==================== arp_sequencer
Fig. 1: arp_sequencer, register map, names as in the netlist
(4 px per um) Other sequential cells in the stronger gray, the rest of the logic in the fainter gray.
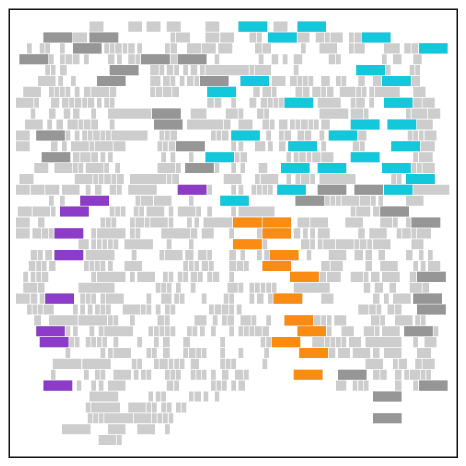

`config.mk`:
```
export PLATFORM = sky130hd
export DESIGN_NAME = arp_sequencer
export DESIGN_NICKNAME = d
export VERILOG_FILES = /design/src/rtl/arp_pkg.sv /design/src/rtl/phase_divider.sv /design/src/rtl/arp_sequencer.sv
export SDC_FILE = /design/constraint.sdc
export NUM_CORES = 1
export LEC_CHECK = 0
export ABC_AREA = 1
export ABC_CLOCK_PERIOD_IN_PS = 11500
export CORE_UTILIZATION = 45
export CTS_CLUSTER_DIAMETER = 150
export DETAILED_ROUTE_END_ITERATION = 8
export PLACE_DENSITY = 0.61
export SYNTH_ARGS = -nofsm -noshare
export SYNTH_HDL_FRONTEND = slang
export SYNTH_SLANG_ARGS = --single-unit
export TNS_END_PERCENT = 1
```
`constraint.sdc`:
```
create_clock -name CLK100MHZ -period 11.5 [get_ports CLK100MHZ]
set_input_delay 2.3 -clock CLK100MHZ [delete_from_list [all_inputs] [get_ports CLK100MHZ]]
set_output_delay 2.3 -clock CLK100MHZ [all_outputs]
set_load 0.05 [all_outputs]
```
`src/rtl/arp_pkg.sv`:
```
// Shared constants and types for the arpeggiator sequencer.
package arp_pkg;

    localparam int STEP_W = 3;

    // Pitch divisors in quarters: div_lim = P * RATIO_Q4[step] / 4
    localparam logic [3:0] RATIO_Q4 [0:7] = '{4'd8, 4'd5, 4'd6, 4'd4, 4'd5, 4'd6, 4'd4, 4'd8};

    typedef enum logic [1:0] {
        MODE_UP       = 2'd0,
        MODE_DOWN     = 2'd1,
        MODE_PINGPONG = 2'd2,
        MODE_HOLD     = 2'd3
    } mode_e;

    function automatic logic [31:0] scaled_limit(input logic [31:0] period, input logic [3:0] ratio);
        logic [31:0] lim;
        lim = (period * {28'd0, ratio}) >> 2;
        if (lim < 32'd2) begin
            lim = 32'd2;
        end else begin
            lim = lim;
        end
        return lim;
    endfunction

endpackage

```
`src/rtl/phase_divider.sv`:
```
// Phase-address divider: one addr step and one addr_tick pulse every div_lim cycles.
module phase_divider
    import arp_pkg::*;
#(
    parameter int DIV_W  = 13,
    parameter int ADDR_W = 8
) (
    input  logic              clk,
    input  logic              rst_n,
    input  logic [DIV_W-1:0]  div_lim,
    output logic [ADDR_W-1:0] addr,
    output logic              addr_tick
);

    logic [DIV_W-1:0]  div_cnt_r;
    logic [ADDR_W-1:0] addr_r;
    logic              addr_tick_r;
    logic              wrap_s;

    // >= rather than == so a shrinking limit never lets the counter run past it
    assign wrap_s = (div_cnt_r >= (div_lim - DIV_W'(1)));

    // Counter, address advance and tick pulse
    always_ff @(posedge clk) begin
        if (!rst_n) begin
            div_cnt_r   <= '0;
            addr_r      <= '0;
            addr_tick_r <= 1'b0;
        end else if (wrap_s) begin
            div_cnt_r   <= '0;
            addr_r      <= addr_r + ADDR_W'(1);
            addr_tick_r <= 1'b1;
        end else begin
            div_cnt_r   <= div_cnt_r + DIV_W'(1);
            addr_tick_r <= 1'b0;
        end
    end

    assign addr      = addr_r;
    assign addr_tick = addr_tick_r;

endmodule

```
`src/rtl/arp_sequencer.sv`:
```
// Arpeggiator top: toggle edge logic, step timer, step sequencer and period pipeline
// driving the phase divider for the quarter-sine table.
module arp_sequencer
    import arp_pkg::*;
#(
    parameter int N_STEPS     = 4,
    parameter int STEP_TICKS  = 50_000_000,
    parameter int BASE_OFFSET = 746,
    parameter int ADDR_W      = 8,
    parameter int DIV_W       = 13
) (
    input  logic              CLK100MHZ,
    input  logic              CPU_RESETN,
    input  logic [7:0]        sw_base,
    input  logic              toggle,
    input  logic [1:0]        mode,
    output logic [ADDR_W-1:0] addr,
    output logic              addr_tick,
    output logic [2:0]        step,
    output logic              arp_on
);

    localparam int TMR_W = (STEP_TICKS > 1) ? $clog2(STEP_TICKS) : 1;
    localparam logic [TMR_W-1:0]  TMR_LAST  = TMR_W'(STEP_TICKS - 1);
    localparam logic [STEP_W-1:0] STEP_LAST = STEP_W'(N_STEPS - 1);
    localparam logic [31:0]       LIM_RST   = scaled_limit(32'(BASE_OFFSET), RATIO_Q4[0]);

    logic              tog_prev_r;
    logic              arp_on_r;
    logic [STEP_W-1:0] step_r;
    logic              dir_up_r;
    logic [TMR_W-1:0]  timer_r;
    logic [DIV_W-1:0]  p_r;
    logic [DIV_W-1:0]  div_lim_r;

    logic              tog_edge_s;
    logic              tc_s;
    logic [STEP_W-1:0] step_nx_s;
    logic              dir_nx_s;
    logic [31:0]       lim_full_s;

    assign tog_edge_s = toggle & ~tog_prev_r;
    assign tc_s       = arp_on_r & (timer_r == TMR_LAST);

    // Next pattern index for the current mode
    always_comb begin
        step_nx_s = step_r;
        dir_nx_s  = dir_up_r;
        case (mode_e'(mode))
            MODE_UP:   step_nx_s = (step_r == STEP_LAST) ? STEP_W'(0) : step_r + STEP_W'(1);
            MODE_DOWN: step_nx_s = (step_r == STEP_W'(0)) ? STEP_LAST : step_r - STEP_W'(1);
            MODE_PINGPONG: begin
                if (N_STEPS == 1) begin
                    step_nx_s = STEP_W'(0);
                end else if (dir_up_r) begin
                    if (step_r == STEP_LAST) begin
                        step_nx_s = step_r - STEP_W'(1);
                        dir_nx_s  = 1'b0;
                    end else begin
                        step_nx_s = step_r + STEP_W'(1);
                    end
                end else begin
                    if (step_r == STEP_W'(0)) begin
                        step_nx_s = step_r + STEP_W'(1);
                        dir_nx_s  = 1'b1;
                    end else begin
                        step_nx_s = step_r - STEP_W'(1);
                    end
                end
            end
            MODE_HOLD: step_nx_s = step_r;
            default:   step_nx_s = step_r;
        endcase
    end

    // Toggle handling and step timer; a toggle edge overrides a same-cycle advance
    always_ff @(posedge CLK100MHZ) begin
        if (!CPU_RESETN) begin
            tog_prev_r <= 1'b0;
            arp_on_r   <= 1'b0;
            step_r     <= '0;
            dir_up_r   <= 1'b1;
            timer_r    <= '0;
        end else begin
            tog_prev_r <= toggle;
            if (tog_edge_s) begin
                arp_on_r <= ~arp_on_r;
                step_r   <= '0;
                timer_r  <= '0;
                if (!arp_on_r) begin
                    dir_up_r <= 1'b1;
                end
            end else if (arp_on_r) begin
                if (tc_s) begin
                    timer_r  <= '0;
                    step_r   <= step_nx_s;
                    dir_up_r <= dir_nx_s;
                end else begin
                    timer_r <= timer_r + TMR_W'(1);
                end
            end else begin
                step_r  <= '0;
                timer_r <= '0;
            end
        end
    end

    assign lim_full_s = scaled_limit(32'(p_r), RATIO_Q4[step_r]);

    // Two-stage period pipeline; reset values match the base note at step 0
    always_ff @(posedge CLK100MHZ) begin
        if (!CPU_RESETN) begin
            p_r       <= DIV_W'(BASE_OFFSET);
            div_lim_r <= DIV_W'(LIM_RST);
        end else begin
            p_r       <= DIV_W'(BASE_OFFSET) + DIV_W'(sw_base);
            div_lim_r <= DIV_W'(lim_full_s);
        end
    end

    phase_divider #(
        .DIV_W  (DIV_W),
        .ADDR_W (ADDR_W)
    ) u_div (
        .clk       (CLK100MHZ),
        .rst_n     (CPU_RESETN),
        .div_lim   (div_lim_r),
        .addr      (addr),
        .addr_tick (addr_tick)
    );

    assign step   = step_r;
    assign arp_on = arp_on_r;

endmodule

```
==================== frfb_mem_arbiter
## src/rtl/frfb_mem_arbiter.sv

```systemverilog
// Framebuffer memory bus sequencer/arbiter: one single-word access per grant, LCD in/out address counters.
// Optional host access port enabled by defining FRFB_ARB_HOST_EN.
module frfb_mem_arbiter #(
  parameter int AW          = 15,
  parameter int FRAME_WORDS = 32768,
  parameter int STARVE_MAX  = 8,
  parameter int TIMEOUT     = 255
) (
  input  logic          clk,
  input  logic          rst,
  input  logic          sys_init_done,
  input  logic          in_req,
  input  logic          lcd_in_svsync,
  output logic          in_done,
  input  logic          out_req,
  input  logic          lcd_out_svsync,
  output logic          out_done,
`ifdef FRFB_ARB_HOST_EN
  input  logic          host_req,
  input  logic          host_wr,
  input  logic [AW-1:0] host_addr,
  output logic          host_done,
`endif
  input  logic          sys_ack,
  output logic [AW-1:0] sys_addr,
  output logic          sys_adsn,
  output logic          sys_r_wn,
  output logic          busy,
  output logic          timeout_err
);

  typedef enum logic [1:0] {IDLE, ISSUE, WAIT_HI, WAIT_LO} state_t;
  typedef enum logic [1:0] {OWN_OUT, OWN_IN, OWN_HOST} owner_t;

  localparam logic [AW-1:0] LAST_WORD = AW'(FRAME_WORDS - 1);
  localparam logic [3:0]    STARVE    = 4'(STARVE_MAX);
  localparam logic [7:0]    TMO_LAST  = 8'(TIMEOUT - 1);

  state_t        state, state_nxt;
  owner_t        owner, win;
  logic [3:0]    wc_out, wc_in, wc_host;
  logic [AW-1:0] in_cnt, out_cnt;
  logic [7:0]    tcnt;
  logic          grant, fin, abort;
  logic          st_out, st_in, st_host;
  logic          hreq, hwr;
  logic [AW-1:0] haddr;

`ifdef FRFB_ARB_HOST_EN
  assign hreq  = host_req;
  assign hwr   = host_wr;
  assign haddr = host_addr;
`else
  assign hreq  = 1'b0;
  assign hwr   = 1'b0;
  assign haddr = '0;
`endif

  function automatic logic [3:0] wc_next(input logic [3:0] c, input logic req,
                                         input logic dec, input logic won);
    if (!req || (dec && won)) return 4'd0;
    if (dec && c != 4'hF)     return c + 4'd1;
    return c;
  endfunction

  // Starving requesters outrank everyone else; fixed priority out > in > host breaks ties.
  always_comb begin
    st_out  = out_req && (wc_out >= STARVE);
    st_in   = in_req  && (wc_in  >= STARVE);
    st_host = hreq    && (wc_host >= STARVE);
    if (st_out)       win = OWN_OUT;
    else if (st_in)   win = OWN_IN;
    else if (st_host) win = OWN_HOST;
    else if (out_req) win = OWN_OUT;
    else if (in_req)  win = OWN_IN;
    else              win = OWN_HOST;

    state_nxt = state;
    grant     = 1'b0;
    fin       = 1'b0;
    abort     = 1'b0;
    case (state)
      IDLE: begin
        if (sys_init_done && (out_req || in_req || hreq)) begin
          grant     = 1'b1;
          state_nxt = ISSUE;
        end
      end
      ISSUE: state_nxt = WAIT_HI;
      WAIT_HI: begin
        if (tcnt >= TMO_LAST) begin
          abort     = 1'b1;
          state_nxt = IDLE;
        end else if (sys_ack) begin
          state_nxt = WAIT_LO;
        end
      end
      WAIT_LO: begin
        if (!sys_ack) begin
          fin       = 1'b1;
          state_nxt = IDLE;
        end else if (tcnt >= TMO_LAST) begin
          abort     = 1'b1;
          state_nxt = IDLE;
        end
      end
      default: state_nxt = IDLE;
    endcase
  end

  always_ff @(posedge clk) begin
    if (rst) begin
      state       <= IDLE;
      owner       <= OWN_OUT;
      tcnt        <= '0;
      wc_out      <= '0;
      wc_in       <= '0;
      wc_host     <= '0;
      in_cnt      <= '0;
      out_cnt     <= '0;
      sys_addr    <= '0;
      sys_adsn    <= 1'b1;
      sys_r_wn    <= 1'b1;
      busy        <= 1'b0;
      timeout_err <= 1'b0;
      in_done     <= 1'b0;
      out_done    <= 1'b0;
`ifdef FRFB_ARB_HOST_EN
      host_done   <= 1'b0;
`endif
    end else begin
      state       <= state_nxt;
      busy        <= (state_nxt != IDLE);
      sys_adsn    <= ~grant;
      timeout_err <= abort;
      in_done     <= fin && (owner == OWN_IN);
      out_done    <= fin && (owner == OWN_OUT);
`ifdef FRFB_ARB_HOST_EN
      host_done   <= fin && (owner == OWN_HOST);
`endif
      tcnt <= (state == WAIT_HI || state == WAIT_LO) ? tcnt + 8'd1 : 8'd0;

      if (grant) begin
        owner <= win;
        case (win)
          OWN_OUT: begin sys_addr <= out_cnt; sys_r_wn <= 1'b1; end
          OWN_IN:  begin sys_addr <= in_cnt;  sys_r_wn <= 1'b0; end
          default: begin sys_addr <= haddr;   sys_r_wn <= ~hwr; end
        endcase
      end else if (state_nxt == IDLE) begin
        sys_r_wn <= 1'b1;
      end

      wc_out  <= wc_next(wc_out,  out_req, grant, win == OWN_OUT);
      wc_in   <= wc_next(wc_in,   in_req,  grant, win == OWN_IN);
      wc_host <= wc_next(wc_host, hreq,    grant, win == OWN_HOST);

      // A vsync clear overrides the post-access increment of the same counter.
      if (!lcd_in_svsync)
        in_cnt <= '0;
      else if (fin && owner == OWN_IN)
        in_cnt <= (in_cnt == LAST_WORD) ? '0 : in_cnt + AW'(1);
      if (!lcd_out_svsync)
        out_cnt <= '0;
      else if (fin && owner == OWN_OUT)
        out_cnt <= (out_cnt == LAST_WORD) ? '0 : out_cnt + AW'(1);
    end
  end

endmodule

```

## config.mk

```make
export PLATFORM = sky130hd
export DESIGN_NAME = frfb_mem_arbiter
export DESIGN_NICKNAME = d
export VERILOG_FILES = /design/src/rtl/frfb_mem_arbiter.sv
export SDC_FILE = /design/constraint.sdc
export NUM_CORES = 1
export LEC_CHECK = 0
export CORE_MARGIN = 2
export CORE_UTILIZATION = 34
export CTS_CLUSTER_DIAMETER = 30
export DETAILED_ROUTE_END_ITERATION = 16
export DONT_BUFFER_PORTS = 1
export SYNTH_ARGS = -nofsm -noshare
export SYNTH_HDL_FRONTEND = slang
export SYNTH_SLANG_ARGS = --single-unit
```

## constraint.sdc

```tcl
create_clock -name clk -period 2.2 [get_ports clk]
set_clock_uncertainty 0.1 [all_clocks]
set_input_delay 0.33 -clock clk [delete_from_list [all_inputs] [get_ports clk]]
set_output_delay 0.33 -clock clk [all_outputs]
set_load 0.05 [all_outputs]
```

==================== morph_seq_ctrl
===== src/rtl/morph_seq_ctrl.sv =====
// Sequencing controller for the 3x3 binary morphology window datapath.
// It drives the shift enable and serial input of the datapath. It applies
// valid/ready backpressure on both the source side and the sink side. The
// operation (dilate, erode or bypass) is chosen once per frame. After the last
// input pixel it flushes the pipeline, and it pulses frame_done when the
// frame is complete.
//
// Ports:
//   CLK, RST            clock; synchronous active-low reset
//   start, mode         frame start pulse and operation select (00/11 bypass,
//                       01 dilate, 10 erode), both taken in IDLE only
//   in_valid/in_ready   source handshake, carries in_pixel
//   shift_en, dp_data   datapath shift enable and serial input
//   dp_result           datapath serial output
//   out_valid/out_ready sink handshake, carries out_pixel and out_last
//   busy, frame_done    registered status
module morph_seq_ctrl #(
    parameter int unsigned H_ACTIVE  = 640,
    parameter int unsigned V_ACTIVE  = 480,
    parameter int unsigned ALIGN_LAT = 962
) (
    input  logic       CLK,
    input  logic       RST,
    input  logic       start,
    input  logic [1:0] mode,
    input  logic       in_valid,
    output logic       in_ready,
    input  logic       in_pixel,
    output logic       shift_en,
    output logic       dp_data,
    input  logic       dp_result,
    output logic       out_valid,
    input  logic       out_ready,
    output logic       out_pixel,
    output logic       out_last,
    output logic       busy,
    output logic       frame_done
);

    localparam int unsigned CNT_W     = 19;
    localparam int unsigned SCNT_W    = 20;
    localparam int unsigned PIX_TOTAL = H_ACTIVE * V_ACTIVE;
    localparam logic [CNT_W-1:0]  LAST_IDX = CNT_W'(PIX_TOTAL - 1);
    localparam logic [SCNT_W-1:0] ALIGN    = SCNT_W'(ALIGN_LAT);

    typedef enum logic [2:0] {
        S_IDLE  = 3'd0,
        S_FILL  = 3'd1,
        S_RUN   = 3'd2,
        S_FLUSH = 3'd3,
        S_DONE  = 3'd4
    } state_e;

    state_e              state_q, state_d;
    logic [CNT_W-1:0]    in_cnt_q, in_cnt_d;
    logic [CNT_W-1:0]    out_cnt_q, out_cnt_d;
    logic [SCNT_W-1:0]   shift_cnt_q, shift_cnt_d;
    logic [1:0]          mode_q, mode_d;
    logic                busy_q, busy_d;
    logic                frame_done_q, frame_done_d;

    logic morph;
    logic erode;
    logic emit;
    logic src_ok;

    // Next-state, counters and handshake outputs
    always_comb begin
        state_d      = state_q;
        in_cnt_d     = in_cnt_q;
        out_cnt_d    = out_cnt_q;
        shift_cnt_d  = shift_cnt_q;
        mode_d       = mode_q;
        in_ready     = 1'b0;
        out_valid    = 1'b0;
        out_pixel    = 1'b0;
        out_last     = 1'b0;
        shift_en     = 1'b0;
        dp_data      = 1'b0;
        src_ok       = 1'b0;
        morph        = (mode_q == 2'b01) || (mode_q == 2'b10);
        erode        = (mode_q == 2'b10);
        emit         = (shift_cnt_q >= ALIGN);

        case (state_q)
            S_IDLE: begin
                if (start) begin
                    mode_d      = mode;
                    in_cnt_d    = '0;
                    out_cnt_d   = '0;
                    shift_cnt_d = '0;
                    state_d     = ((mode == 2'b01) || (mode == 2'b10)) ? S_FILL : S_RUN;
                end
            end

            S_FILL, S_RUN, S_FLUSH: begin
                if (!morph) begin
                    // Bypass: straight-through handshake, datapath idle
                    in_ready  = out_ready;
                    out_valid = in_valid;
                    out_pixel = in_pixel;
                    out_last  = in_valid && (in_cnt_q == LAST_IDX);
                    if (in_valid && out_ready) begin
                        in_cnt_d = in_cnt_q + CNT_W'(1);
                        if (in_cnt_q == LAST_IDX) begin
                            state_d = S_DONE;
                        end
                    end
                end else begin
                    // Erode runs as dilate of the complement; flush pads with 0
                    src_ok    = (state_q == S_FLUSH) ? 1'b1 : in_valid;
                    in_ready  = (state_q != S_FLUSH) && (!emit || out_ready);
                    shift_en  = src_ok && (!emit || out_ready);
                    out_valid = emit && src_ok;
                    dp_data   = (state_q == S_FLUSH) ? 1'b0 : (in_pixel ^ erode);
                    out_pixel = dp_result ^ erode;
                    out_last  = out_valid && (out_cnt_q == LAST_IDX);
                    if (shift_en) begin
                        if (!emit) begin
                            shift_cnt_d = shift_cnt_q + SCNT_W'(1);
                        end
                        if (state_q != S_FLUSH) begin
                            in_cnt_d = in_cnt_q + CNT_W'(1);
                            if (in_cnt_q == LAST_IDX) begin
                                state_d = S_FLUSH;
                            end else if ((state_q == S_FILL) && (shift_cnt_d >= ALIGN)) begin
                                state_d = S_RUN;
                            end
                        end
                        // A shift while emitting is always a sink transfer
                        if (emit) begin
                            out_cnt_d = out_cnt_q + CNT_W'(1);
                            if (out_cnt_q == LAST_IDX) begin
                                state_d = S_DONE;
                            end
                        end
                    end
                end
            end

            S_DONE: begin
                state_d = S_IDLE;
            end

            default: begin
                state_d = S_IDLE;
            end
        endcase

        busy_d       = (state_d != S_IDLE);
        frame_done_d = (state_d == S_DONE);
    end

    // State and status registers
    always_ff @(posedge CLK) begin
        if (!RST) begin
            state_q      <= S_IDLE;
            in_cnt_q     <= '0;
            out_cnt_q    <= '0;
            shift_cnt_q  <= '0;
            mode_q       <= 2'b00;
            busy_q       <= 1'b0;
            frame_done_q <= 1'b0;
        end else begin
            state_q      <= state_d;
            in_cnt_q     <= in_cnt_d;
            out_cnt_q    <= out_cnt_d;
            shift_cnt_q  <= shift_cnt_d;
            mode_q       <= mode_d;
            busy_q       <= busy_d;
            frame_done_q <= frame_done_d;
        end
    end

    assign busy       = busy_q;
    assign frame_done = frame_done_q;

endmodule


===== config.mk =====
export PLATFORM = sky130hd
export DESIGN_NAME = morph_seq_ctrl
export DESIGN_NICKNAME = d
export VERILOG_FILES = /design/src/rtl/morph_seq_ctrl.sv
export SDC_FILE = /design/constraint.sdc
export NUM_CORES = 1
export LEC_CHECK = 0
export CAP_MARGIN = 15
export CORE_MARGIN = 2
export CORE_UTILIZATION = 55
export CTS_BUF_LIST = sky130_fd_sc_hd__clkbuf_8
export CTS_CLUSTER_SIZE = 16
export DETAILED_ROUTE_END_ITERATION = 10
export PLACE_DENSITY = 0.77
export SYNTH_ARGS = -nofsm -noshare
export SYNTH_HDL_FRONTEND = slang
export SYNTH_SLANG_ARGS = --single-unit
export TNS_END_PERCENT = 10

===== constraint.sdc =====
create_clock -name CLK -period 2.7 [get_ports CLK]
set_clock_uncertainty 0.15 [all_clocks]
set_input_delay 0.54 -clock CLK [delete_from_list [all_inputs] [get_ports CLK]]
set_output_delay 0.54 -clock CLK [all_outputs]
set_load 0.01 [all_outputs]

==================== pheap_cmd_queue
[src/rtl/pheap_cmd_queue.sv]
`default_nettype none
// +----------------------------------------------------------------------------+
// | pheap_cmd_queue: client command FIFO, pheap issue control, result buffer    |
// | Rev 1.0                                                                     |
// +----------------------------------------------------------------------------+

package pheapTypes;
  typedef enum logic {
    LEQ = 1'b0,
    DEQ = 1'b1
  } opcode_t;
endpackage

module pheap_cmd_queue #(
  parameter int FIFO_DEPTH = 8,
  parameter int HEAP_CAP   = 15,
  parameter int RES_DEPTH  = 4
) (
  input  logic                              clk,
  input  logic                              rst,
  input  logic                              in_valid,
  output logic                              in_ready,
  input  pheapTypes::opcode_t               in_op,
  input  logic [31:0]                       in_pri,
  output logic                              heap_valid,
  output pheapTypes::opcode_t               heap_op,
  output logic [31:0]                       heap_pri,
  input  logic                              heap_rdy,
  input  logic [31:0]                       heap_pri_out,
  input  logic                              heap_valid_out,
  output logic                              out_valid,
  input  logic                              out_ready,
  output logic [31:0]                       out_pri,
  output logic                              err_full,
  output logic                              err_empty,
  output logic [$clog2(HEAP_CAP+1)-1:0]     occupancy
);

  localparam int c_faw = $clog2(FIFO_DEPTH);
  localparam int c_raw = $clog2(RES_DEPTH);
  localparam int c_ow  = $clog2(HEAP_CAP + 1);

  localparam logic [c_faw:0]   c_fdepth = FIFO_DEPTH[c_faw:0];
  localparam logic [c_faw:0]   c_f1     = 1;
  localparam logic [c_raw:0]   c_rdepth = RES_DEPTH[c_raw:0];
  localparam logic [c_raw:0]   c_r1     = 1;
  localparam logic [c_ow-1:0]  c_cap    = HEAP_CAP[c_ow-1:0];
  localparam logic [c_ow-1:0]  c_o1     = 1;

  logic [32:0]          r_fmem [FIFO_DEPTH];
  logic [c_faw:0]       r_fwr;
  logic [c_faw:0]       r_frd;
  logic [31:0]          r_rmem [RES_DEPTH];
  logic [c_raw:0]       r_rwr;
  logic [c_raw:0]       r_rrd;
  logic [c_raw:0]       r_outst;
  logic [c_ow-1:0]      r_occ;
  logic                 r_init;
  logic                 r_heap_valid;
  pheapTypes::opcode_t  r_heap_op;
  logic [31:0]          r_heap_pri;
  logic                 r_err_full;
  logic                 r_err_empty;

  logic [c_faw:0]       w_fcount;
  logic                 w_fempty;
  logic                 w_ffull;
  logic                 w_wr;
  logic [32:0]          w_head;
  pheapTypes::opcode_t  w_head_op;
  logic [c_raw:0]       w_rcount;
  logic [c_raw:0]       w_credits;
  logic                 w_can_issue;
  logic                 w_iss_leq;
  logic                 w_iss_deq;
  logic                 w_drop_full;
  logic                 w_drop_empty;
  logic                 w_pop;
  logic                 w_rpush;
  logic                 w_rpop;

  assign w_fcount  = r_fwr - r_frd;
  assign w_fempty  = (w_fcount == '0);
  assign w_ffull   = (w_fcount == c_fdepth);
  assign in_ready  = r_init && !w_ffull;
  assign w_wr      = in_valid && in_ready;
  assign w_head    = r_fmem[r_frd[c_faw-1:0]];
  assign w_head_op = pheapTypes::opcode_t'(w_head[32]);

  // Credits reserve result-buffer space for every DEQ in flight.
  assign w_rcount  = r_rwr - r_rrd;
  assign w_credits = c_rdepth - (w_rcount + r_outst);

  assign w_can_issue = !w_fempty && heap_rdy && !r_heap_valid;

  always_comb begin
    w_iss_leq    = 1'b0;
    w_iss_deq    = 1'b0;
    w_drop_full  = 1'b0;
    w_drop_empty = 1'b0;
    if (w_can_issue) begin
      if (w_head_op == pheapTypes::LEQ) begin
        if (r_occ < c_cap) w_iss_leq = 1'b1;
        else               w_drop_full = 1'b1;
      end else if (r_occ == '0) begin
        w_drop_empty = 1'b1;
      end else if (w_credits != '0) begin
        w_iss_deq = 1'b1;
      end
    end
  end

  assign w_pop   = w_iss_leq | w_iss_deq | w_drop_full | w_drop_empty;
  assign w_rpush = heap_valid_out && (r_outst != '0);
  assign w_rpop  = out_valid && out_ready;

  always_ff @(posedge clk or negedge rst) begin
    if (!rst) begin
      r_fwr        <= '0;
      r_frd        <= '0;
      r_rwr        <= '0;
      r_rrd        <= '0;
      r_outst      <= '0;
      r_occ        <= '0;
      r_init       <= 1'b0;
      r_heap_valid <= 1'b0;
      r_heap_op    <= pheapTypes::LEQ;
      r_heap_pri   <= '0;
      r_err_full   <= 1'b0;
      r_err_empty  <= 1'b0;
    end else begin
      r_init       <= 1'b1;
      r_heap_valid <= w_iss_leq | w_iss_deq;
      r_err_full   <= w_drop_full;
      r_err_empty  <= w_drop_empty;
      if (w_wr)    r_fwr <= r_fwr + c_f1;
      if (w_pop)   r_frd <= r_frd + c_f1;
      if (w_rpush) r_rwr <= r_rwr + c_r1;
      if (w_rpop)  r_rrd <= r_rrd + c_r1;
      if (w_iss_leq) begin
        r_heap_op  <= pheapTypes::LEQ;
        r_heap_pri <= w_head[31:0];
        r_occ      <= r_occ + c_o1;
      end else if (w_iss_deq) begin
        r_heap_op  <= pheapTypes::DEQ;
        r_heap_pri <= '0;
        r_occ      <= r_occ - c_o1;
      end
      case ({w_iss_deq, w_rpush})
        2'b10:   r_outst <= r_outst + c_r1;
        2'b01:   r_outst <= r_outst - c_r1;
        default: r_outst <= r_outst;
      endcase
    end
  end

  // Storage arrays need no reset; the pointers define what is valid.
  always_ff @(posedge clk) begin
    if (w_wr)    r_fmem[r_fwr[c_faw-1:0]] <= {in_op, in_pri};
    if (w_rpush) r_rmem[r_rwr[c_raw-1:0]] <= heap_pri_out;
  end

  assign heap_valid = r_heap_valid;
  assign heap_op    = r_heap_op;
  assign heap_pri   = r_heap_pri;
  assign err_full   = r_err_full;
  assign err_empty  = r_err_empty;
  assign occupancy  = r_occ;
  assign out_valid  = (w_rcount != '0);
  assign out_pri    = out_valid ? r_rmem[r_rrd[c_raw-1:0]] : 32'h0;

endmodule
`default_nettype wire

[config.mk]
export PLATFORM = sky130hd
export DESIGN_NAME = pheap_cmd_queue
export DESIGN_NICKNAME = d
export VERILOG_FILES = /design/src/rtl/pheap_cmd_queue.sv
export SDC_FILE = /design/constraint.sdc
export NUM_CORES = 1
export LEC_CHECK = 0
export ABC_AREA = 1
export ABC_CLOCK_PERIOD_IN_PS = 5000
export CAP_MARGIN = 30
export CORE_MARGIN = 2
export CORE_UTILIZATION = 50
export CTS_BUF_LIST = sky130_fd_sc_hd__clkbuf_8
export CTS_CLUSTER_DIAMETER = 200
export DETAILED_ROUTE_END_ITERATION = 16
export PLACE_DENSITY = 0.74
export SLEW_MARGIN = 20
export SYNTH_ARGS = -nofsm -noshare
export SYNTH_HDL_FRONTEND = slang
export SYNTH_SLANG_ARGS = --single-unit
[constraint.sdc]
create_clock -name clk -period 5 [get_ports clk]
set_input_delay 1.5 -clock clk [delete_from_list [all_inputs] [get_ports clk]]
set_output_delay 1.5 -clock clk [all_outputs]
set_load 0.02 [all_outputs]
Fig. 2: arp_sequencer, signal wires on met1
(2 px per um)
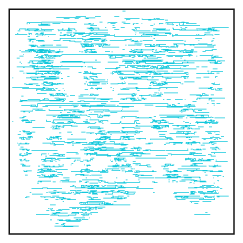
longest straight run: 51.5 um
main direction: horizontal
wire length on this layer: 5240 um
share of all routed wire: 47%
via count: 4668
drt total wl: 11.1 mm

Fig. 3: arp_sequencer, routing congestion
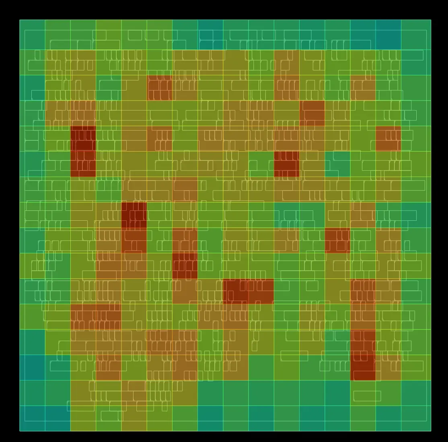
met3 Use GR: 0.0414
routed len/inst: 11.8 um

Notes on Fig. 1 above:
legend:
  p_r:
    color: purple
    sequential_cells: 9
    where: middle left
  timer_r:
    color: cyan
    sequential_cells: 26
  div_lim_r:
    color: orange
    sequential_cells: 13
not colored: 28

==> flow_summary.toml, arp_sequencer <==
# flow metrics
[status]
status = "finished clean"

[grt]
grt_use_met1 = 0.235
grt_pass1_wl_mm = 19.7
antenna_found_initial = 0

[final_timing]
rsz0062_at_grt = "no"
setup_violations = 0

[finish]
finalNonFillerCells = 945
clock_buffers = 11
buffer_area_frac = 0.0410

[pwr]
power_density_nw_per_um2 = 102

[routing]
wl_met1_mm = 5.24
drt_iter0_drc = 197
first_pass_iters = 4

[floorplan]
row_count = 39
core_area_sq_um = 11600

[clock_tree]
cts_tree = "done"
cts.sinks = 76

[synthesis]
common_cells = "170 x nand2_1, 137 x inv_1, 93 x nor2_1"
arp_sequencer: cells in the final DEF (no fill, tap or decap), drive strengths merged, types with 8 or more instances in the layout:
cell	Yosys	layout
a21oi	42	42
nor2	105	105
clkbuf	2	11
nand3	49	49
fa	16	16
xnor2	12	12
inv	139	140
dfxtp	76	76
ha	46	46
nand2	172	172
nand3b	9	9
nand4	14	14
nor4	8	8
xor2	17	17
o21ai	21	21
nor3	21	21
clkdlybuf4s50	0	25
Fig. 4: morph_seq_ctrl, gate families picked out
(3 px per um)
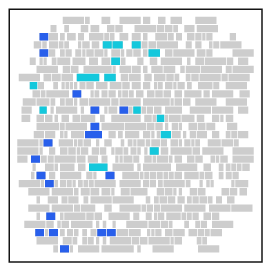
legend:
  non-inverting ao/oa cells:
    color: cyan
    cells: 14
    most_used: o21a_1
  xor and xnor cells:
    color: blue
    cells: 18
    most_used: xor2_1

==> flow_summary.toml, morph_seq_ctrl <==
# flow metrics
[final_timing]
fin_crit_ns = 2.87
fin_ws_ns = -0.172
setup_violations = 13
holdWs_ns = 0.332
relSlewSlack = 0.393

[synthesis]
synthArstFlopShare = 0
syn_area_per_cell_sq_um = 8.09

[setup_path]
startpoint_type = "register"
crit_buf_inv = 2
slowest_delay_ns = 0.54

[status]
status = "finished, violations left"
failed_checks = "setup timing"

[grt]
grt_use_met1 = 0.372
grt_pass1_wl_mm = 15.7

[floorplan]
chipArea_sq_um = 7010
row_count = 29

[pwr]
p_sw_uw = 572
switching_share = 0.271

[clock_tree]
holdBufCountCts = 0
==> morph_seq_ctrl: placed cells by master, fill, tap and decap left out, types with 7 or more instances in the layout <==
master / instances
xor2_1: 9
o31ai_1: 7
nor3_1: 7
o21ai_0: 11
buf_4: 67
o21ai_1: 10
nand2_1: 37
clkdlybuf4s50_1: 10
and3_1: 19
nor2_1: 37
nand4_1: 10
a21oi_1: 25
buf_6: 10
o211ai_1: 10
clkbuf_8: 10
inv_1: 11
xnor2_1: 8
nand3_1: 16
dfxtp_1: 63
and4_1: 9
or3_1: 18
Fig. 5: frfb_mem_arbiter, routing congestion
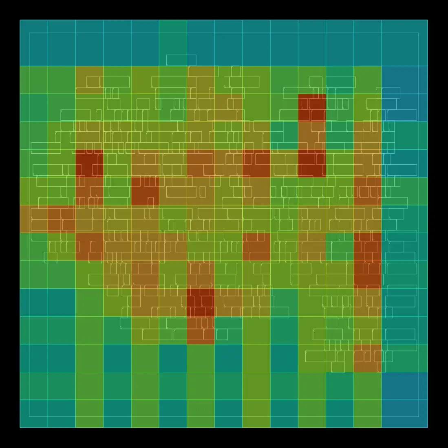
GRT met1 Usage: 0.206
fin util: 0.397
GRT Util Overall: 0.148

Fig. 6: frfb_mem_arbiter, a small window of the routed layout
Window x 63 to 88, y 63 to 88 um. Cells in gray, sequential cells in the stronger gray; small squares are vias.
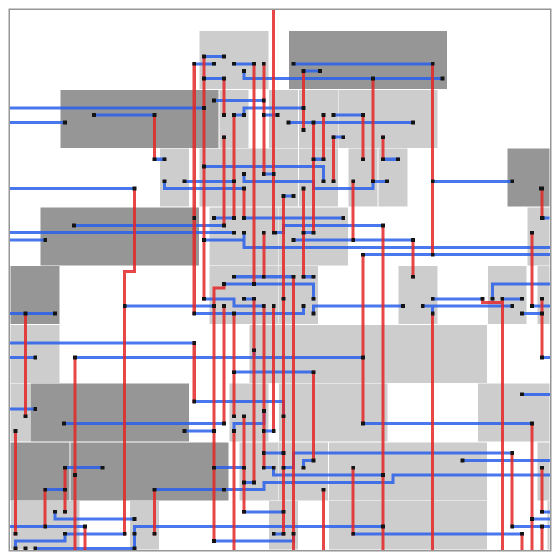
legend:
  M1:
    color: blue
  M2:
    color: red
most frequent: dfxtp_1 (5), nand3_1 (4)
netlist names of flops here include: wc_out (4), sys_addr (1)
cells with their middle in the window: 34
sequential cells in the window: 5

==> flow_summary.toml, frfb_mem_arbiter <==
# flow metrics
[status]
status = "finished clean"

[finish]
flop-count = 71
inv_count = 11
n_all_buffers = 12
finalNonFillerCells = 502
drive_gt1_frac = 0.0895

[synthesis]
ys_area_sq_um = 3210
common_cells = "71 x dfxtp_1, 58 x nor2_1, 49 x nand2_1"
topCellsByArea = "dfxtp_1 44%, nor2_1 6.8%, nand2_1 5.7%, xnor2_1 5.5%, a311oi_1 4.1%"

[setup_path]
crit_cells = 5
crit_type = "reg2reg"
critPathSlowestCell = "or4_4"
cpLargestDelayFamily = "simple AND/OR/NAND/NOR gates"
worstPathCellList = "ha_1 -> nand3_1 -> or4_4 -> or3_1 -> a21oi_1"

[place]
place_area_sq_um = 3370

[grt]
met3_usage = 0.0596
grt_max_degree = 28

[clock_tree]
cts-root-buf = "clkbuf_8"
clk_transition_reported_paths_ns = 0.07
cts_buffer_depth = 2

[routing]
wire_per_inst_um = 14.5
first_pass_iters = 4
met2_length_mm = 3.10
wl_met1_mm = 3.53
drc = 0

[floorplan]
nWellTaps = 111
die_y_um = 101

[final_timing]
period_used_share = 0.929
[frfb_mem_arbiter: power by group through the flow]
stage / Sequential, uW / Clock (uW) / Combinational [uW]
2_1_floorplan: 1480 / 0 / 124
3_3_place_gp: 1480 / 0 / 159
3_5_place_dp: 1480 / 0 / 161
4_1_cts: 1450 / 1290 / 171
5_1_grt: 1460 / 1350 / 192
6_report: 1450 / 1260 / 172
[frfb_mem_arbiter: kinds of logic after synthesis]
family          after synthesis
compound gates               55
xor+xnor                     27
fa+ha+maj                     8
buf+inv                      28
flops                        71
mux                           1
simple gates                190
Fig. 7: pheap_cmd_queue, routing congestion
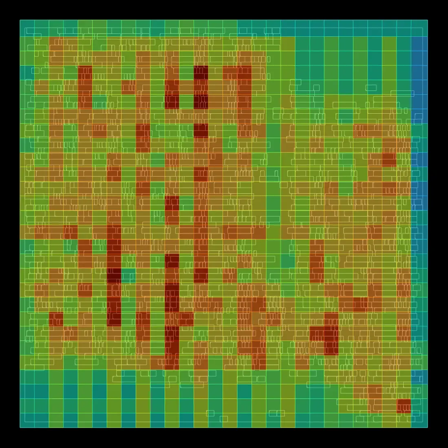
busiest layer in global routing: met2
fin util: 0.606

==> flow_summary.toml, pheap_cmd_queue <==
# flow metrics
[clock_tree]
cts_made_buffers = 72

[floorplan]
core_area_sq_um = 35600
fp.dieW_um = 194
nWellTaps = 461

[synthesis]
yosysMostFrequentCell = "edfxtp_1"
simple_gate_share = 0.117
ys_types = 36
yosys_cells = 1484
ys_seq_share = 0.731

[grt]
overflow = 0

[setup_path]
cp.arrival_ns = 3.14
crit_path_max_fanout = 35

[finish]
flop-count = 450
comb-cell-share = 0.199

[status]
status = "finished clean"

[final_timing]
finalMaxSlewViolations = 0
setup_violations = 0
pheap_cmd_queue: metrics by stage:
stage / power [uW] / cells / instance area [sq um] / util
final: 13500 / 2173 / 21500 / 0.606
after global routing: 14300 / 2173 / 21500 / 0.606
after CTS: 13600 / 2169 / 21500 / 0.605
after detailed placement: 10500 / 2036 / 20100 / 0.564
after global placement: 10300 / 2035 / 20000 / 0.563
after floorplan: 8480 / 1484 / 18100 / -

==================== sar_adc_ctrl
===== src/rtl/sar_adc_ctrl.sv =====
// Successive-approximation ADC controller: drives an R2R ladder as a trial DAC,
// reads the external comparator back and resolves one result bit per trial, MSB first.
module sar_adc_ctrl #(
    parameter int unsigned WIDTH         = 8,
    parameter int unsigned SETTLE_CYCLES = 100,
    parameter int unsigned SYNC_STAGES   = 2
) (
    input  logic             clk,
    input  logic             reset,
    input  logic             enable,
    input  logic             start,
    input  logic             comp_in,
    output logic [WIDTH-1:0] dac_out,
    output logic             busy,
    output logic [WIDTH-1:0] result,
    output logic             result_valid
);

    localparam int unsigned CNT_W = $clog2(SETTLE_CYCLES + 1);
    localparam int unsigned IDX_W = (WIDTH > 1) ? $clog2(WIDTH) : 1;

    localparam logic [CNT_W-1:0] CNT_LOAD = CNT_W'(SETTLE_CYCLES - 1);
    localparam logic [CNT_W-1:0] CNT_ONE  = CNT_W'(1);
    localparam logic [IDX_W-1:0] IDX_MSB  = IDX_W'(WIDTH - 1);
    localparam logic [IDX_W-1:0] IDX_ONE  = IDX_W'(1);
    localparam logic [WIDTH-1:0] DAC_MSB  = WIDTH'(1) << (WIDTH - 1);

    typedef enum logic [1:0] {
        S_IDLE,
        S_SETTLE,
        S_DECIDE,
        S_DONE
    } state_e;

    state_e                 state_q, state_d;
    logic [SYNC_STAGES-1:0] sync_q, sync_d;
    logic [CNT_W-1:0]       cnt_q, cnt_d;
    logic [IDX_W-1:0]       idx_q, idx_d;
    logic [WIDTH-1:0]       dac_q, dac_d;
    logic [WIDTH-1:0]       result_q, result_d;
    logic                   valid_q, valid_d;
    logic                   comp_s;

    // Comparator is asynchronous to clk; the chain free-runs even when disabled.
    assign sync_d = {sync_q[SYNC_STAGES-2:0], comp_in};
    assign comp_s = sync_q[SYNC_STAGES-1];

    always_ff @(posedge clk) begin
        if (reset) begin
            state_q  <= S_IDLE;
            sync_q   <= '0;
            cnt_q    <= '0;
            idx_q    <= IDX_MSB;
            dac_q    <= '0;
            result_q <= '0;
            valid_q  <= 1'b0;
        end else begin
            state_q  <= state_d;
            sync_q   <= sync_d;
            cnt_q    <= cnt_d;
            idx_q    <= idx_d;
            dac_q    <= dac_d;
            result_q <= result_d;
            valid_q  <= valid_d;
        end
    end

    always_comb begin
        state_d = state_q;
        case (state_q)
            S_IDLE:   if (enable && start) state_d = S_SETTLE;
            S_SETTLE: if (enable && cnt_q == '0) state_d = S_DECIDE;
            S_DECIDE: if (enable) state_d = (idx_q == '0) ? S_DONE : S_SETTLE;
            S_DONE:   state_d = S_IDLE;
            default:  state_d = S_IDLE;
        endcase
    end

    always_comb begin
        cnt_d    = cnt_q;
        idx_d    = idx_q;
        dac_d    = dac_q;
        result_d = result_q;
        valid_d  = 1'b0;
        case (state_q)
            S_IDLE: begin
                if (enable && start) begin
                    dac_d = DAC_MSB;
                    idx_d = IDX_MSB;
                    cnt_d = CNT_LOAD;
                end
            end
            S_SETTLE: begin
                if (enable && cnt_q != '0) cnt_d = cnt_q - CNT_ONE;
            end
            S_DECIDE: begin
                if (enable) begin
                    // Resolve the current bit and, if more remain, raise the next trial bit in the same update.
                    if (!comp_s) dac_d[idx_q] = 1'b0;
                    if (idx_q == '0) begin
                        result_d = dac_d;
                        valid_d  = 1'b1;
                    end else begin
                        dac_d[idx_q - IDX_ONE] = 1'b1;
                        idx_d = idx_q - IDX_ONE;
                        cnt_d = CNT_LOAD;
                    end
                end
            end
            default: ;
        endcase
    end

    always_comb begin
        busy         = (state_q != S_IDLE);
        dac_out      = dac_q;
        result       = result_q;
        result_valid = valid_q;
    end

endmodule


===== config.mk =====
export PLATFORM = sky130hd
export DESIGN_NAME = sar_adc_ctrl
export DESIGN_NICKNAME = d
export VERILOG_FILES = /design/src/rtl/sar_adc_ctrl.sv
export SDC_FILE = /design/constraint.sdc
export NUM_CORES = 1
export LEC_CHECK = 0
export ABC_AREA = 1
export CAP_MARGIN = 0
export CORE_ASPECT_RATIO = 0.6
export CORE_UTILIZATION = 50
export CTS_BUF_LIST = sky130_fd_sc_hd__clkbuf_8
export CTS_CLUSTER_SIZE = 20
export DETAILED_ROUTE_END_ITERATION = 8
export PLACE_DENSITY = 0.78
export SETUP_SLACK_MARGIN = 0.02
export SLEW_MARGIN = 20
export SYNTH_ARGS = -nofsm -noshare
export SYNTH_HDL_FRONTEND = slang
export SYNTH_SLANG_ARGS = --single-unit

===== constraint.sdc =====
create_clock -name clk -period 1.4 [get_ports clk]
set_input_delay 0.21 -clock clk [delete_from_list [all_inputs] [get_ports clk]]
set_output_delay 0.21 -clock clk [all_outputs]
set_load 0.03 [all_outputs]

==================== ex_muldiv_flat
**src/rtl/ex_muldiv_if.sv**
```systemverilog
// EX-stage multiply/divide unit bus: operation request from EX, HI/LO and
// stall/done status back to the pipeline.
interface ex_muldiv_if #(
    parameter int unsigned DATA_WIDTH = 32
);
    logic [2:0]            W_EX_muldiv_op;
    logic [DATA_WIDTH-1:0] W_EX_rs_data;
    logic [DATA_WIDTH-1:0] W_EX_rt_data;
    logic                  W_EX_flush;
    logic [DATA_WIDTH-1:0] W_hi;
    logic [DATA_WIDTH-1:0] W_lo;
    logic                  W_muldiv_stall;
    logic                  W_muldiv_done;

    modport master (
        output W_EX_muldiv_op, W_EX_rs_data, W_EX_rt_data, W_EX_flush,
        input  W_hi, W_lo, W_muldiv_stall, W_muldiv_done
    );

    modport slave (
        input  W_EX_muldiv_op, W_EX_rs_data, W_EX_rt_data, W_EX_flush,
        output W_hi, W_lo, W_muldiv_stall, W_muldiv_done
    );
endinterface

```
**src/rtl/ex_muldiv.sv**
```systemverilog
// Iterative HI/LO multiply/divide unit. Radix-2 shift-add multiply and
// restoring divide on operand magnitudes, one bit per cycle, with a final
// sign-fix cycle that writes HI/LO.
module ex_muldiv #(
    parameter int unsigned DATA_WIDTH = 32
) (
    input logic          clk,
    input logic          rst,
    ex_muldiv_if.slave   bus
);
    localparam int unsigned DW   = DATA_WIDTH;
    localparam int unsigned CntW = $clog2(DATA_WIDTH);

    localparam logic [2:0] OpMult  = 3'b001;
    localparam logic [2:0] OpMultu = 3'b010;
    localparam logic [2:0] OpDiv   = 3'b011;
    localparam logic [2:0] OpDivu  = 3'b100;
    localparam logic [2:0] OpMthi  = 3'b101;
    localparam logic [2:0] OpMtlo  = 3'b110;

    localparam logic [1:0] StIdle = 2'd0;
    localparam logic [1:0] StCalc = 2'd1;
    localparam logic [1:0] StFix  = 2'd2;
    localparam logic [1:0] StDone = 2'd3;

    logic [1:0]      state_q, state_d;
    logic [CntW-1:0] cnt_q, cnt_d;
    logic [2*DW-1:0] acc_q, acc_d;       // mul: {partial product, multiplier}; div: {rem, quotient}
    logic [DW-1:0]   opnd_q, opnd_d;     // multiplicand or divisor magnitude
    logic [DW-1:0]   rs_raw_q, rs_raw_d; // raw dividend, returned in HI on divide by zero
    logic            is_div_q, is_div_d;
    logic            neg_q, neg_d;       // product/quotient sign
    logic            rem_neg_q, rem_neg_d;
    logic            div_zero_q, div_zero_d;
    logic [DW-1:0]   hi_q, hi_d;
    logic [DW-1:0]   lo_q, lo_d;

    logic [2:0]      op;
    logic            flush;
    logic [DW-1:0]   rs, rt;
    logic            is_start, is_signed, rs_neg, rt_neg;
    logic [DW-1:0]   rs_mag, rt_mag;
    logic [DW:0]     mul_sum;
    logic [DW:0]     div_diff;
    logic [2*DW-1:0] mul_next, div_next;
    logic [2*DW-1:0] prod_fix;
    logic [DW-1:0]   quo_fix, rem_fix;

    assign op    = bus.W_EX_muldiv_op;
    assign flush = bus.W_EX_flush;
    assign rs    = bus.W_EX_rs_data;
    assign rt    = bus.W_EX_rt_data;

    assign is_start  = (op == OpMult) || (op == OpMultu) || (op == OpDiv) || (op == OpDivu);
    assign is_signed = (op == OpMult) || (op == OpDiv);
    assign rs_neg    = is_signed & rs[DW-1];
    assign rt_neg    = is_signed & rt[DW-1];
    assign rs_mag    = rs_neg ? -rs : rs;
    assign rt_mag    = rt_neg ? -rt : rt;

    // Shift-add step: add multiplicand into the upper half when the current
    // multiplier bit (acc LSB) is set, then shift the whole accumulator right.
    assign mul_sum  = {1'b0, acc_q[2*DW-1:DW]} + (acc_q[0] ? {1'b0, opnd_q} : '0);
    assign mul_next = {mul_sum, acc_q[DW-1:1]};

    // Restoring step: shifted remainder minus divisor; no borrow means it fits.
    assign div_diff = acc_q[2*DW-1:DW-1] - {1'b0, opnd_q};
    assign div_next = div_diff[DW] ? {acc_q[2*DW-2:0], 1'b0}
                                   : {div_diff[DW-1:0], acc_q[DW-2:0], 1'b1};

    assign prod_fix = neg_q ? -acc_q : acc_q;
    assign quo_fix  = neg_q ? -acc_q[DW-1:0] : acc_q[DW-1:0];
    assign rem_fix  = rem_neg_q ? -acc_q[2*DW-1:DW] : acc_q[2*DW-1:DW];

    // Next-state: flush overrides everything; DONE ignores the held op.
    always_comb begin
        state_d    = state_q;
        cnt_d      = cnt_q;
        acc_d      = acc_q;
        opnd_d     = opnd_q;
        rs_raw_d   = rs_raw_q;
        is_div_d   = is_div_q;
        neg_d      = neg_q;
        rem_neg_d  = rem_neg_q;
        div_zero_d = div_zero_q;
        hi_d       = hi_q;
        lo_d       = lo_q;
        if (flush) begin
            state_d = StIdle;
        end else begin
            case (state_q)
                StIdle: begin
                    if (is_start) begin
                        is_div_d   = (op == OpDiv) || (op == OpDivu);
                        neg_d      = rs_neg ^ rt_neg;
                        rem_neg_d  = rs_neg;
                        div_zero_d = (rt == '0);
                        rs_raw_d   = rs;
                        cnt_d      = '0;
                        if ((op == OpDiv) || (op == OpDivu)) begin
                            acc_d  = {{DW{1'b0}}, rs_mag};
                            opnd_d = rt_mag;
                        end else begin
                            acc_d  = {{DW{1'b0}}, rt_mag};
                            opnd_d = rs_mag;
                        end
                        state_d = StCalc;
                    end else if (op == OpMthi) begin
                        hi_d = rs;
                    end else if (op == OpMtlo) begin
                        lo_d = rs;
                    end
                end
                StCalc: begin
                    cnt_d = cnt_q + CntW'(1);
                    acc_d = is_div_q ? div_next : mul_next;
                    if (cnt_q == CntW'(DW - 1)) begin
                        state_d = StFix;
                    end
                end
                StFix: begin
                    if (!is_div_q) begin
                        hi_d = prod_fix[2*DW-1:DW];
                        lo_d = prod_fix[DW-1:0];
                    end else if (div_zero_q) begin
                        hi_d = rs_raw_q;
                        lo_d = '1;
                    end else begin
                        hi_d = rem_fix;
                        lo_d = quo_fix;
                    end
                    state_d = StDone;
                end
                default: state_d = StIdle;
            endcase
        end
    end

    // State and HI/LO registers.
    always_ff @(posedge clk or posedge rst) begin
        if (rst) begin
            state_q    <= StIdle;
            cnt_q      <= '0;
            acc_q      <= '0;
            opnd_q     <= '0;
            rs_raw_q   <= '0;
            is_div_q   <= 1'b0;
            neg_q      <= 1'b0;
            rem_neg_q  <= 1'b0;
            div_zero_q <= 1'b0;
            hi_q       <= '0;
            lo_q       <= '0;
        end else begin
            state_q    <= state_d;
            cnt_q      <= cnt_d;
            acc_q      <= acc_d;
            opnd_q     <= opnd_d;
            rs_raw_q   <= rs_raw_d;
            is_div_q   <= is_div_d;
            neg_q      <= neg_d;
            rem_neg_q  <= rem_neg_d;
            div_zero_q <= div_zero_d;
            hi_q       <= hi_d;
            lo_q       <= lo_d;
        end
    end

    assign bus.W_hi          = hi_q;
    assign bus.W_lo          = lo_q;
    assign bus.W_muldiv_done = (state_q == StDone);
    // Reset masks the accept-cycle term so stall drops at once even if EX still holds an op.
    assign bus.W_muldiv_stall = ~rst & ((state_q == StCalc) || (state_q == StFix) ||
                                        ((state_q == StIdle) && is_start && !flush));
endmodule

```
**src/flat_wrapper.sv**
```systemverilog
// flat-port wrapper written by rule: the top's interface ports become plain ports
module ex_muldiv_flat 
#(
    parameter int unsigned DATA_WIDTH = 32
)
  (clk, rst, bus_W_EX_muldiv_op, bus_W_EX_rs_data, bus_W_EX_rt_data, bus_W_EX_flush, bus_W_hi, bus_W_lo, bus_W_muldiv_stall, bus_W_muldiv_done);
  ex_muldiv_if #(.DATA_WIDTH(DATA_WIDTH)) bus_i ();
  input logic clk;
  input logic rst;
  input wire logic [$bits(bus_i.W_EX_muldiv_op)-1:0] bus_W_EX_muldiv_op;
  input wire logic [$bits(bus_i.W_EX_rs_data)-1:0] bus_W_EX_rs_data;
  input wire logic [$bits(bus_i.W_EX_rt_data)-1:0] bus_W_EX_rt_data;
  input wire logic [$bits(bus_i.W_EX_flush)-1:0] bus_W_EX_flush;
  output wire logic [$bits(bus_i.W_hi)-1:0] bus_W_hi;
  output wire logic [$bits(bus_i.W_lo)-1:0] bus_W_lo;
  output wire logic [$bits(bus_i.W_muldiv_stall)-1:0] bus_W_muldiv_stall;
  output wire logic [$bits(bus_i.W_muldiv_done)-1:0] bus_W_muldiv_done;
  assign bus_i.W_EX_muldiv_op = bus_W_EX_muldiv_op;
  assign bus_i.W_EX_rs_data = bus_W_EX_rs_data;
  assign bus_i.W_EX_rt_data = bus_W_EX_rt_data;
  assign bus_i.W_EX_flush = bus_W_EX_flush;
  assign bus_W_hi = bus_i.W_hi;
  assign bus_W_lo = bus_i.W_lo;
  assign bus_W_muldiv_stall = bus_i.W_muldiv_stall;
  assign bus_W_muldiv_done = bus_i.W_muldiv_done;
  ex_muldiv #(.DATA_WIDTH(DATA_WIDTH)) u_core (.clk(clk), .rst(rst), .bus(bus_i));
endmodule
```
**config.mk**
```make
export PLATFORM = sky130hd
export DESIGN_NAME = ex_muldiv_flat
export DESIGN_NICKNAME = d
export VERILOG_FILES = /design/src/rtl/ex_muldiv_if.sv /design/src/rtl/ex_muldiv.sv /design/src/flat_wrapper.sv
export SDC_FILE = /design/constraint.sdc
export NUM_CORES = 1
export LEC_CHECK = 0
export CELL_PAD_IN_SITES_DETAIL_PLACEMENT = 1
export CELL_PAD_IN_SITES_GLOBAL_PLACEMENT = 2
export CORE_UTILIZATION = 39
export CTS_BUF_LIST = sky130_fd_sc_hd__clkbuf_2 sky130_fd_sc_hd__clkbuf_4 sky130_fd_sc_hd__clkbuf_8
export DETAILED_ROUTE_END_ITERATION = 16
export PLACE_DENSITY = 0.85
export RECOVER_POWER = 25
export SETUP_SLACK_MARGIN = 0.02
export SKIP_CTS_REPAIR_TIMING = 1
export SLEW_MARGIN = 10
export SYNTH_ARGS = -nofsm -noshare
export SYNTH_HDL_FRONTEND = slang
export SYNTH_SLANG_ARGS = --single-unit
```
**constraint.sdc**
```tcl
create_clock -name clk -period 22.9 [get_ports clk]
set_input_delay 5.725 -clock clk [delete_from_list [all_inputs] [get_ports clk]]
set_output_delay 5.725 -clock clk [all_outputs]
set_load 0.01 [all_outputs]
```
==================== ram_4x8_arbiter
===== src/rtl/ram_4x8_arbiter.sv =====
// Two-port round-robin arbiter that sequences single read/write transactions onto one ram_4x8.
// Writes occupy two cycles (IDLE, ACCESS); reads occupy three (IDLE, ACCESS, RESP).
module ram_4x8_arbiter #(
  parameter int ADDR_W = 3,
  parameter int DATA_W = 4
) (
  input  logic              clk,
  input  logic              rst_n,
  input  logic              req_0,
  input  logic              rw_0,
  input  logic [ADDR_W-1:0] addr_0,
  input  logic [DATA_W-1:0] wdata_0,
  output logic              gnt_0,
  output logic              rvalid_0,
  output logic [DATA_W-1:0] rdata_0,
  input  logic              req_1,
  input  logic              rw_1,
  input  logic [ADDR_W-1:0] addr_1,
  input  logic [DATA_W-1:0] wdata_1,
  output logic              gnt_1,
  output logic              rvalid_1,
  output logic [DATA_W-1:0] rdata_1,
  output logic              ram_rw,
  output logic [ADDR_W-1:0] ram_addr,
  output logic [DATA_W-1:0] ram_data_in,
  input  logic [DATA_W-1:0] ram_data_out
);

  typedef enum logic [1:0] {IDLE, ACCESS, RESP} state_t;

  state_t              state;
  logic                prio;
  logic                owner;
  logic                any_req;
  logic                sel;
  logic                sel_rw;
  logic [ADDR_W-1:0]   sel_addr;
  logic [DATA_W-1:0]   sel_wdata;

  // Contention goes to prio; a lone requester wins regardless of prio.
  always_comb begin
    any_req   = req_0 | req_1;
    sel       = (req_0 && req_1) ? prio : req_1;
    sel_rw    = sel ? rw_1    : rw_0;
    sel_addr  = sel ? addr_1  : addr_0;
    sel_wdata = sel ? wdata_1 : wdata_0;
  end

  always_ff @(posedge clk or negedge rst_n) begin
    if (!rst_n) begin
      state       <= IDLE;
      prio        <= 1'b0;
      owner       <= 1'b0;
      ram_rw      <= 1'b1;
      ram_addr    <= '0;
      ram_data_in <= '0;
      gnt_0       <= 1'b0;
      gnt_1       <= 1'b0;
      rvalid_0    <= 1'b0;
      rvalid_1    <= 1'b0;
      rdata_0     <= '0;
      rdata_1     <= '0;
    end else begin
      gnt_0    <= 1'b0;
      gnt_1    <= 1'b0;
      rvalid_0 <= 1'b0;
      rvalid_1 <= 1'b0;
      case (state)
        IDLE: begin
          if (any_req) begin
            ram_rw      <= sel_rw;
            ram_addr    <= sel_addr;
            ram_data_in <= sel_wdata;
            gnt_0       <= ~sel;
            gnt_1       <= sel;
            owner       <= sel;
            prio        <= ~sel;
            state       <= ACCESS;
          end
        end
        // ram_rw still holds the accepted direction here, so it doubles as the read flag.
        ACCESS: begin
          if (ram_rw) begin
            state <= RESP;
          end else begin
            ram_rw <= 1'b1;
            state  <= IDLE;
          end
        end
        RESP: begin
          if (owner) begin
            rdata_1  <= ram_data_out;
            rvalid_1 <= 1'b1;
          end else begin
            rdata_0  <= ram_data_out;
            rvalid_0 <= 1'b1;
          end
          state <= IDLE;
        end
        default: state <= IDLE;
      endcase
    end
  end

endmodule


===== config.mk =====
export PLATFORM = sky130hd
export DESIGN_NAME = ram_4x8_arbiter
export DESIGN_NICKNAME = d
export VERILOG_FILES = /design/src/rtl/ram_4x8_arbiter.sv
export SDC_FILE = /design/constraint.sdc
export NUM_CORES = 1
export LEC_CHECK = 0
export ABC_CLOCK_PERIOD_IN_PS = 2500
export CAP_MARGIN = 20
export CORE_MARGIN = 4
export CORE_UTILIZATION = 43
export CTS_CLUSTER_SIZE = 30
export DETAILED_ROUTE_END_ITERATION = 6
export PLACE_DENSITY = 0.82
export SLEW_MARGIN = 20
export SYNTH_ARGS = -nofsm -noshare
export SYNTH_HDL_FRONTEND = slang
export SYNTH_SLANG_ARGS = --single-unit

===== constraint.sdc =====
create_clock -name clk -period 2.5 [get_ports clk]
set_input_delay 0.375 -clock clk [delete_from_list [all_inputs] [get_ports clk]]
set_output_delay 0.375 -clock clk [all_outputs]
set_load 0.03 [all_outputs]

Fig. 8: ex_muldiv_flat, a small window of the routed layout
Window x 147 to 172, y 147 to 172 um. Cells in gray, sequential cells in the stronger gray; small squares are vias.
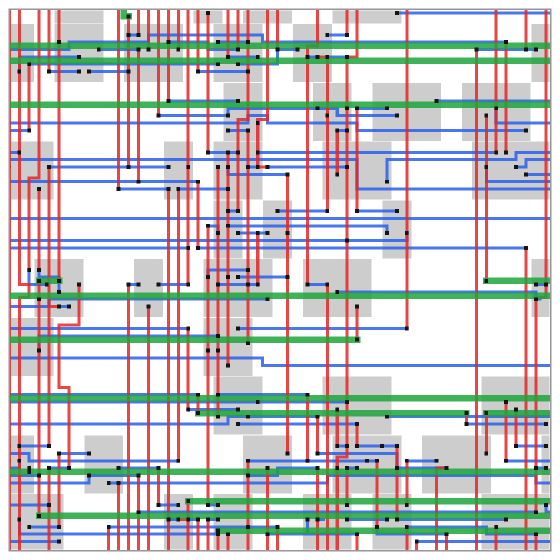
legend:
  M1:
    color: blue
  M3:
    color: green
  M2:
    color: red
sequential cells in the window: 0
cells with their middle in the window: 34
most frequent: xnor2_1 (8), nand2_1 (4), o21ai_0 (3)

==> flow_summary.toml, ex_muldiv_flat <==
# flow metrics
[floorplan]
core_area_sq_um = 43400
io_pins = 136

[finish]
most-common-layout-cells = "321 x nand2_1, 240 x o21ai_0, 202 x dfrtp_1"
clock_buffers = 59
largest-register = "u_core.acc_q"

[pwr]
combPwrFrac = 0.590
p_sw_uw = 1460

[place]
pre_cts_ws_ns = 9.62

[clock_tree]
cts.sinks = 203
clk_transition_reported_paths_ns = 0.06

[grt]
antenna_found_initial = 0
grt_use_met1 = 0.439

[setup_path]
crit_path_end_kind = "primary output"
reg2reg_from = "u_core.acc_q[31]"
worstReg2RegEnd = "u_core.acc_q[46]"

[final_timing]
clock.fmax_mhz = 75.6
finalMaxSlewViolations = 197

[routing]
ant_nets = 0
finalWirelength_mm = 72.7
top_layer_used = "met4"

[synthesis]
synthAdderAreaFrac = 0.0559
syn_area_per_cell_sq_um = 7.79
synth_area_sq_um = 17300

[job]
cap_violations = 2

[status]
status = "finished, violations left"
failed_checks = "capacitance limit, slew limit"
[ex_muldiv_flat: power by group through the flow]
stage | Combinational, uW | Sequential [uW] | Clock [uW]
after floorplan | 1210 | 653 | 0
after global placement | 1640 | 767 | 0
after detailed placement | 1690 | 778 | 0
after CTS | 1690 | 772 | 406
after global routing | 1860 | 798 | 419
final | 1710 | 786 | 400
[ex_muldiv_flat: critical path, cell delays in order]
cell and delay, ns:
clkdlybuf4s50_1 0.60, nor2_1 0.12, xnor2_1 0.26, nand2_2 0.09
a21oi_1 0.16, clkdlybuf4s50_1 0.55
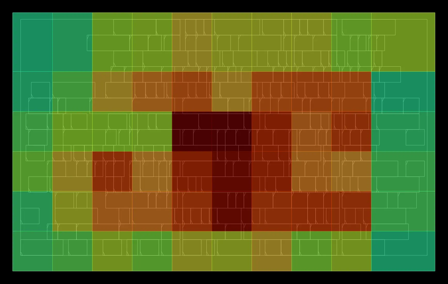
Fig. 9. Routing congestion (sar_adc_ctrl).
GRT Util Overall: 0.279
met3 Use GR: 0.0706
fin util: 0.780
GRT met1 Usage: 0.450
busiest layer in global routing: met1

==> flow_summary.toml, sar_adc_ctrl <==
# flow metrics
[final_timing]
clock.fmax_mhz = 646
setup_tns_ns = -0.188
setup_violations = 4
fin_ws_ns = -0.148

[floorplan]
row_count = 15
core_area_sq_um = 2870

[place]
place_area_sq_um = 1920
placedCellCount = 289

[pwr]
total_power_uw = 2430
pwr-share-clk = 0.293

[finish]
n_fill_cell = 184
lay_top_count = "nand2_1"

[synthesis]
synthAdderAreaFrac = 0.0330
ys_seq_share = 0.409

[setup_path]
crit_path_max_fanout = 4
critPathSlowestCell = "o21ai_0"

[clock_tree]
cts_resized = 33

[status]
status = "finished, violations left"
failed_checks = "setup timing"
[sar_adc_ctrl: flip-flops by register name (all words and copies together) (netlist names)]
| register | flops |
|---|---|
| idx_q | 3 |
| result | 8 |
| sync_q | 2 |
| state_q | 2 |
| cnt_q | 7 |
| dac_out | 8 |
| result_valid | 1 |
[sar_adc_ctrl: layout make-up]
class	instances	area, sq um	share of cell area
Clock buffer	5	68.8	0.0307
Clock inverter	3	16.3	0.00726
Multi-Input combinational cell	152	952	0.425
Timing Repair Buffer	52	433	0.193
Inverter	21	88.8	0.0396
Sequential cell	31	629	0.281
Tap cell	42	52.6	0.0235
Fig. 10: ram_4x8_arbiter, signal wires on met1
(4 px per um)
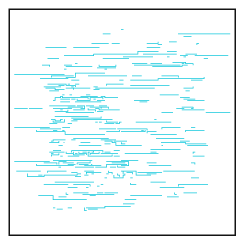
wire length on this layer: 996 um
main direction: horizontal
longest straight run: 14.7 um

==> flow_summary.toml, ram_4x8_arbiter <==
# flow metrics
[hold_path]
holdCritPathClass = "in2async"

[finish]
largest_class = "sequential cells"
clock_buffers = 4
utilization = 0.668
finalNonFillerCells = 159
lay_top_count = "clkdlybuf4s50_1"

[synthesis]
ys_seq_share = 0.605
simple_gate_share = 0.113

[clock_tree]
htreeDepth = 1
holdBufCountCts = 0
cts_made_buffers = 3

[floorplan]
fp-utilization = 0.450
row_count = 17

[pwr]
maxPowerGroup = "combinational cells"
internal_power_uw = 1070
seq_power_share = 0.371

[setup_path]
crit_type = "reg2out"

[routing]
met2_length_mm = 1.10
drc = 0

[status]
status = "finished clean"

[grt]
grt_pass1_vias = 864
antenna_found_initial = 0

[final_timing]
worstMarginPinSlew_ns = 0.653
clock.fmax_mhz = 526
setup_tns_ns = 0
-- ram_4x8_arbiter: through the flow --
stage | cell area (sq um) | total power (uW)
global route | 1480 | 1950
CTS | 1480 | 1860
global placement | 1450 | 1670
floorplan | 995 | 1270
detailed placement | 1450 | 1690
finish | 1480 | 1840
-- ram_4x8_arbiter: Yosys cell counts, drive strengths merged (2+ instances only) --
cell    n  area, sq um
o21ai   7         35.0
and3    2         12.5
inv     3         11.3
nand2   2         10.0
dfrtp  23          576
nand3   7         35.0
buf     3         20.0
mux2    8         90.1
a21oi   9         45.0
a31oi   8         50.1
nor2    3         11.3

==================== idu_is_pipe4_iq
Fig. 11: idu_is_pipe4_iq, signal wires on met1
(1 px per um)
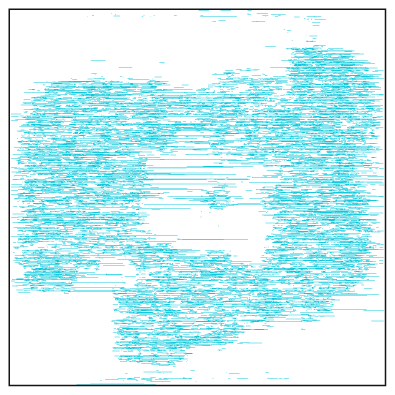

### src/rtl/idu_pkg.sv
// Shared IDU constants and types for the issue-stage queues.
// Tag buses are four EX writeback tags followed by four CDB tags.
package idu_pkg;

    localparam int unsigned IID_W  = 5;
    localparam int unsigned PREG_W = 6;
    localparam int unsigned OPC_W  = 7;
    localparam int unsigned IMM_W  = 64;
    localparam int unsigned WAKE_N = 8;

    typedef struct packed {
        logic              valid;
        logic              rdy;
        logic [IID_W-1:0]  iid;
        logic [OPC_W-1:0]  opcode;
        logic              psrc1_vld;
        logic [PREG_W-1:0] psrc1;
        logic              imm_vld;
        logic [IMM_W-1:0]  imm;
    } iq_entry_t;

endpackage

### src/rtl/idu_is_iq_entry.sv
// One issue-queue slot: payload registers plus psrc1 wakeup compare.
// Priority per edge: flush, dispatch write, shift-in from the slot above, hold.
module idu_is_iq_entry
    import idu_pkg::WAKE_N;
#(
    parameter int unsigned IID_W  = idu_pkg::IID_W,
    parameter int unsigned PREG_W = idu_pkg::PREG_W,
    parameter int unsigned OPC_W  = idu_pkg::OPC_W,
    parameter int unsigned IMM_W  = idu_pkg::IMM_W
) (
    input  logic                     clk,
    input  logic                     rst_clk,
    input  logic                     flush,
    input  logic [WAKE_N-1:0]        wake_vld,
    input  logic [WAKE_N*PREG_W-1:0] wake_preg,
    input  logic                     write,
    input  logic                     wr_rdy,
    input  logic [IID_W-1:0]         wr_iid,
    input  logic [OPC_W-1:0]         wr_opcode,
    input  logic                     wr_psrc1_vld,
    input  logic [PREG_W-1:0]        wr_psrc1,
    input  logic                     wr_imm_vld,
    input  logic [IMM_W-1:0]         wr_imm,
    input  logic                     shift_in,
    input  logic                     up_valid,
    input  logic                     up_rdy,
    input  logic [IID_W-1:0]         up_iid,
    input  logic [OPC_W-1:0]         up_opcode,
    input  logic                     up_psrc1_vld,
    input  logic [PREG_W-1:0]        up_psrc1,
    input  logic                     up_imm_vld,
    input  logic [IMM_W-1:0]         up_imm,
    output logic                     valid,
    output logic                     rdy,
    output logic                     rdy_upd,
    output logic [IID_W-1:0]         iid,
    output logic [OPC_W-1:0]         opcode,
    output logic                     psrc1_vld,
    output logic [PREG_W-1:0]        psrc1,
    output logic                     imm_vld,
    output logic [IMM_W-1:0]         imm
);

    logic              valid_q;
    logic              rdy_q;
    logic [IID_W-1:0]  iid_q;
    logic [OPC_W-1:0]  opcode_q;
    logic              psrc1_vld_q;
    logic [PREG_W-1:0] psrc1_q;
    logic              imm_vld_q;
    logic [IMM_W-1:0]  imm_q;
    logic              hit;

    always_comb begin
        hit = 1'b0;
        for (int b = 0; b < WAKE_N; b++) begin
            if (wake_vld[b] && (wake_preg[b*PREG_W +: PREG_W] == psrc1_q)) begin
                hit = 1'b1;
            end
        end
    end

    // Ready including this cycle's wakeup; the slot below takes this when shifting.
    assign rdy_upd = rdy_q | (valid_q & psrc1_vld_q & hit);

    always_ff @(posedge clk or negedge rst_clk) begin
        if (!rst_clk) begin
            valid_q <= 1'b0;
            rdy_q   <= 1'b0;
        end else if (flush) begin
            valid_q <= 1'b0;
            rdy_q   <= 1'b0;
        end else if (write) begin
            valid_q <= 1'b1;
            rdy_q   <= wr_rdy;
        end else if (shift_in) begin
            valid_q <= up_valid;
            rdy_q   <= up_rdy;
        end else begin
            rdy_q   <= rdy_upd;
        end
    end

    always_ff @(posedge clk or negedge rst_clk) begin
        if (!rst_clk) begin
            iid_q       <= '0;
            opcode_q    <= '0;
            psrc1_vld_q <= 1'b0;
            psrc1_q     <= '0;
            imm_vld_q   <= 1'b0;
            imm_q       <= '0;
        end else if (write) begin
            iid_q       <= wr_iid;
            opcode_q    <= wr_opcode;
            psrc1_vld_q <= wr_psrc1_vld;
            psrc1_q     <= wr_psrc1;
            imm_vld_q   <= wr_imm_vld;
            imm_q       <= wr_imm;
        end else if (shift_in) begin
            iid_q       <= up_iid;
            opcode_q    <= up_opcode;
            psrc1_vld_q <= up_psrc1_vld;
            psrc1_q     <= up_psrc1;
            imm_vld_q   <= up_imm_vld;
            imm_q       <= up_imm;
        end
    end

    assign valid     = valid_q;
    assign rdy       = rdy_q;
    assign iid       = iid_q;
    assign opcode    = opcode_q;
    assign psrc1_vld = psrc1_vld_q;
    assign psrc1     = psrc1_q;
    assign imm_vld   = imm_vld_q;
    assign imm       = imm_q;

endmodule

### src/rtl/idu_is_pipe4_iq.sv
// Compacting issue queue for execution pipe 4; entry 0 is always the oldest.
// Issues the oldest ready entry each cycle to the pipe-4 register-read stage.
module idu_is_pipe4_iq
    import idu_pkg::WAKE_N;
#(
    parameter int unsigned DEPTH  = 8,
    parameter int unsigned IID_W  = idu_pkg::IID_W,
    parameter int unsigned PREG_W = idu_pkg::PREG_W,
    parameter int unsigned OPC_W  = idu_pkg::OPC_W,
    parameter int unsigned IMM_W  = idu_pkg::IMM_W
) (
    input  logic                         clk,
    input  logic                         rst_clk,
    input  logic                         rtu_global_flush,
    input  logic                         dis_pipe4_vld,
    input  logic [IID_W-1:0]             dis_pipe4_iid,
    input  logic [OPC_W-1:0]             dis_pipe4_opcode,
    input  logic                         dis_pipe4_psrc1_vld,
    input  logic [PREG_W-1:0]            dis_pipe4_psrc1,
    input  logic                         dis_pipe4_psrc1_rdy,
    input  logic                         dis_pipe4_imm_vld,
    input  logic [IMM_W-1:0]             dis_pipe4_imm,
    output logic                         iq_pipe4_full,
    output logic [$clog2(DEPTH+1)-1:0]   iq_pipe4_entry_cnt,
    input  logic                         exu_idu_is_alu_ex_vld,
    input  logic [PREG_W-1:0]            exu_idu_is_alu_ex_preg,
    input  logic                         exu_idu_is_mxu_ex_vld,
    input  logic [PREG_W-1:0]            exu_idu_is_mxu_ex_preg,
    input  logic                         exu_idu_is_div_ex_vld,
    input  logic [PREG_W-1:0]            exu_idu_is_div_ex_preg,
    input  logic                         exu_idu_is_lsu_ex_vld,
    input  logic [PREG_W-1:0]            exu_idu_is_lsu_ex_preg,
    input  logic                         exu_idu_is_alu_cdb_vld,
    input  logic [PREG_W-1:0]            exu_idu_is_alu_cdb_preg,
    input  logic                         exu_idu_is_mxu_cdb_vld,
    input  logic [PREG_W-1:0]            exu_idu_is_mxu_cdb_preg,
    input  logic                         exu_idu_is_div_cdb_vld,
    input  logic [PREG_W-1:0]            exu_idu_is_div_cdb_preg,
    input  logic                         exu_idu_is_lsu_cdb_vld,
    input  logic [PREG_W-1:0]            exu_idu_is_lsu_cdb_preg,
    output logic                         idu_idu_rf_pipe4_vld,
    output logic [IID_W-1:0]             idu_idu_rf_pipe4_iid,
    output logic [OPC_W-1:0]             idu_idu_rf_pipe4_opcode,
    output logic                         idu_idu_rf_pipe4_psrc1_vld,
    output logic [PREG_W-1:0]            idu_idu_rf_pipe4_psrc1,
    output logic                         idu_idu_rf_pipe4_imm_vld,
    output logic [IMM_W-1:0]             idu_idu_rf_pipe4_imm
);

    localparam int unsigned IDX_W = (DEPTH > 1) ? $clog2(DEPTH) : 1;
    localparam int unsigned CNT_W = $clog2(DEPTH+1);

    logic [WAKE_N-1:0]        wake_vld;
    logic [WAKE_N*PREG_W-1:0] wake_preg;

    logic [CNT_W-1:0] count_q;
    logic [CNT_W-1:0] count_d;
    logic [CNT_W-1:0] wr_idx;
    logic             dis_hit;
    logic             dis_rdy;
    logic             dis_acc;
    logic             sel_vld;
    logic [IDX_W-1:0] sel_idx;
    logic             issue;
    logic [DEPTH-1:0] wr_en;
    logic [DEPTH-1:0] shift;

    logic [DEPTH-1:0]  e_valid;
    logic [DEPTH-1:0]  e_rdy;
    logic              e_rdy_upd   [DEPTH];
    logic [IID_W-1:0]  e_iid       [DEPTH];
    logic [OPC_W-1:0]  e_opcode    [DEPTH];
    logic              e_psrc1_vld [DEPTH];
    logic [PREG_W-1:0] e_psrc1     [DEPTH];
    logic              e_imm_vld   [DEPTH];
    logic [IMM_W-1:0]  e_imm       [DEPTH];

    assign wake_vld  = {exu_idu_is_lsu_cdb_vld, exu_idu_is_div_cdb_vld,
                        exu_idu_is_mxu_cdb_vld, exu_idu_is_alu_cdb_vld,
                        exu_idu_is_lsu_ex_vld,  exu_idu_is_div_ex_vld,
                        exu_idu_is_mxu_ex_vld,  exu_idu_is_alu_ex_vld};
    assign wake_preg = {exu_idu_is_lsu_cdb_preg, exu_idu_is_div_cdb_preg,
                        exu_idu_is_mxu_cdb_preg, exu_idu_is_alu_cdb_preg,
                        exu_idu_is_lsu_ex_preg,  exu_idu_is_div_ex_preg,
                        exu_idu_is_mxu_ex_preg,  exu_idu_is_alu_ex_preg};

    // Catch a tag broadcast in the dispatch cycle so the new entry is not left waiting.
    always_comb begin
        dis_hit = 1'b0;
        for (int b = 0; b < WAKE_N; b++) begin
            if (wake_vld[b] && (wake_preg[b*PREG_W +: PREG_W] == dis_pipe4_psrc1)) begin
                dis_hit = 1'b1;
            end
        end
    end

    assign dis_rdy       = dis_pipe4_psrc1_rdy | ~dis_pipe4_psrc1_vld | dis_hit;
    assign iq_pipe4_full = (count_q == CNT_W'(DEPTH));
    assign dis_acc       = dis_pipe4_vld & ~iq_pipe4_full & ~rtu_global_flush;

    always_comb begin
        sel_vld = 1'b0;
        sel_idx = '0;
        for (int i = DEPTH - 1; i >= 0; i--) begin
            if (e_valid[i] && e_rdy[i]) begin
                sel_vld = 1'b1;
                sel_idx = IDX_W'(i);
            end
        end
    end

    assign issue  = sel_vld & ~rtu_global_flush;
    assign wr_idx = count_q - CNT_W'(issue);

    // Slots at and above the issued one pull from their upper neighbour; a write wins.
    always_comb begin
        wr_en = '0;
        shift = '0;
        for (int i = 0; i < DEPTH; i++) begin
            wr_en[i] = dis_acc && (wr_idx == CNT_W'(i));
            shift[i] = issue && (CNT_W'(i) >= CNT_W'(sel_idx));
        end
    end

    always_comb begin
        count_d = count_q + CNT_W'(dis_acc) - CNT_W'(issue);
        if (rtu_global_flush) begin
            count_d = '0;
        end
    end

    always_ff @(posedge clk or negedge rst_clk) begin
        if (!rst_clk) begin
            count_q <= '0;
        end else begin
            count_q <= count_d;
        end
    end

    assign iq_pipe4_entry_cnt = count_q;

    for (genvar i = 0; i < DEPTH; i++) begin : g_entry
        logic              up_valid;
        logic              up_rdy;
        logic [IID_W-1:0]  up_iid;
        logic [OPC_W-1:0]  up_opcode;
        logic              up_psrc1_vld;
        logic [PREG_W-1:0] up_psrc1;
        logic              up_imm_vld;
        logic [IMM_W-1:0]  up_imm;

        if (i < DEPTH - 1) begin : g_up
            assign up_valid     = e_valid[i+1];
            assign up_rdy       = e_rdy_upd[i+1];
            assign up_iid       = e_iid[i+1];
            assign up_opcode    = e_opcode[i+1];
            assign up_psrc1_vld = e_psrc1_vld[i+1];
            assign up_psrc1     = e_psrc1[i+1];
            assign up_imm_vld   = e_imm_vld[i+1];
            assign up_imm       = e_imm[i+1];
        end else begin : g_top
            assign up_valid     = 1'b0;
            assign up_rdy       = 1'b0;
            assign up_iid       = '0;
            assign up_opcode    = '0;
            assign up_psrc1_vld = 1'b0;
            assign up_psrc1     = '0;
            assign up_imm_vld   = 1'b0;
            assign up_imm       = '0;
        end

        idu_is_iq_entry #(
            .IID_W  (IID_W),
            .PREG_W (PREG_W),
            .OPC_W  (OPC_W),
            .IMM_W  (IMM_W)
        ) u_entry (
            .clk          (clk),
            .rst_clk      (rst_clk),
            .flush        (rtu_global_flush),
            .wake_vld     (wake_vld),
            .wake_preg    (wake_preg),
            .write        (wr_en[i]),
            .wr_rdy       (dis_rdy),
            .wr_iid       (dis_pipe4_iid),
            .wr_opcode    (dis_pipe4_opcode),
            .wr_psrc1_vld (dis_pipe4_psrc1_vld),
            .wr_psrc1     (dis_pipe4_psrc1),
            .wr_imm_vld   (dis_pipe4_imm_vld),
            .wr_imm       (dis_pipe4_imm),
            .shift_in     (shift[i]),
            .up_valid     (up_valid),
            .up_rdy       (up_rdy),
            .up_iid       (up_iid),
            .up_opcode    (up_opcode),
            .up_psrc1_vld (up_psrc1_vld),
            .up_psrc1     (up_psrc1),
            .up_imm_vld   (up_imm_vld),
            .up_imm       (up_imm),
            .valid        (e_valid[i]),
            .rdy          (e_rdy[i]),
            .rdy_upd      (e_rdy_upd[i]),
            .iid          (e_iid[i]),
            .opcode       (e_opcode[i]),
            .psrc1_vld    (e_psrc1_vld[i]),
            .psrc1        (e_psrc1[i]),
            .imm_vld      (e_imm_vld[i]),
            .imm          (e_imm[i])
        );
    end

    always_comb begin
        idu_idu_rf_pipe4_vld       = 1'b0;
        idu_idu_rf_pipe4_iid       = '0;
        idu_idu_rf_pipe4_opcode    = '0;
        idu_idu_rf_pipe4_psrc1_vld = 1'b0;
        idu_idu_rf_pipe4_psrc1     = '0;
        idu_idu_rf_pipe4_imm_vld   = 1'b0;
        idu_idu_rf_pipe4_imm       = '0;
        if (issue) begin
            idu_idu_rf_pipe4_vld       = 1'b1;
            idu_idu_rf_pipe4_iid       = e_iid[sel_idx];
            idu_idu_rf_pipe4_opcode    = e_opcode[sel_idx];
            idu_idu_rf_pipe4_psrc1_vld = e_psrc1_vld[sel_idx];
            idu_idu_rf_pipe4_psrc1     = e_psrc1[sel_idx];
            idu_idu_rf_pipe4_imm_vld   = e_imm_vld[sel_idx];
            idu_idu_rf_pipe4_imm       = e_imm[sel_idx];
        end
    end

    // Dispatch into a full queue is dropped by the datapath; flag it in simulation.
    assert property (@(posedge clk) disable iff (!rst_clk)
                     !(dis_pipe4_vld && iq_pipe4_full && !rtu_global_flush))
        else $warning("iq_pipe4: dispatch while full was dropped");

endmodule
### config.mk
export PLATFORM = sky130hd
export DESIGN_NAME = idu_is_pipe4_iq
export DESIGN_NICKNAME = d
export VERILOG_FILES = /design/src/rtl/idu_pkg.sv /design/src/rtl/idu_is_iq_entry.sv /design/src/rtl/idu_is_pipe4_iq.sv
export SDC_FILE = /design/constraint.sdc
export NUM_CORES = 2
export LEC_CHECK = 0
export CORE_MARGIN = 2
export CORE_UTILIZATION = 30
export CTS_CLUSTER_SIZE = 16
export DETAILED_ROUTE_END_ITERATION = 8
export SYNTH_ARGS = -nofsm -noshare
export SYNTH_HDL_FRONTEND = slang
export SYNTH_HIERARCHICAL = 1
export SYNTH_SLANG_ARGS = --single-unit
### constraint.sdc
create_clock -name clk -period 4 [get_ports clk]
set_input_delay 0.8 -clock clk [delete_from_list [all_inputs] [get_ports clk]]
set_output_delay 0.8 -clock clk [all_outputs]
set_load 0.01 [all_outputs]
==================== hmc_rf_arbiter_flat
**config.mk**
```make
export PLATFORM = sky130hd
export DESIGN_NAME = hmc_rf_arbiter_flat
export DESIGN_NICKNAME = d
export VERILOG_FILES = /design/src/rtl/hmc_rf_arbiter_if.sv /design/src/rtl/hmc_rf_arbiter.sv /design/src/flat_wrapper.sv
export SDC_FILE = /design/constraint.sdc
export NUM_CORES = 1
export LEC_CHECK = 0
export CAP_MARGIN = 20
export CORE_AREA = 2 2 135 137
export CTS_CLUSTER_DIAMETER = 30
export DETAILED_ROUTE_END_ITERATION = 10
export DIE_AREA = 0 0 137 139
export DONT_BUFFER_PORTS = 1
export PLACE_DENSITY = 0.49
export SLEW_MARGIN = 5
export SYNTH_ARGS = -nofsm -noshare
export SYNTH_HDL_FRONTEND = slang
export SYNTH_SLANG_ARGS = --single-unit
```
**constraint.sdc**
```tcl
create_clock -name clk_hmc -period 1.75 [get_ports clk_hmc]
set_input_delay 0.2625 -clock clk_hmc [delete_from_list [all_inputs] [get_ports clk_hmc]]
set_output_delay 0.2625 -clock clk_hmc [all_outputs]
set_load 0.03 [all_outputs]
```
**src/rtl/hmc_rf_arbiter_if.sv**
```systemverilog
// Requester-side bundle of the RF arbiter: packed per-requester requests in,
// one-hot grant and response pulse back out on a shared data bus.
interface hmc_rf_arbiter_if #(
   parameter int NUM_REQ       = 2,
   parameter int HMC_RF_AWIDTH = 4,
   parameter int HMC_RF_WWIDTH = 64,
   parameter int HMC_RF_RWIDTH = 64
);
   logic [NUM_REQ-1:0]               req_valid;
   logic [NUM_REQ-1:0]               req_write;
   logic [NUM_REQ*HMC_RF_AWIDTH-1:0] req_address;
   logic [NUM_REQ*HMC_RF_WWIDTH-1:0] req_wdata;
   logic [NUM_REQ-1:0]               req_ready;
   logic [NUM_REQ-1:0]               rsp_valid;
   logic [HMC_RF_RWIDTH-1:0]         rsp_rdata;
   logic                             rsp_invalid_address;
   logic                             rsp_timeout;

   modport master (
      output req_valid, req_write, req_address, req_wdata,
      input  req_ready, rsp_valid, rsp_rdata, rsp_invalid_address, rsp_timeout
   );

   modport slave (
      input  req_valid, req_write, req_address, req_wdata,
      output req_ready, rsp_valid, rsp_rdata, rsp_invalid_address, rsp_timeout
   );
endinterface

```
**src/rtl/hmc_rf_arbiter.sv**
```systemverilog
// Round-robin arbiter sharing the openHMC register-file port between NUM_REQ
// requesters; one access in flight, with completion timeout and response pulse.
module hmc_rf_arbiter #(
   parameter int NUM_REQ       = 2,
   parameter int LOG_NUM_REQ   = 1,
   parameter int HMC_RF_AWIDTH = 4,
   parameter int HMC_RF_WWIDTH = 64,
   parameter int HMC_RF_RWIDTH = 64,
   parameter int TIMEOUT_LOG   = 8
) (
   input  logic                     clk_hmc,
   input  logic                     res_hmc,
   hmc_rf_arbiter_if.slave          req_bus,
   output logic [HMC_RF_AWIDTH-1:0] rf_address,
   output logic [HMC_RF_WWIDTH-1:0] rf_write_data,
   output logic                     rf_read_en,
   output logic                     rf_write_en,
   input  logic [HMC_RF_RWIDTH-1:0] rf_read_data,
   input  logic                     rf_access_complete,
   input  logic                     rf_invalid_address,
   output logic                     busy
);
   typedef enum logic [1:0] {IDLE, ISSUE, WAIT, RESP} state_t;

   // Counter value on the last WAIT cycle before a timeout is declared.
   localparam int CNT_LAST_I = (1 << TIMEOUT_LOG) - 2;
   localparam logic [TIMEOUT_LOG-1:0] CNT_LAST = CNT_LAST_I[TIMEOUT_LOG-1:0];
   localparam int LAST_INIT_I = NUM_REQ - 1;
   localparam logic [LOG_NUM_REQ-1:0] LAST_INIT = LAST_INIT_I[LOG_NUM_REQ-1:0];

   state_t                   state_reg, state_next;
   logic [LOG_NUM_REQ-1:0]   last_grant_reg, last_grant_next;
   logic [LOG_NUM_REQ-1:0]   winner_reg, winner_next;
   logic                     write_reg, write_next;
   logic [HMC_RF_AWIDTH-1:0] address_reg, address_next;
   logic [HMC_RF_WWIDTH-1:0] wdata_reg, wdata_next;
   logic                     rd_en_reg, rd_en_next;
   logic                     wr_en_reg, wr_en_next;
   logic [TIMEOUT_LOG-1:0]   cnt_reg, cnt_next;
   logic [HMC_RF_RWIDTH-1:0] rdata_reg, rdata_next;
   logic                     invalid_reg, invalid_next;
   logic                     timeout_reg, timeout_next;

   logic [HMC_RF_AWIDTH-1:0] addr_slice [NUM_REQ];
   logic [HMC_RF_WWIDTH-1:0] wdata_slice [NUM_REQ];
   logic [NUM_REQ-1:0]       ready_c;
   logic [NUM_REQ-1:0]       rsp_valid_c;
   logic [LOG_NUM_REQ-1:0]   win_idx;
   logic                     win_found;

   for (genvar gi = 0; gi < NUM_REQ; gi++) begin : g_req
      assign addr_slice[gi]  = req_bus.req_address[gi*HMC_RF_AWIDTH +: HMC_RF_AWIDTH];
      assign wdata_slice[gi] = req_bus.req_wdata[gi*HMC_RF_WWIDTH +: HMC_RF_WWIDTH];
      assign rsp_valid_c[gi] = (state_reg == RESP) && (int'(winner_reg) == gi);
   end

   // Search starts just after the previous winner and wraps at NUM_REQ.
   always_comb begin
      int idx;
      win_idx   = '0;
      win_found = 1'b0;
      idx       = 0;
      for (int off = 1; off <= NUM_REQ; off++) begin
         idx = int'(last_grant_reg) + off;
         if (idx >= NUM_REQ) idx = idx - NUM_REQ;
         if (!win_found && req_bus.req_valid[idx]) begin
            win_found = 1'b1;
            win_idx   = idx[LOG_NUM_REQ-1:0];
         end
      end
   end

   always_comb begin
      state_next      = state_reg;
      last_grant_next = last_grant_reg;
      winner_next     = winner_reg;
      write_next      = write_reg;
      address_next    = address_reg;
      wdata_next      = wdata_reg;
      rd_en_next      = 1'b0;
      wr_en_next      = 1'b0;
      cnt_next        = cnt_reg;
      rdata_next      = rdata_reg;
      invalid_next    = invalid_reg;
      timeout_next    = timeout_reg;
      ready_c         = '0;
      case (state_reg)
         IDLE: begin
            if (win_found) begin
               ready_c[win_idx] = 1'b1;
               winner_next      = win_idx;
               last_grant_next  = win_idx;
               write_next       = req_bus.req_write[win_idx];
               address_next     = addr_slice[win_idx];
               wdata_next       = wdata_slice[win_idx];
               rd_en_next       = ~req_bus.req_write[win_idx];
               wr_en_next       = req_bus.req_write[win_idx];
               state_next       = ISSUE;
            end
         end
         ISSUE: begin
            cnt_next   = '0;
            state_next = WAIT;
         end
         WAIT: begin
            // A completion on the terminal-count cycle still counts as success.
            if (rf_access_complete) begin
               rdata_next   = write_reg ? '0 : rf_read_data;
               invalid_next = rf_invalid_address;
               timeout_next = 1'b0;
               state_next   = RESP;
            end else if (cnt_reg == CNT_LAST) begin
               rdata_next   = '0;
               invalid_next = 1'b0;
               timeout_next = 1'b1;
               state_next   = RESP;
            end else begin
               cnt_next = cnt_reg + 1'b1;
            end
         end
         RESP: state_next = IDLE;
         default: state_next = IDLE;
      endcase
   end

   always_ff @(posedge clk_hmc) begin
      if (res_hmc) begin
         state_reg      <= IDLE;
         last_grant_reg <= LAST_INIT;
         winner_reg     <= '0;
         write_reg      <= 1'b0;
         address_reg    <= '0;
         wdata_reg      <= '0;
         rd_en_reg      <= 1'b0;
         wr_en_reg      <= 1'b0;
         cnt_reg        <= '0;
         rdata_reg      <= '0;
         invalid_reg    <= 1'b0;
         timeout_reg    <= 1'b0;
      end else begin
         state_reg      <= state_next;
         last_grant_reg <= last_grant_next;
         winner_reg     <= winner_next;
         write_reg      <= write_next;
         address_reg    <= address_next;
         wdata_reg      <= wdata_next;
         rd_en_reg      <= rd_en_next;
         wr_en_reg      <= wr_en_next;
         cnt_reg        <= cnt_next;
         rdata_reg      <= rdata_next;
         invalid_reg    <= invalid_next;
         timeout_reg    <= timeout_next;
      end
   end

   assign req_bus.req_ready           = ready_c;
   assign req_bus.rsp_valid           = rsp_valid_c;
   assign req_bus.rsp_rdata           = (state_reg == RESP) ? rdata_reg : '0;
   assign req_bus.rsp_invalid_address = (state_reg == RESP) && invalid_reg;
   assign req_bus.rsp_timeout         = (state_reg == RESP) && timeout_reg;
   assign rf_address                  = address_reg;
   assign rf_write_data               = wdata_reg;
   assign rf_read_en                  = rd_en_reg;
   assign rf_write_en                 = wr_en_reg;
   assign busy                        = (state_reg != IDLE);
endmodule

```
**src/flat_wrapper.sv**
```systemverilog
// flat-port wrapper written by rule: the top's interface ports become plain ports
module hmc_rf_arbiter_flat 
#(
   parameter int NUM_REQ       = 2,
   parameter int LOG_NUM_REQ   = 1,
   parameter int HMC_RF_AWIDTH = 4,
   parameter int HMC_RF_WWIDTH = 64,
   parameter int HMC_RF_RWIDTH = 64,
   parameter int TIMEOUT_LOG   = 8
)
  (clk_hmc, res_hmc, rf_address, rf_write_data, rf_read_en, rf_write_en, rf_read_data, rf_access_complete, rf_invalid_address, busy, req_bus_req_valid, req_bus_req_write, req_bus_req_address, req_bus_req_wdata, req_bus_req_ready, req_bus_rsp_valid, req_bus_rsp_rdata, req_bus_rsp_invalid_address, req_bus_rsp_timeout);
  hmc_rf_arbiter_if #(.NUM_REQ(NUM_REQ), .HMC_RF_AWIDTH(HMC_RF_AWIDTH), .HMC_RF_WWIDTH(HMC_RF_WWIDTH), .HMC_RF_RWIDTH(HMC_RF_RWIDTH)) req_bus_i ();
  input  logic clk_hmc;
  input  logic res_hmc;
  output logic [HMC_RF_AWIDTH-1:0] rf_address;
  output logic [HMC_RF_WWIDTH-1:0] rf_write_data;
  output logic rf_read_en;
  output logic rf_write_en;
  input  logic [HMC_RF_RWIDTH-1:0] rf_read_data;
  input  logic rf_access_complete;
  input  logic rf_invalid_address;
  output logic busy;
  input wire logic [$bits(req_bus_i.req_valid)-1:0] req_bus_req_valid;
  input wire logic [$bits(req_bus_i.req_write)-1:0] req_bus_req_write;
  input wire logic [$bits(req_bus_i.req_address)-1:0] req_bus_req_address;
  input wire logic [$bits(req_bus_i.req_wdata)-1:0] req_bus_req_wdata;
  output wire logic [$bits(req_bus_i.req_ready)-1:0] req_bus_req_ready;
  output wire logic [$bits(req_bus_i.rsp_valid)-1:0] req_bus_rsp_valid;
  output wire logic [$bits(req_bus_i.rsp_rdata)-1:0] req_bus_rsp_rdata;
  output wire logic [$bits(req_bus_i.rsp_invalid_address)-1:0] req_bus_rsp_invalid_address;
  output wire logic [$bits(req_bus_i.rsp_timeout)-1:0] req_bus_rsp_timeout;
  assign req_bus_i.req_valid = req_bus_req_valid;
  assign req_bus_i.req_write = req_bus_req_write;
  assign req_bus_i.req_address = req_bus_req_address;
  assign req_bus_i.req_wdata = req_bus_req_wdata;
  assign req_bus_req_ready = req_bus_i.req_ready;
  assign req_bus_rsp_valid = req_bus_i.rsp_valid;
  assign req_bus_rsp_rdata = req_bus_i.rsp_rdata;
  assign req_bus_rsp_invalid_address = req_bus_i.rsp_invalid_address;
  assign req_bus_rsp_timeout = req_bus_i.rsp_timeout;
  hmc_rf_arbiter #(.NUM_REQ(NUM_REQ), .LOG_NUM_REQ(LOG_NUM_REQ), .HMC_RF_AWIDTH(HMC_RF_AWIDTH), .HMC_RF_WWIDTH(HMC_RF_WWIDTH), .HMC_RF_RWIDTH(HMC_RF_RWIDTH), .TIMEOUT_LOG(TIMEOUT_LOG)) u_core (.clk_hmc(clk_hmc), .res_hmc(res_hmc), .req_bus(req_bus_i), .rf_address(rf_address), .rf_write_data(rf_write_data), .rf_read_en(rf_read_en), .rf_write_en(rf_write_en), .rf_read_data(rf_read_data), .rf_access_complete(rf_access_complete), .rf_invalid_address(rf_invalid_address), .busy(busy));
endmodule
```
==================== mem_stream_arbiter
===== config.mk =====
export PLATFORM = sky130hd
export DESIGN_NAME = mem_stream_arbiter
export DESIGN_NICKNAME = d
export VERILOG_FILES = /design/src/rtl/mem_stream_arbiter.sv
export SDC_FILE = /design/constraint.sdc
export NUM_CORES = 1
export LEC_CHECK = 0
export CORE_MARGIN = 2
export CORE_UTILIZATION = 44
export CTS_CLUSTER_SIZE = 40
export DETAILED_ROUTE_END_ITERATION = 10
export HOLD_SLACK_MARGIN = 0.15
export PLACE_DENSITY = 0.85
export SYNTH_ARGS = -nofsm -noshare
export SYNTH_HDL_FRONTEND = slang
export SYNTH_SLANG_ARGS = --single-unit

===== constraint.sdc =====
create_clock -name axis_aclk -period 2.9 [get_ports axis_aclk]
set_clock_uncertainty 0.2 [all_clocks]
set_input_delay 0.29 -clock axis_aclk [delete_from_list [all_inputs] [get_ports axis_aclk]]
set_output_delay 0.29 -clock axis_aclk [all_outputs]
set_load 0.05 [all_outputs]

===== src/rtl/mem_stream_arbiter.sv =====
// Two-requester AXI-Stream arbiter feeding the stream memory write port.
// Whole-packet round-robin grants, forced tlast at MAX_BEATS, one registered output beat.
module mem_stream_arbiter #(
  parameter int DATA_WIDTH = 32,
  parameter int MAX_BEATS  = 256,
  parameter int BEAT_WIDTH = 12,
  parameter int CNT_WIDTH  = 16
) (
  input  logic                    axis_aclk,
  input  logic                    axis_aresetn,
  input  logic [DATA_WIDTH-1:0]   s00_axis_tdata,
  input  logic [DATA_WIDTH/8-1:0] s00_axis_tstrb,
  input  logic                    s00_axis_tvalid,
  input  logic                    s00_axis_tlast,
  output logic                    s00_axis_tready,
  input  logic [DATA_WIDTH-1:0]   s01_axis_tdata,
  input  logic [DATA_WIDTH/8-1:0] s01_axis_tstrb,
  input  logic                    s01_axis_tvalid,
  input  logic                    s01_axis_tlast,
  output logic                    s01_axis_tready,
  output logic [DATA_WIDTH-1:0]   m00_axis_tdata,
  output logic [DATA_WIDTH/8-1:0] m00_axis_tstrb,
  output logic                    m00_axis_tvalid,
  output logic                    m00_axis_tlast,
  input  logic                    m00_axis_tready,
  output logic [1:0]              grant,
  output logic [CNT_WIDTH-1:0]    pkt_cnt0,
  output logic [CNT_WIDTH-1:0]    pkt_cnt1
);

  localparam int STRB_WIDTH = DATA_WIDTH / 8;

  typedef enum logic [1:0] {
    IDLE = 2'd0,
    GNT0 = 2'd1,
    GNT1 = 2'd2
  } state_t;

  state_t                  state_reg, state_next;
  logic                    last_grant_reg, last_grant_next;
  logic [BEAT_WIDTH-1:0]   beat_cnt_reg, beat_cnt_next;
  logic [DATA_WIDTH-1:0]   tdata_reg;
  logic [STRB_WIDTH-1:0]   tstrb_reg;
  logic                    tvalid_reg;
  logic                    tlast_reg;
  logic [CNT_WIDTH-1:0]    pkt_cnt0_reg, pkt_cnt1_reg;

  logic                    can_load;
  logic                    accept0, accept1, accept;
  logic [DATA_WIDTH-1:0]   src_data;
  logic [STRB_WIDTH-1:0]   src_strb;
  logic                    src_last;
  logic                    beat_limit;
  logic                    last_out;
  logic                    pkt_end;

  // The output register can take a new beat when empty or draining this cycle.
  assign can_load        = ~tvalid_reg | m00_axis_tready;
  assign s00_axis_tready = (state_reg == GNT0) & can_load;
  assign s01_axis_tready = (state_reg == GNT1) & can_load;
  assign accept0         = s00_axis_tvalid & s00_axis_tready;
  assign accept1         = s01_axis_tvalid & s01_axis_tready;
  assign accept          = accept0 | accept1;

  assign src_data   = (state_reg == GNT1) ? s01_axis_tdata : s00_axis_tdata;
  assign src_strb   = (state_reg == GNT1) ? s01_axis_tstrb : s00_axis_tstrb;
  assign src_last   = (state_reg == GNT1) ? s01_axis_tlast : s00_axis_tlast;
  assign beat_limit = (beat_cnt_reg == BEAT_WIDTH'(MAX_BEATS - 1));
  assign last_out   = src_last | beat_limit;
  assign pkt_end    = accept & last_out;

  assign grant = {state_reg == GNT1, state_reg == GNT0};

  always_comb begin
    state_next      = state_reg;
    last_grant_next = last_grant_reg;
    beat_cnt_next   = beat_cnt_reg;
    case (state_reg)
      IDLE: begin
        beat_cnt_next = '0;
        // On a tie, the requester that was not granted last wins.
        if (s00_axis_tvalid & (~s01_axis_tvalid | last_grant_reg)) begin
          state_next      = GNT0;
          last_grant_next = 1'b0;
        end else if (s01_axis_tvalid) begin
          state_next      = GNT1;
          last_grant_next = 1'b1;
        end
      end
      GNT0, GNT1: begin
        if (pkt_end) begin
          state_next    = IDLE;
          beat_cnt_next = '0;
        end else if (accept) begin
          beat_cnt_next = beat_cnt_reg + BEAT_WIDTH'(1);
        end
      end
      default: begin
        state_next    = IDLE;
        beat_cnt_next = '0;
      end
    endcase
  end

  always_ff @(posedge axis_aclk or negedge axis_aresetn) begin
    if (!axis_aresetn) begin
      state_reg      <= IDLE;
      last_grant_reg <= 1'b1;
      beat_cnt_reg   <= '0;
    end else begin
      state_reg      <= state_next;
      last_grant_reg <= last_grant_next;
      beat_cnt_reg   <= beat_cnt_next;
    end
  end

  always_ff @(posedge axis_aclk or negedge axis_aresetn) begin
    if (!axis_aresetn) begin
      tdata_reg  <= '0;
      tstrb_reg  <= '0;
      tvalid_reg <= 1'b0;
      tlast_reg  <= 1'b0;
    end else if (accept) begin
      tdata_reg  <= src_data;
      tstrb_reg  <= src_strb;
      tvalid_reg <= 1'b1;
      tlast_reg  <= last_out;
    end else if (m00_axis_tready) begin
      tvalid_reg <= 1'b0;
    end
  end

  always_ff @(posedge axis_aclk or negedge axis_aresetn) begin
    if (!axis_aresetn) begin
      pkt_cnt0_reg <= '0;
      pkt_cnt1_reg <= '0;
    end else begin
      if (pkt_end && state_reg == GNT0) pkt_cnt0_reg <= pkt_cnt0_reg + CNT_WIDTH'(1);
      if (pkt_end && state_reg == GNT1) pkt_cnt1_reg <= pkt_cnt1_reg + CNT_WIDTH'(1);
    end
  end

  assign m00_axis_tdata  = tdata_reg;
  assign m00_axis_tstrb  = tstrb_reg;
  assign m00_axis_tvalid = tvalid_reg;
  assign m00_axis_tlast  = tlast_reg;
  assign pkt_cnt0        = pkt_cnt0_reg;
  assign pkt_cnt1        = pkt_cnt1_reg;

endmodule


Fig. 12: hmc_rf_arbiter_flat, register map, names as in the netlist
(3 px per um) Other sequential cells in the stronger gray, the rest of the logic in the fainter gray.
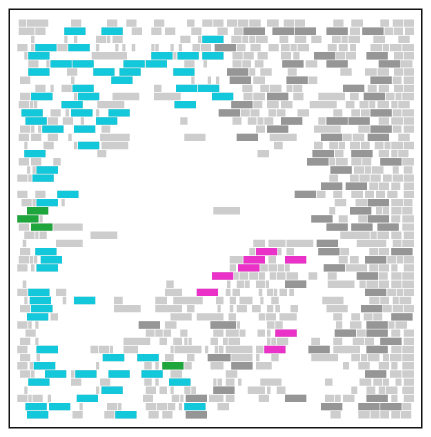
legend:
  u_core.rf_write_data:
    color: cyan
    sequential_cells: 64
  u_core.cnt_reg:
    color: magenta
    sequential_cells: 8
  u_core.rf_address:
    color: green
    sequential_cells: 4
    where: middle left
not colored: 73

Fig. 13: hmc_rf_arbiter_flat, a small window of the routed layout
Window x 90 to 115, y 92 to 117 um. Cells in gray, sequential cells in the stronger gray; small squares are vias.
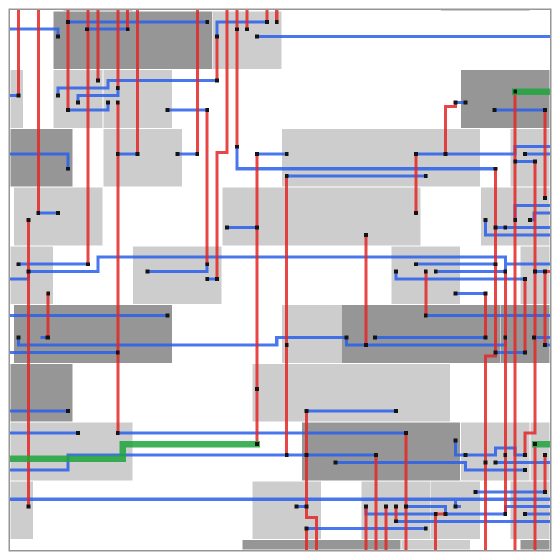
legend:
  M2:
    color: red
  M3:
    color: green
  M1:
    color: blue
cells with their middle in the window: 24
sequential cells in the window: 5
most frequent: a22o_1 (6), dfxtp_1 (5), clkbuf_16 (4)
netlist names of flops here include: u_core.rdata_reg (5)

==> flow_summary.toml, hmc_rf_arbiter_flat <==
# flow metrics
[final_timing]
finalMaxSlewViolations = 0
period_used_share = 1.07
hold_viol = 58
holdWs_ns = -0.0774
fin_ws_ns = -0.115
setup_violations = 69

[floorplan]
fp-utilization = 0.327

[finish]
area_growth_pct = 46.6

[status]
status = "finished, violations left"
failed_checks = "hold timing, setup timing"

[routing]
drc = 0

[job]
tool_warnings = 34

[hold_path]
holdPathStages = 1
hp-start = "res_hmc"

[grt]
busiest_layer = "met2"
grt_pass1_wl_mm = 28.8
grtUsageMet2 = 0.340

[setup_path]
critPathSlowestCell = "dfxtp_2"
worstReg2RegEnd = "u_core.cnt_reg[5]"

[synthesis]
synth-seq-cells = 149

[clock_tree]
cts.sinks = 149
[hmc_rf_arbiter_flat: area by class of cell]
class                           instances  area, sq um  share of cell area
Inverter                                8         30.0             0.00354
Sequential cell                       149         2990               0.353
Multi-Input combinational cell        343         2610               0.307
Clock inverter                         13          115              0.0136
Timing Repair Buffer                  176         2010               0.237
Tap cell                              229          287              0.0338
Clock buffer                           18          439              0.0518
[hmc_rf_arbiter_flat: critical path: cells and delay by family (launching register included)]
| family | cells | cell delay, ns |
|---|---|---|
| flops | 1 | 0.35 |
| buf+inv | 3 | 0.44 |
| simple gates | 1 | 0.17 |
| fa+ha+maj | 1 | 0.22 |
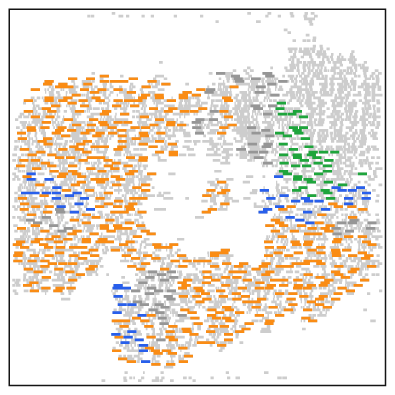
Fig. 14. Register map, names as in the netlist (idu_is_pipe4_iq).
(1 px per um) Other sequential cells in the stronger gray, the rest of the logic in the fainter gray.
legend:
  g_entry.u_entry/opcode:
    color: blue
    sequential_cells: 56
  g_entry.u_entry/imm:
    color: orange
    sequential_cells: 512
  g_entry.u_entry/psrc1:
    color: green
    sequential_cells: 48
    where: middle right
not colored: 76
Reg area: 17300 sq um
Seq. pwr: 12400 uW
fin util: 0.369

Notes on Fig. 11 above:
share of all routed wire: 43%
nets with wire on the layer: 4477
GRT met1 Usage: 0.284
drt total wl: 153 mm
via count: 36100

==> flow_summary.toml, idu_is_pipe4_iq <==
# flow metrics
[routing]
vias_per_cell = 5.50
first_pass_iters = 6

[place]
numPortBuffers = 234
place_area_sq_um = 46600

[grt]
met3_usage = 0.0401
grt_pass1_vias = 35400
grt_pass1_wl_mm = 230
busiest_layer = "met2"

[setup_path]
startpoint = "g_entry[7].u_entry/valid"
crit_path_max_fanout = 27
rrSetupSlack_ns = 0.57
cpLargestDelayFamily = "AND-OR/OR-AND gates"
crit_required_ns = 3.20
critPathSlowestCell = "o31a_4"

[finish]
clk_share = 0.0524
finalNonFillerCells = 6565
n_all_buffers = 471
final_nets = 4854

[final_timing]
rsz0062_at_grt = "yes"
finalMaxSlewViolations = 0
skew_ns = 0.0337

[floorplan]
chipArea_sq_um = 140000

[pwr]
total_power_uw = 27400

[status]
status = "finished clean"

[clock_tree]
htreeDepth = 3

[synthesis]
synth_area_sq_um = 41200
-- idu_is_pipe4_iq: power groups by stage --
stage / Sequential [uW] / Combinational [uW] / Clock [uW]
global placement: 12300 / 6980 / 0
finish: 12400 / 7450 / 7500
global route: 12800 / 8280 / 7920
CTS: 12300 / 7340 / 7650
floorplan: 11200 / 5780 / 0
detailed placement: 12400 / 7250 / 0
-- idu_is_pipe4_iq: what timing repair did --
item,4_1_cts,5_1_grt
buffers inserted,26,14
cloned,7,4
gates resized,163,67
setup endpoints to repair,85,40
pin swaps,21,13
Fig. 15: mem_stream_arbiter, a small window of the routed layout
Window x 63 to 88, y 63 to 88 um. Cells in gray, sequential cells in the stronger gray; small squares are vias.
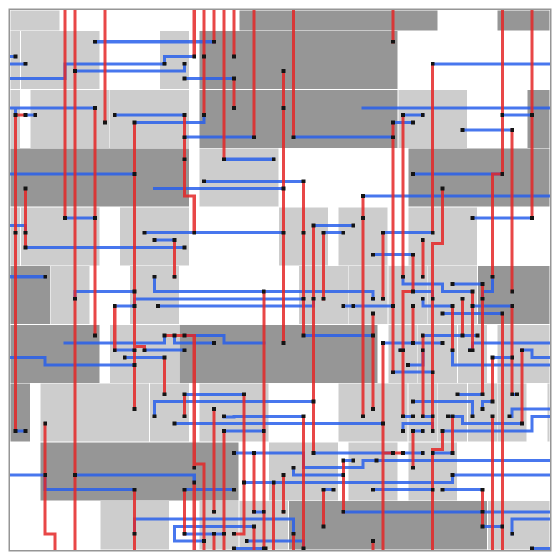
legend:
  M1:
    color: blue
  M2:
    color: red
cells with their middle in the window: 44
netlist names of flops here include: pkt_cnt0 (5)
sequential cells in the window: 7
most frequent: xnor2_1 (7), dfrtp_1 (7)

==> flow_summary.toml, mem_stream_arbiter <==
# flow metrics
[synthesis]
syn_inst = 382
yosys_cells = 382
yosysMostFrequentCell = "dfrtp_1"

[finish]
utilization = 0.644
finalNonFillerCells = 644
clock_buffers = 10

[setup_path]
worstPathCellList = "inv_1 -> ha_2 -> buf_4 -> and2_1 -> buf_4"
worstReg2RegEnd = "state_reg[0]"
reg2regPathDepth = 7
reg2reg_from = "state_reg[0]"
rrSetupSlack_ns = 0.43
crit_required_ns = 2.41

[final_timing]
setup_tns_ns = 0
period_used_share = 0.895

[clock_tree]
cts_made_buffers = 9

[pwr]
seq_power_share = 0.319
ir_drop_v = 0.000570
switching_share = 0.461

[place]
numPortBuffers = 152

[status]
status = "finished clean"

[grt]
grt_pass1_vias = 3301

[floorplan]
fp.dieW_um = 100
[mem_stream_arbiter: power groups by stage]
stage	clock network, uW	logic, uW	registers, uW
after floorplan	0	887	2650
after global placement	0	2740	1690
after detailed placement	0	2790	1710
after CTS	854	2790	1690
after global routing	903	2960	1740
final	837	2770	1690
[mem_stream_arbiter: logic make-up after synthesis]
kind of cell,after synthesis,synth area share
buffers and inverters,29,0.0287
AND-OR/OR-AND,56,0.0851
AND/OR/NAND/NOR,127,0.161
XOR/XNOR,41,0.0884
multiplexers,38,0.0940
flip-flops,85,0.524
adder cells (fa/ha/maj),6,0.0185


==> notes/layouts.md <==
Pictures saved along the way, in no particular order.

Register map, names as in the netlist.
picture 1
(8 px per um) Other sequential cells in the stronger gray, the rest of the logic in the fainter gray.
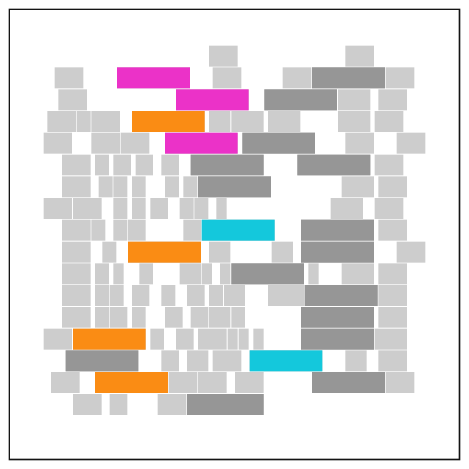
picture 2
(2 px per um) Other sequential cells in the stronger gray, the rest of the logic in the fainter gray.
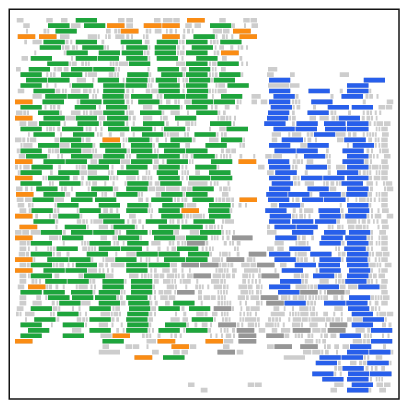
picture 3
(2 px per um) Other sequential cells in the stronger gray, the rest of the logic in the fainter gray.
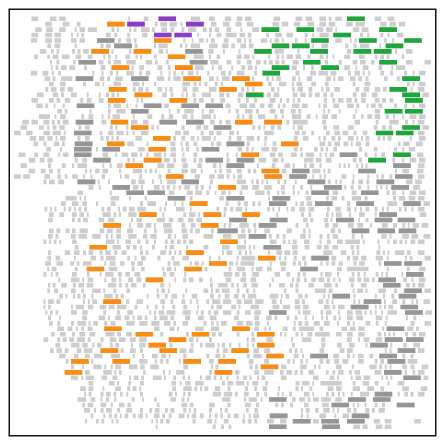
picture 4
(4 px per um) Other sequential cells in the stronger gray, the rest of the logic in the fainter gray.
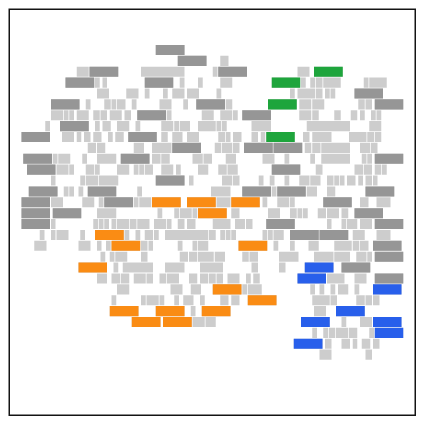
picture 5
(8 px per um) Other sequential cells in the stronger gray, the rest of the logic in the fainter gray.
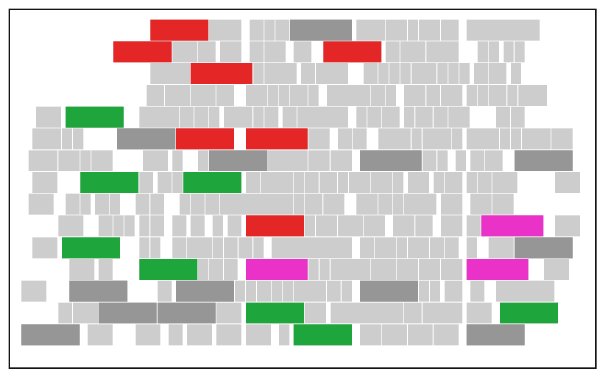
picture 6
(4 px per um) Other sequential cells in the stronger gray, the rest of the logic in the fainter gray.
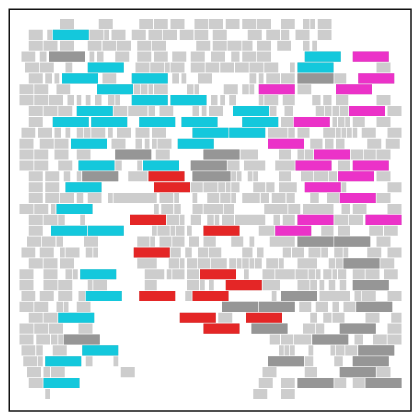
- picture 2 = pheap_cmd_queue
- picture 1 = ram_4x8_arbiter
- picture 6 = mem_stream_arbiter
- picture 5 = sar_adc_ctrl
- picture 3 = ex_muldiv_flat
- picture 4 = frfb_mem_arbiter
The one with the fewest cells is picture 1.
The one with the most cells is picture 3.


==> notes/layouts.md <==
Pictures saved along the way, in no particular order.

Routing congestion.
Plate I
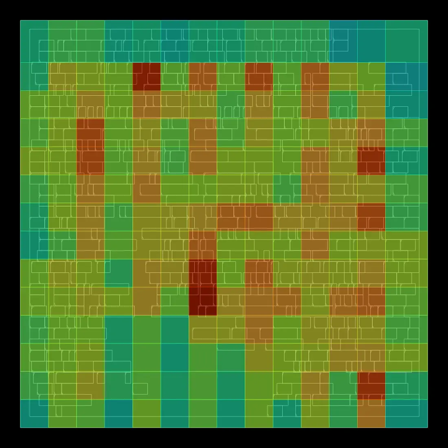
Plate II
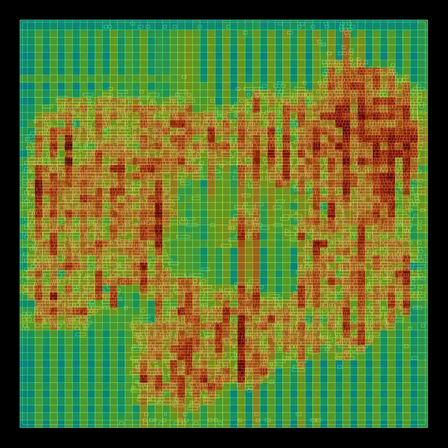
Plate III
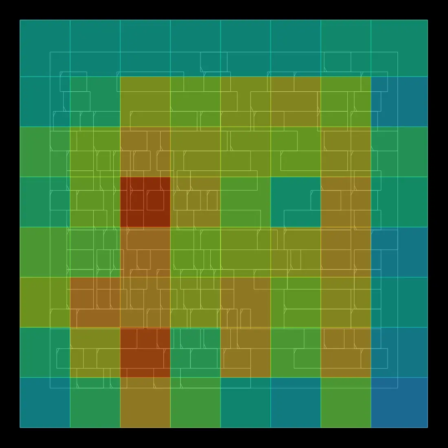
Plate IV
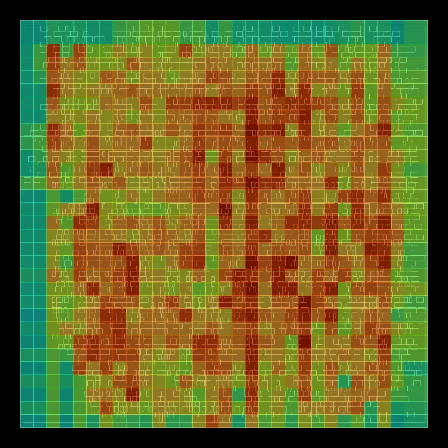
Plate V
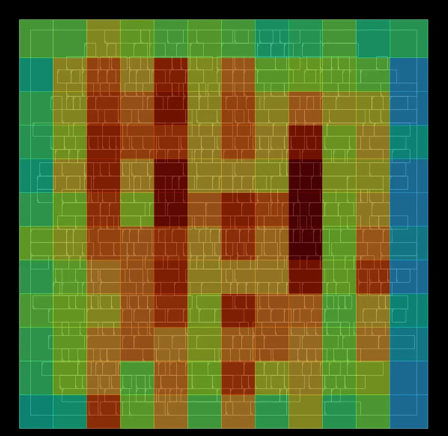
Plate VI
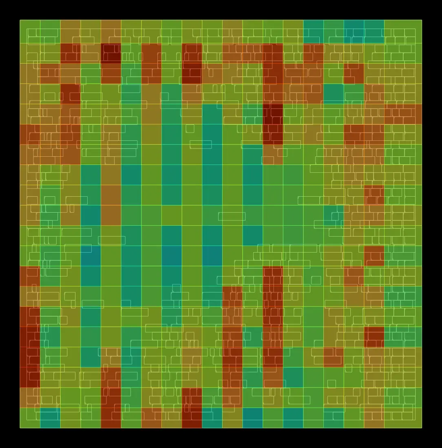
- lowest track usage: Plate III
- ex_muldiv_flat = Plate IV
- ram_4x8_arbiter = Plate III
- mem_stream_arbiter = Plate I
- hmc_rf_arbiter_flat = Plate VI
- idu_is_pipe4_iq = Plate II
- morph_seq_ctrl = Plate V

Power and IR drop assume default switching activity.
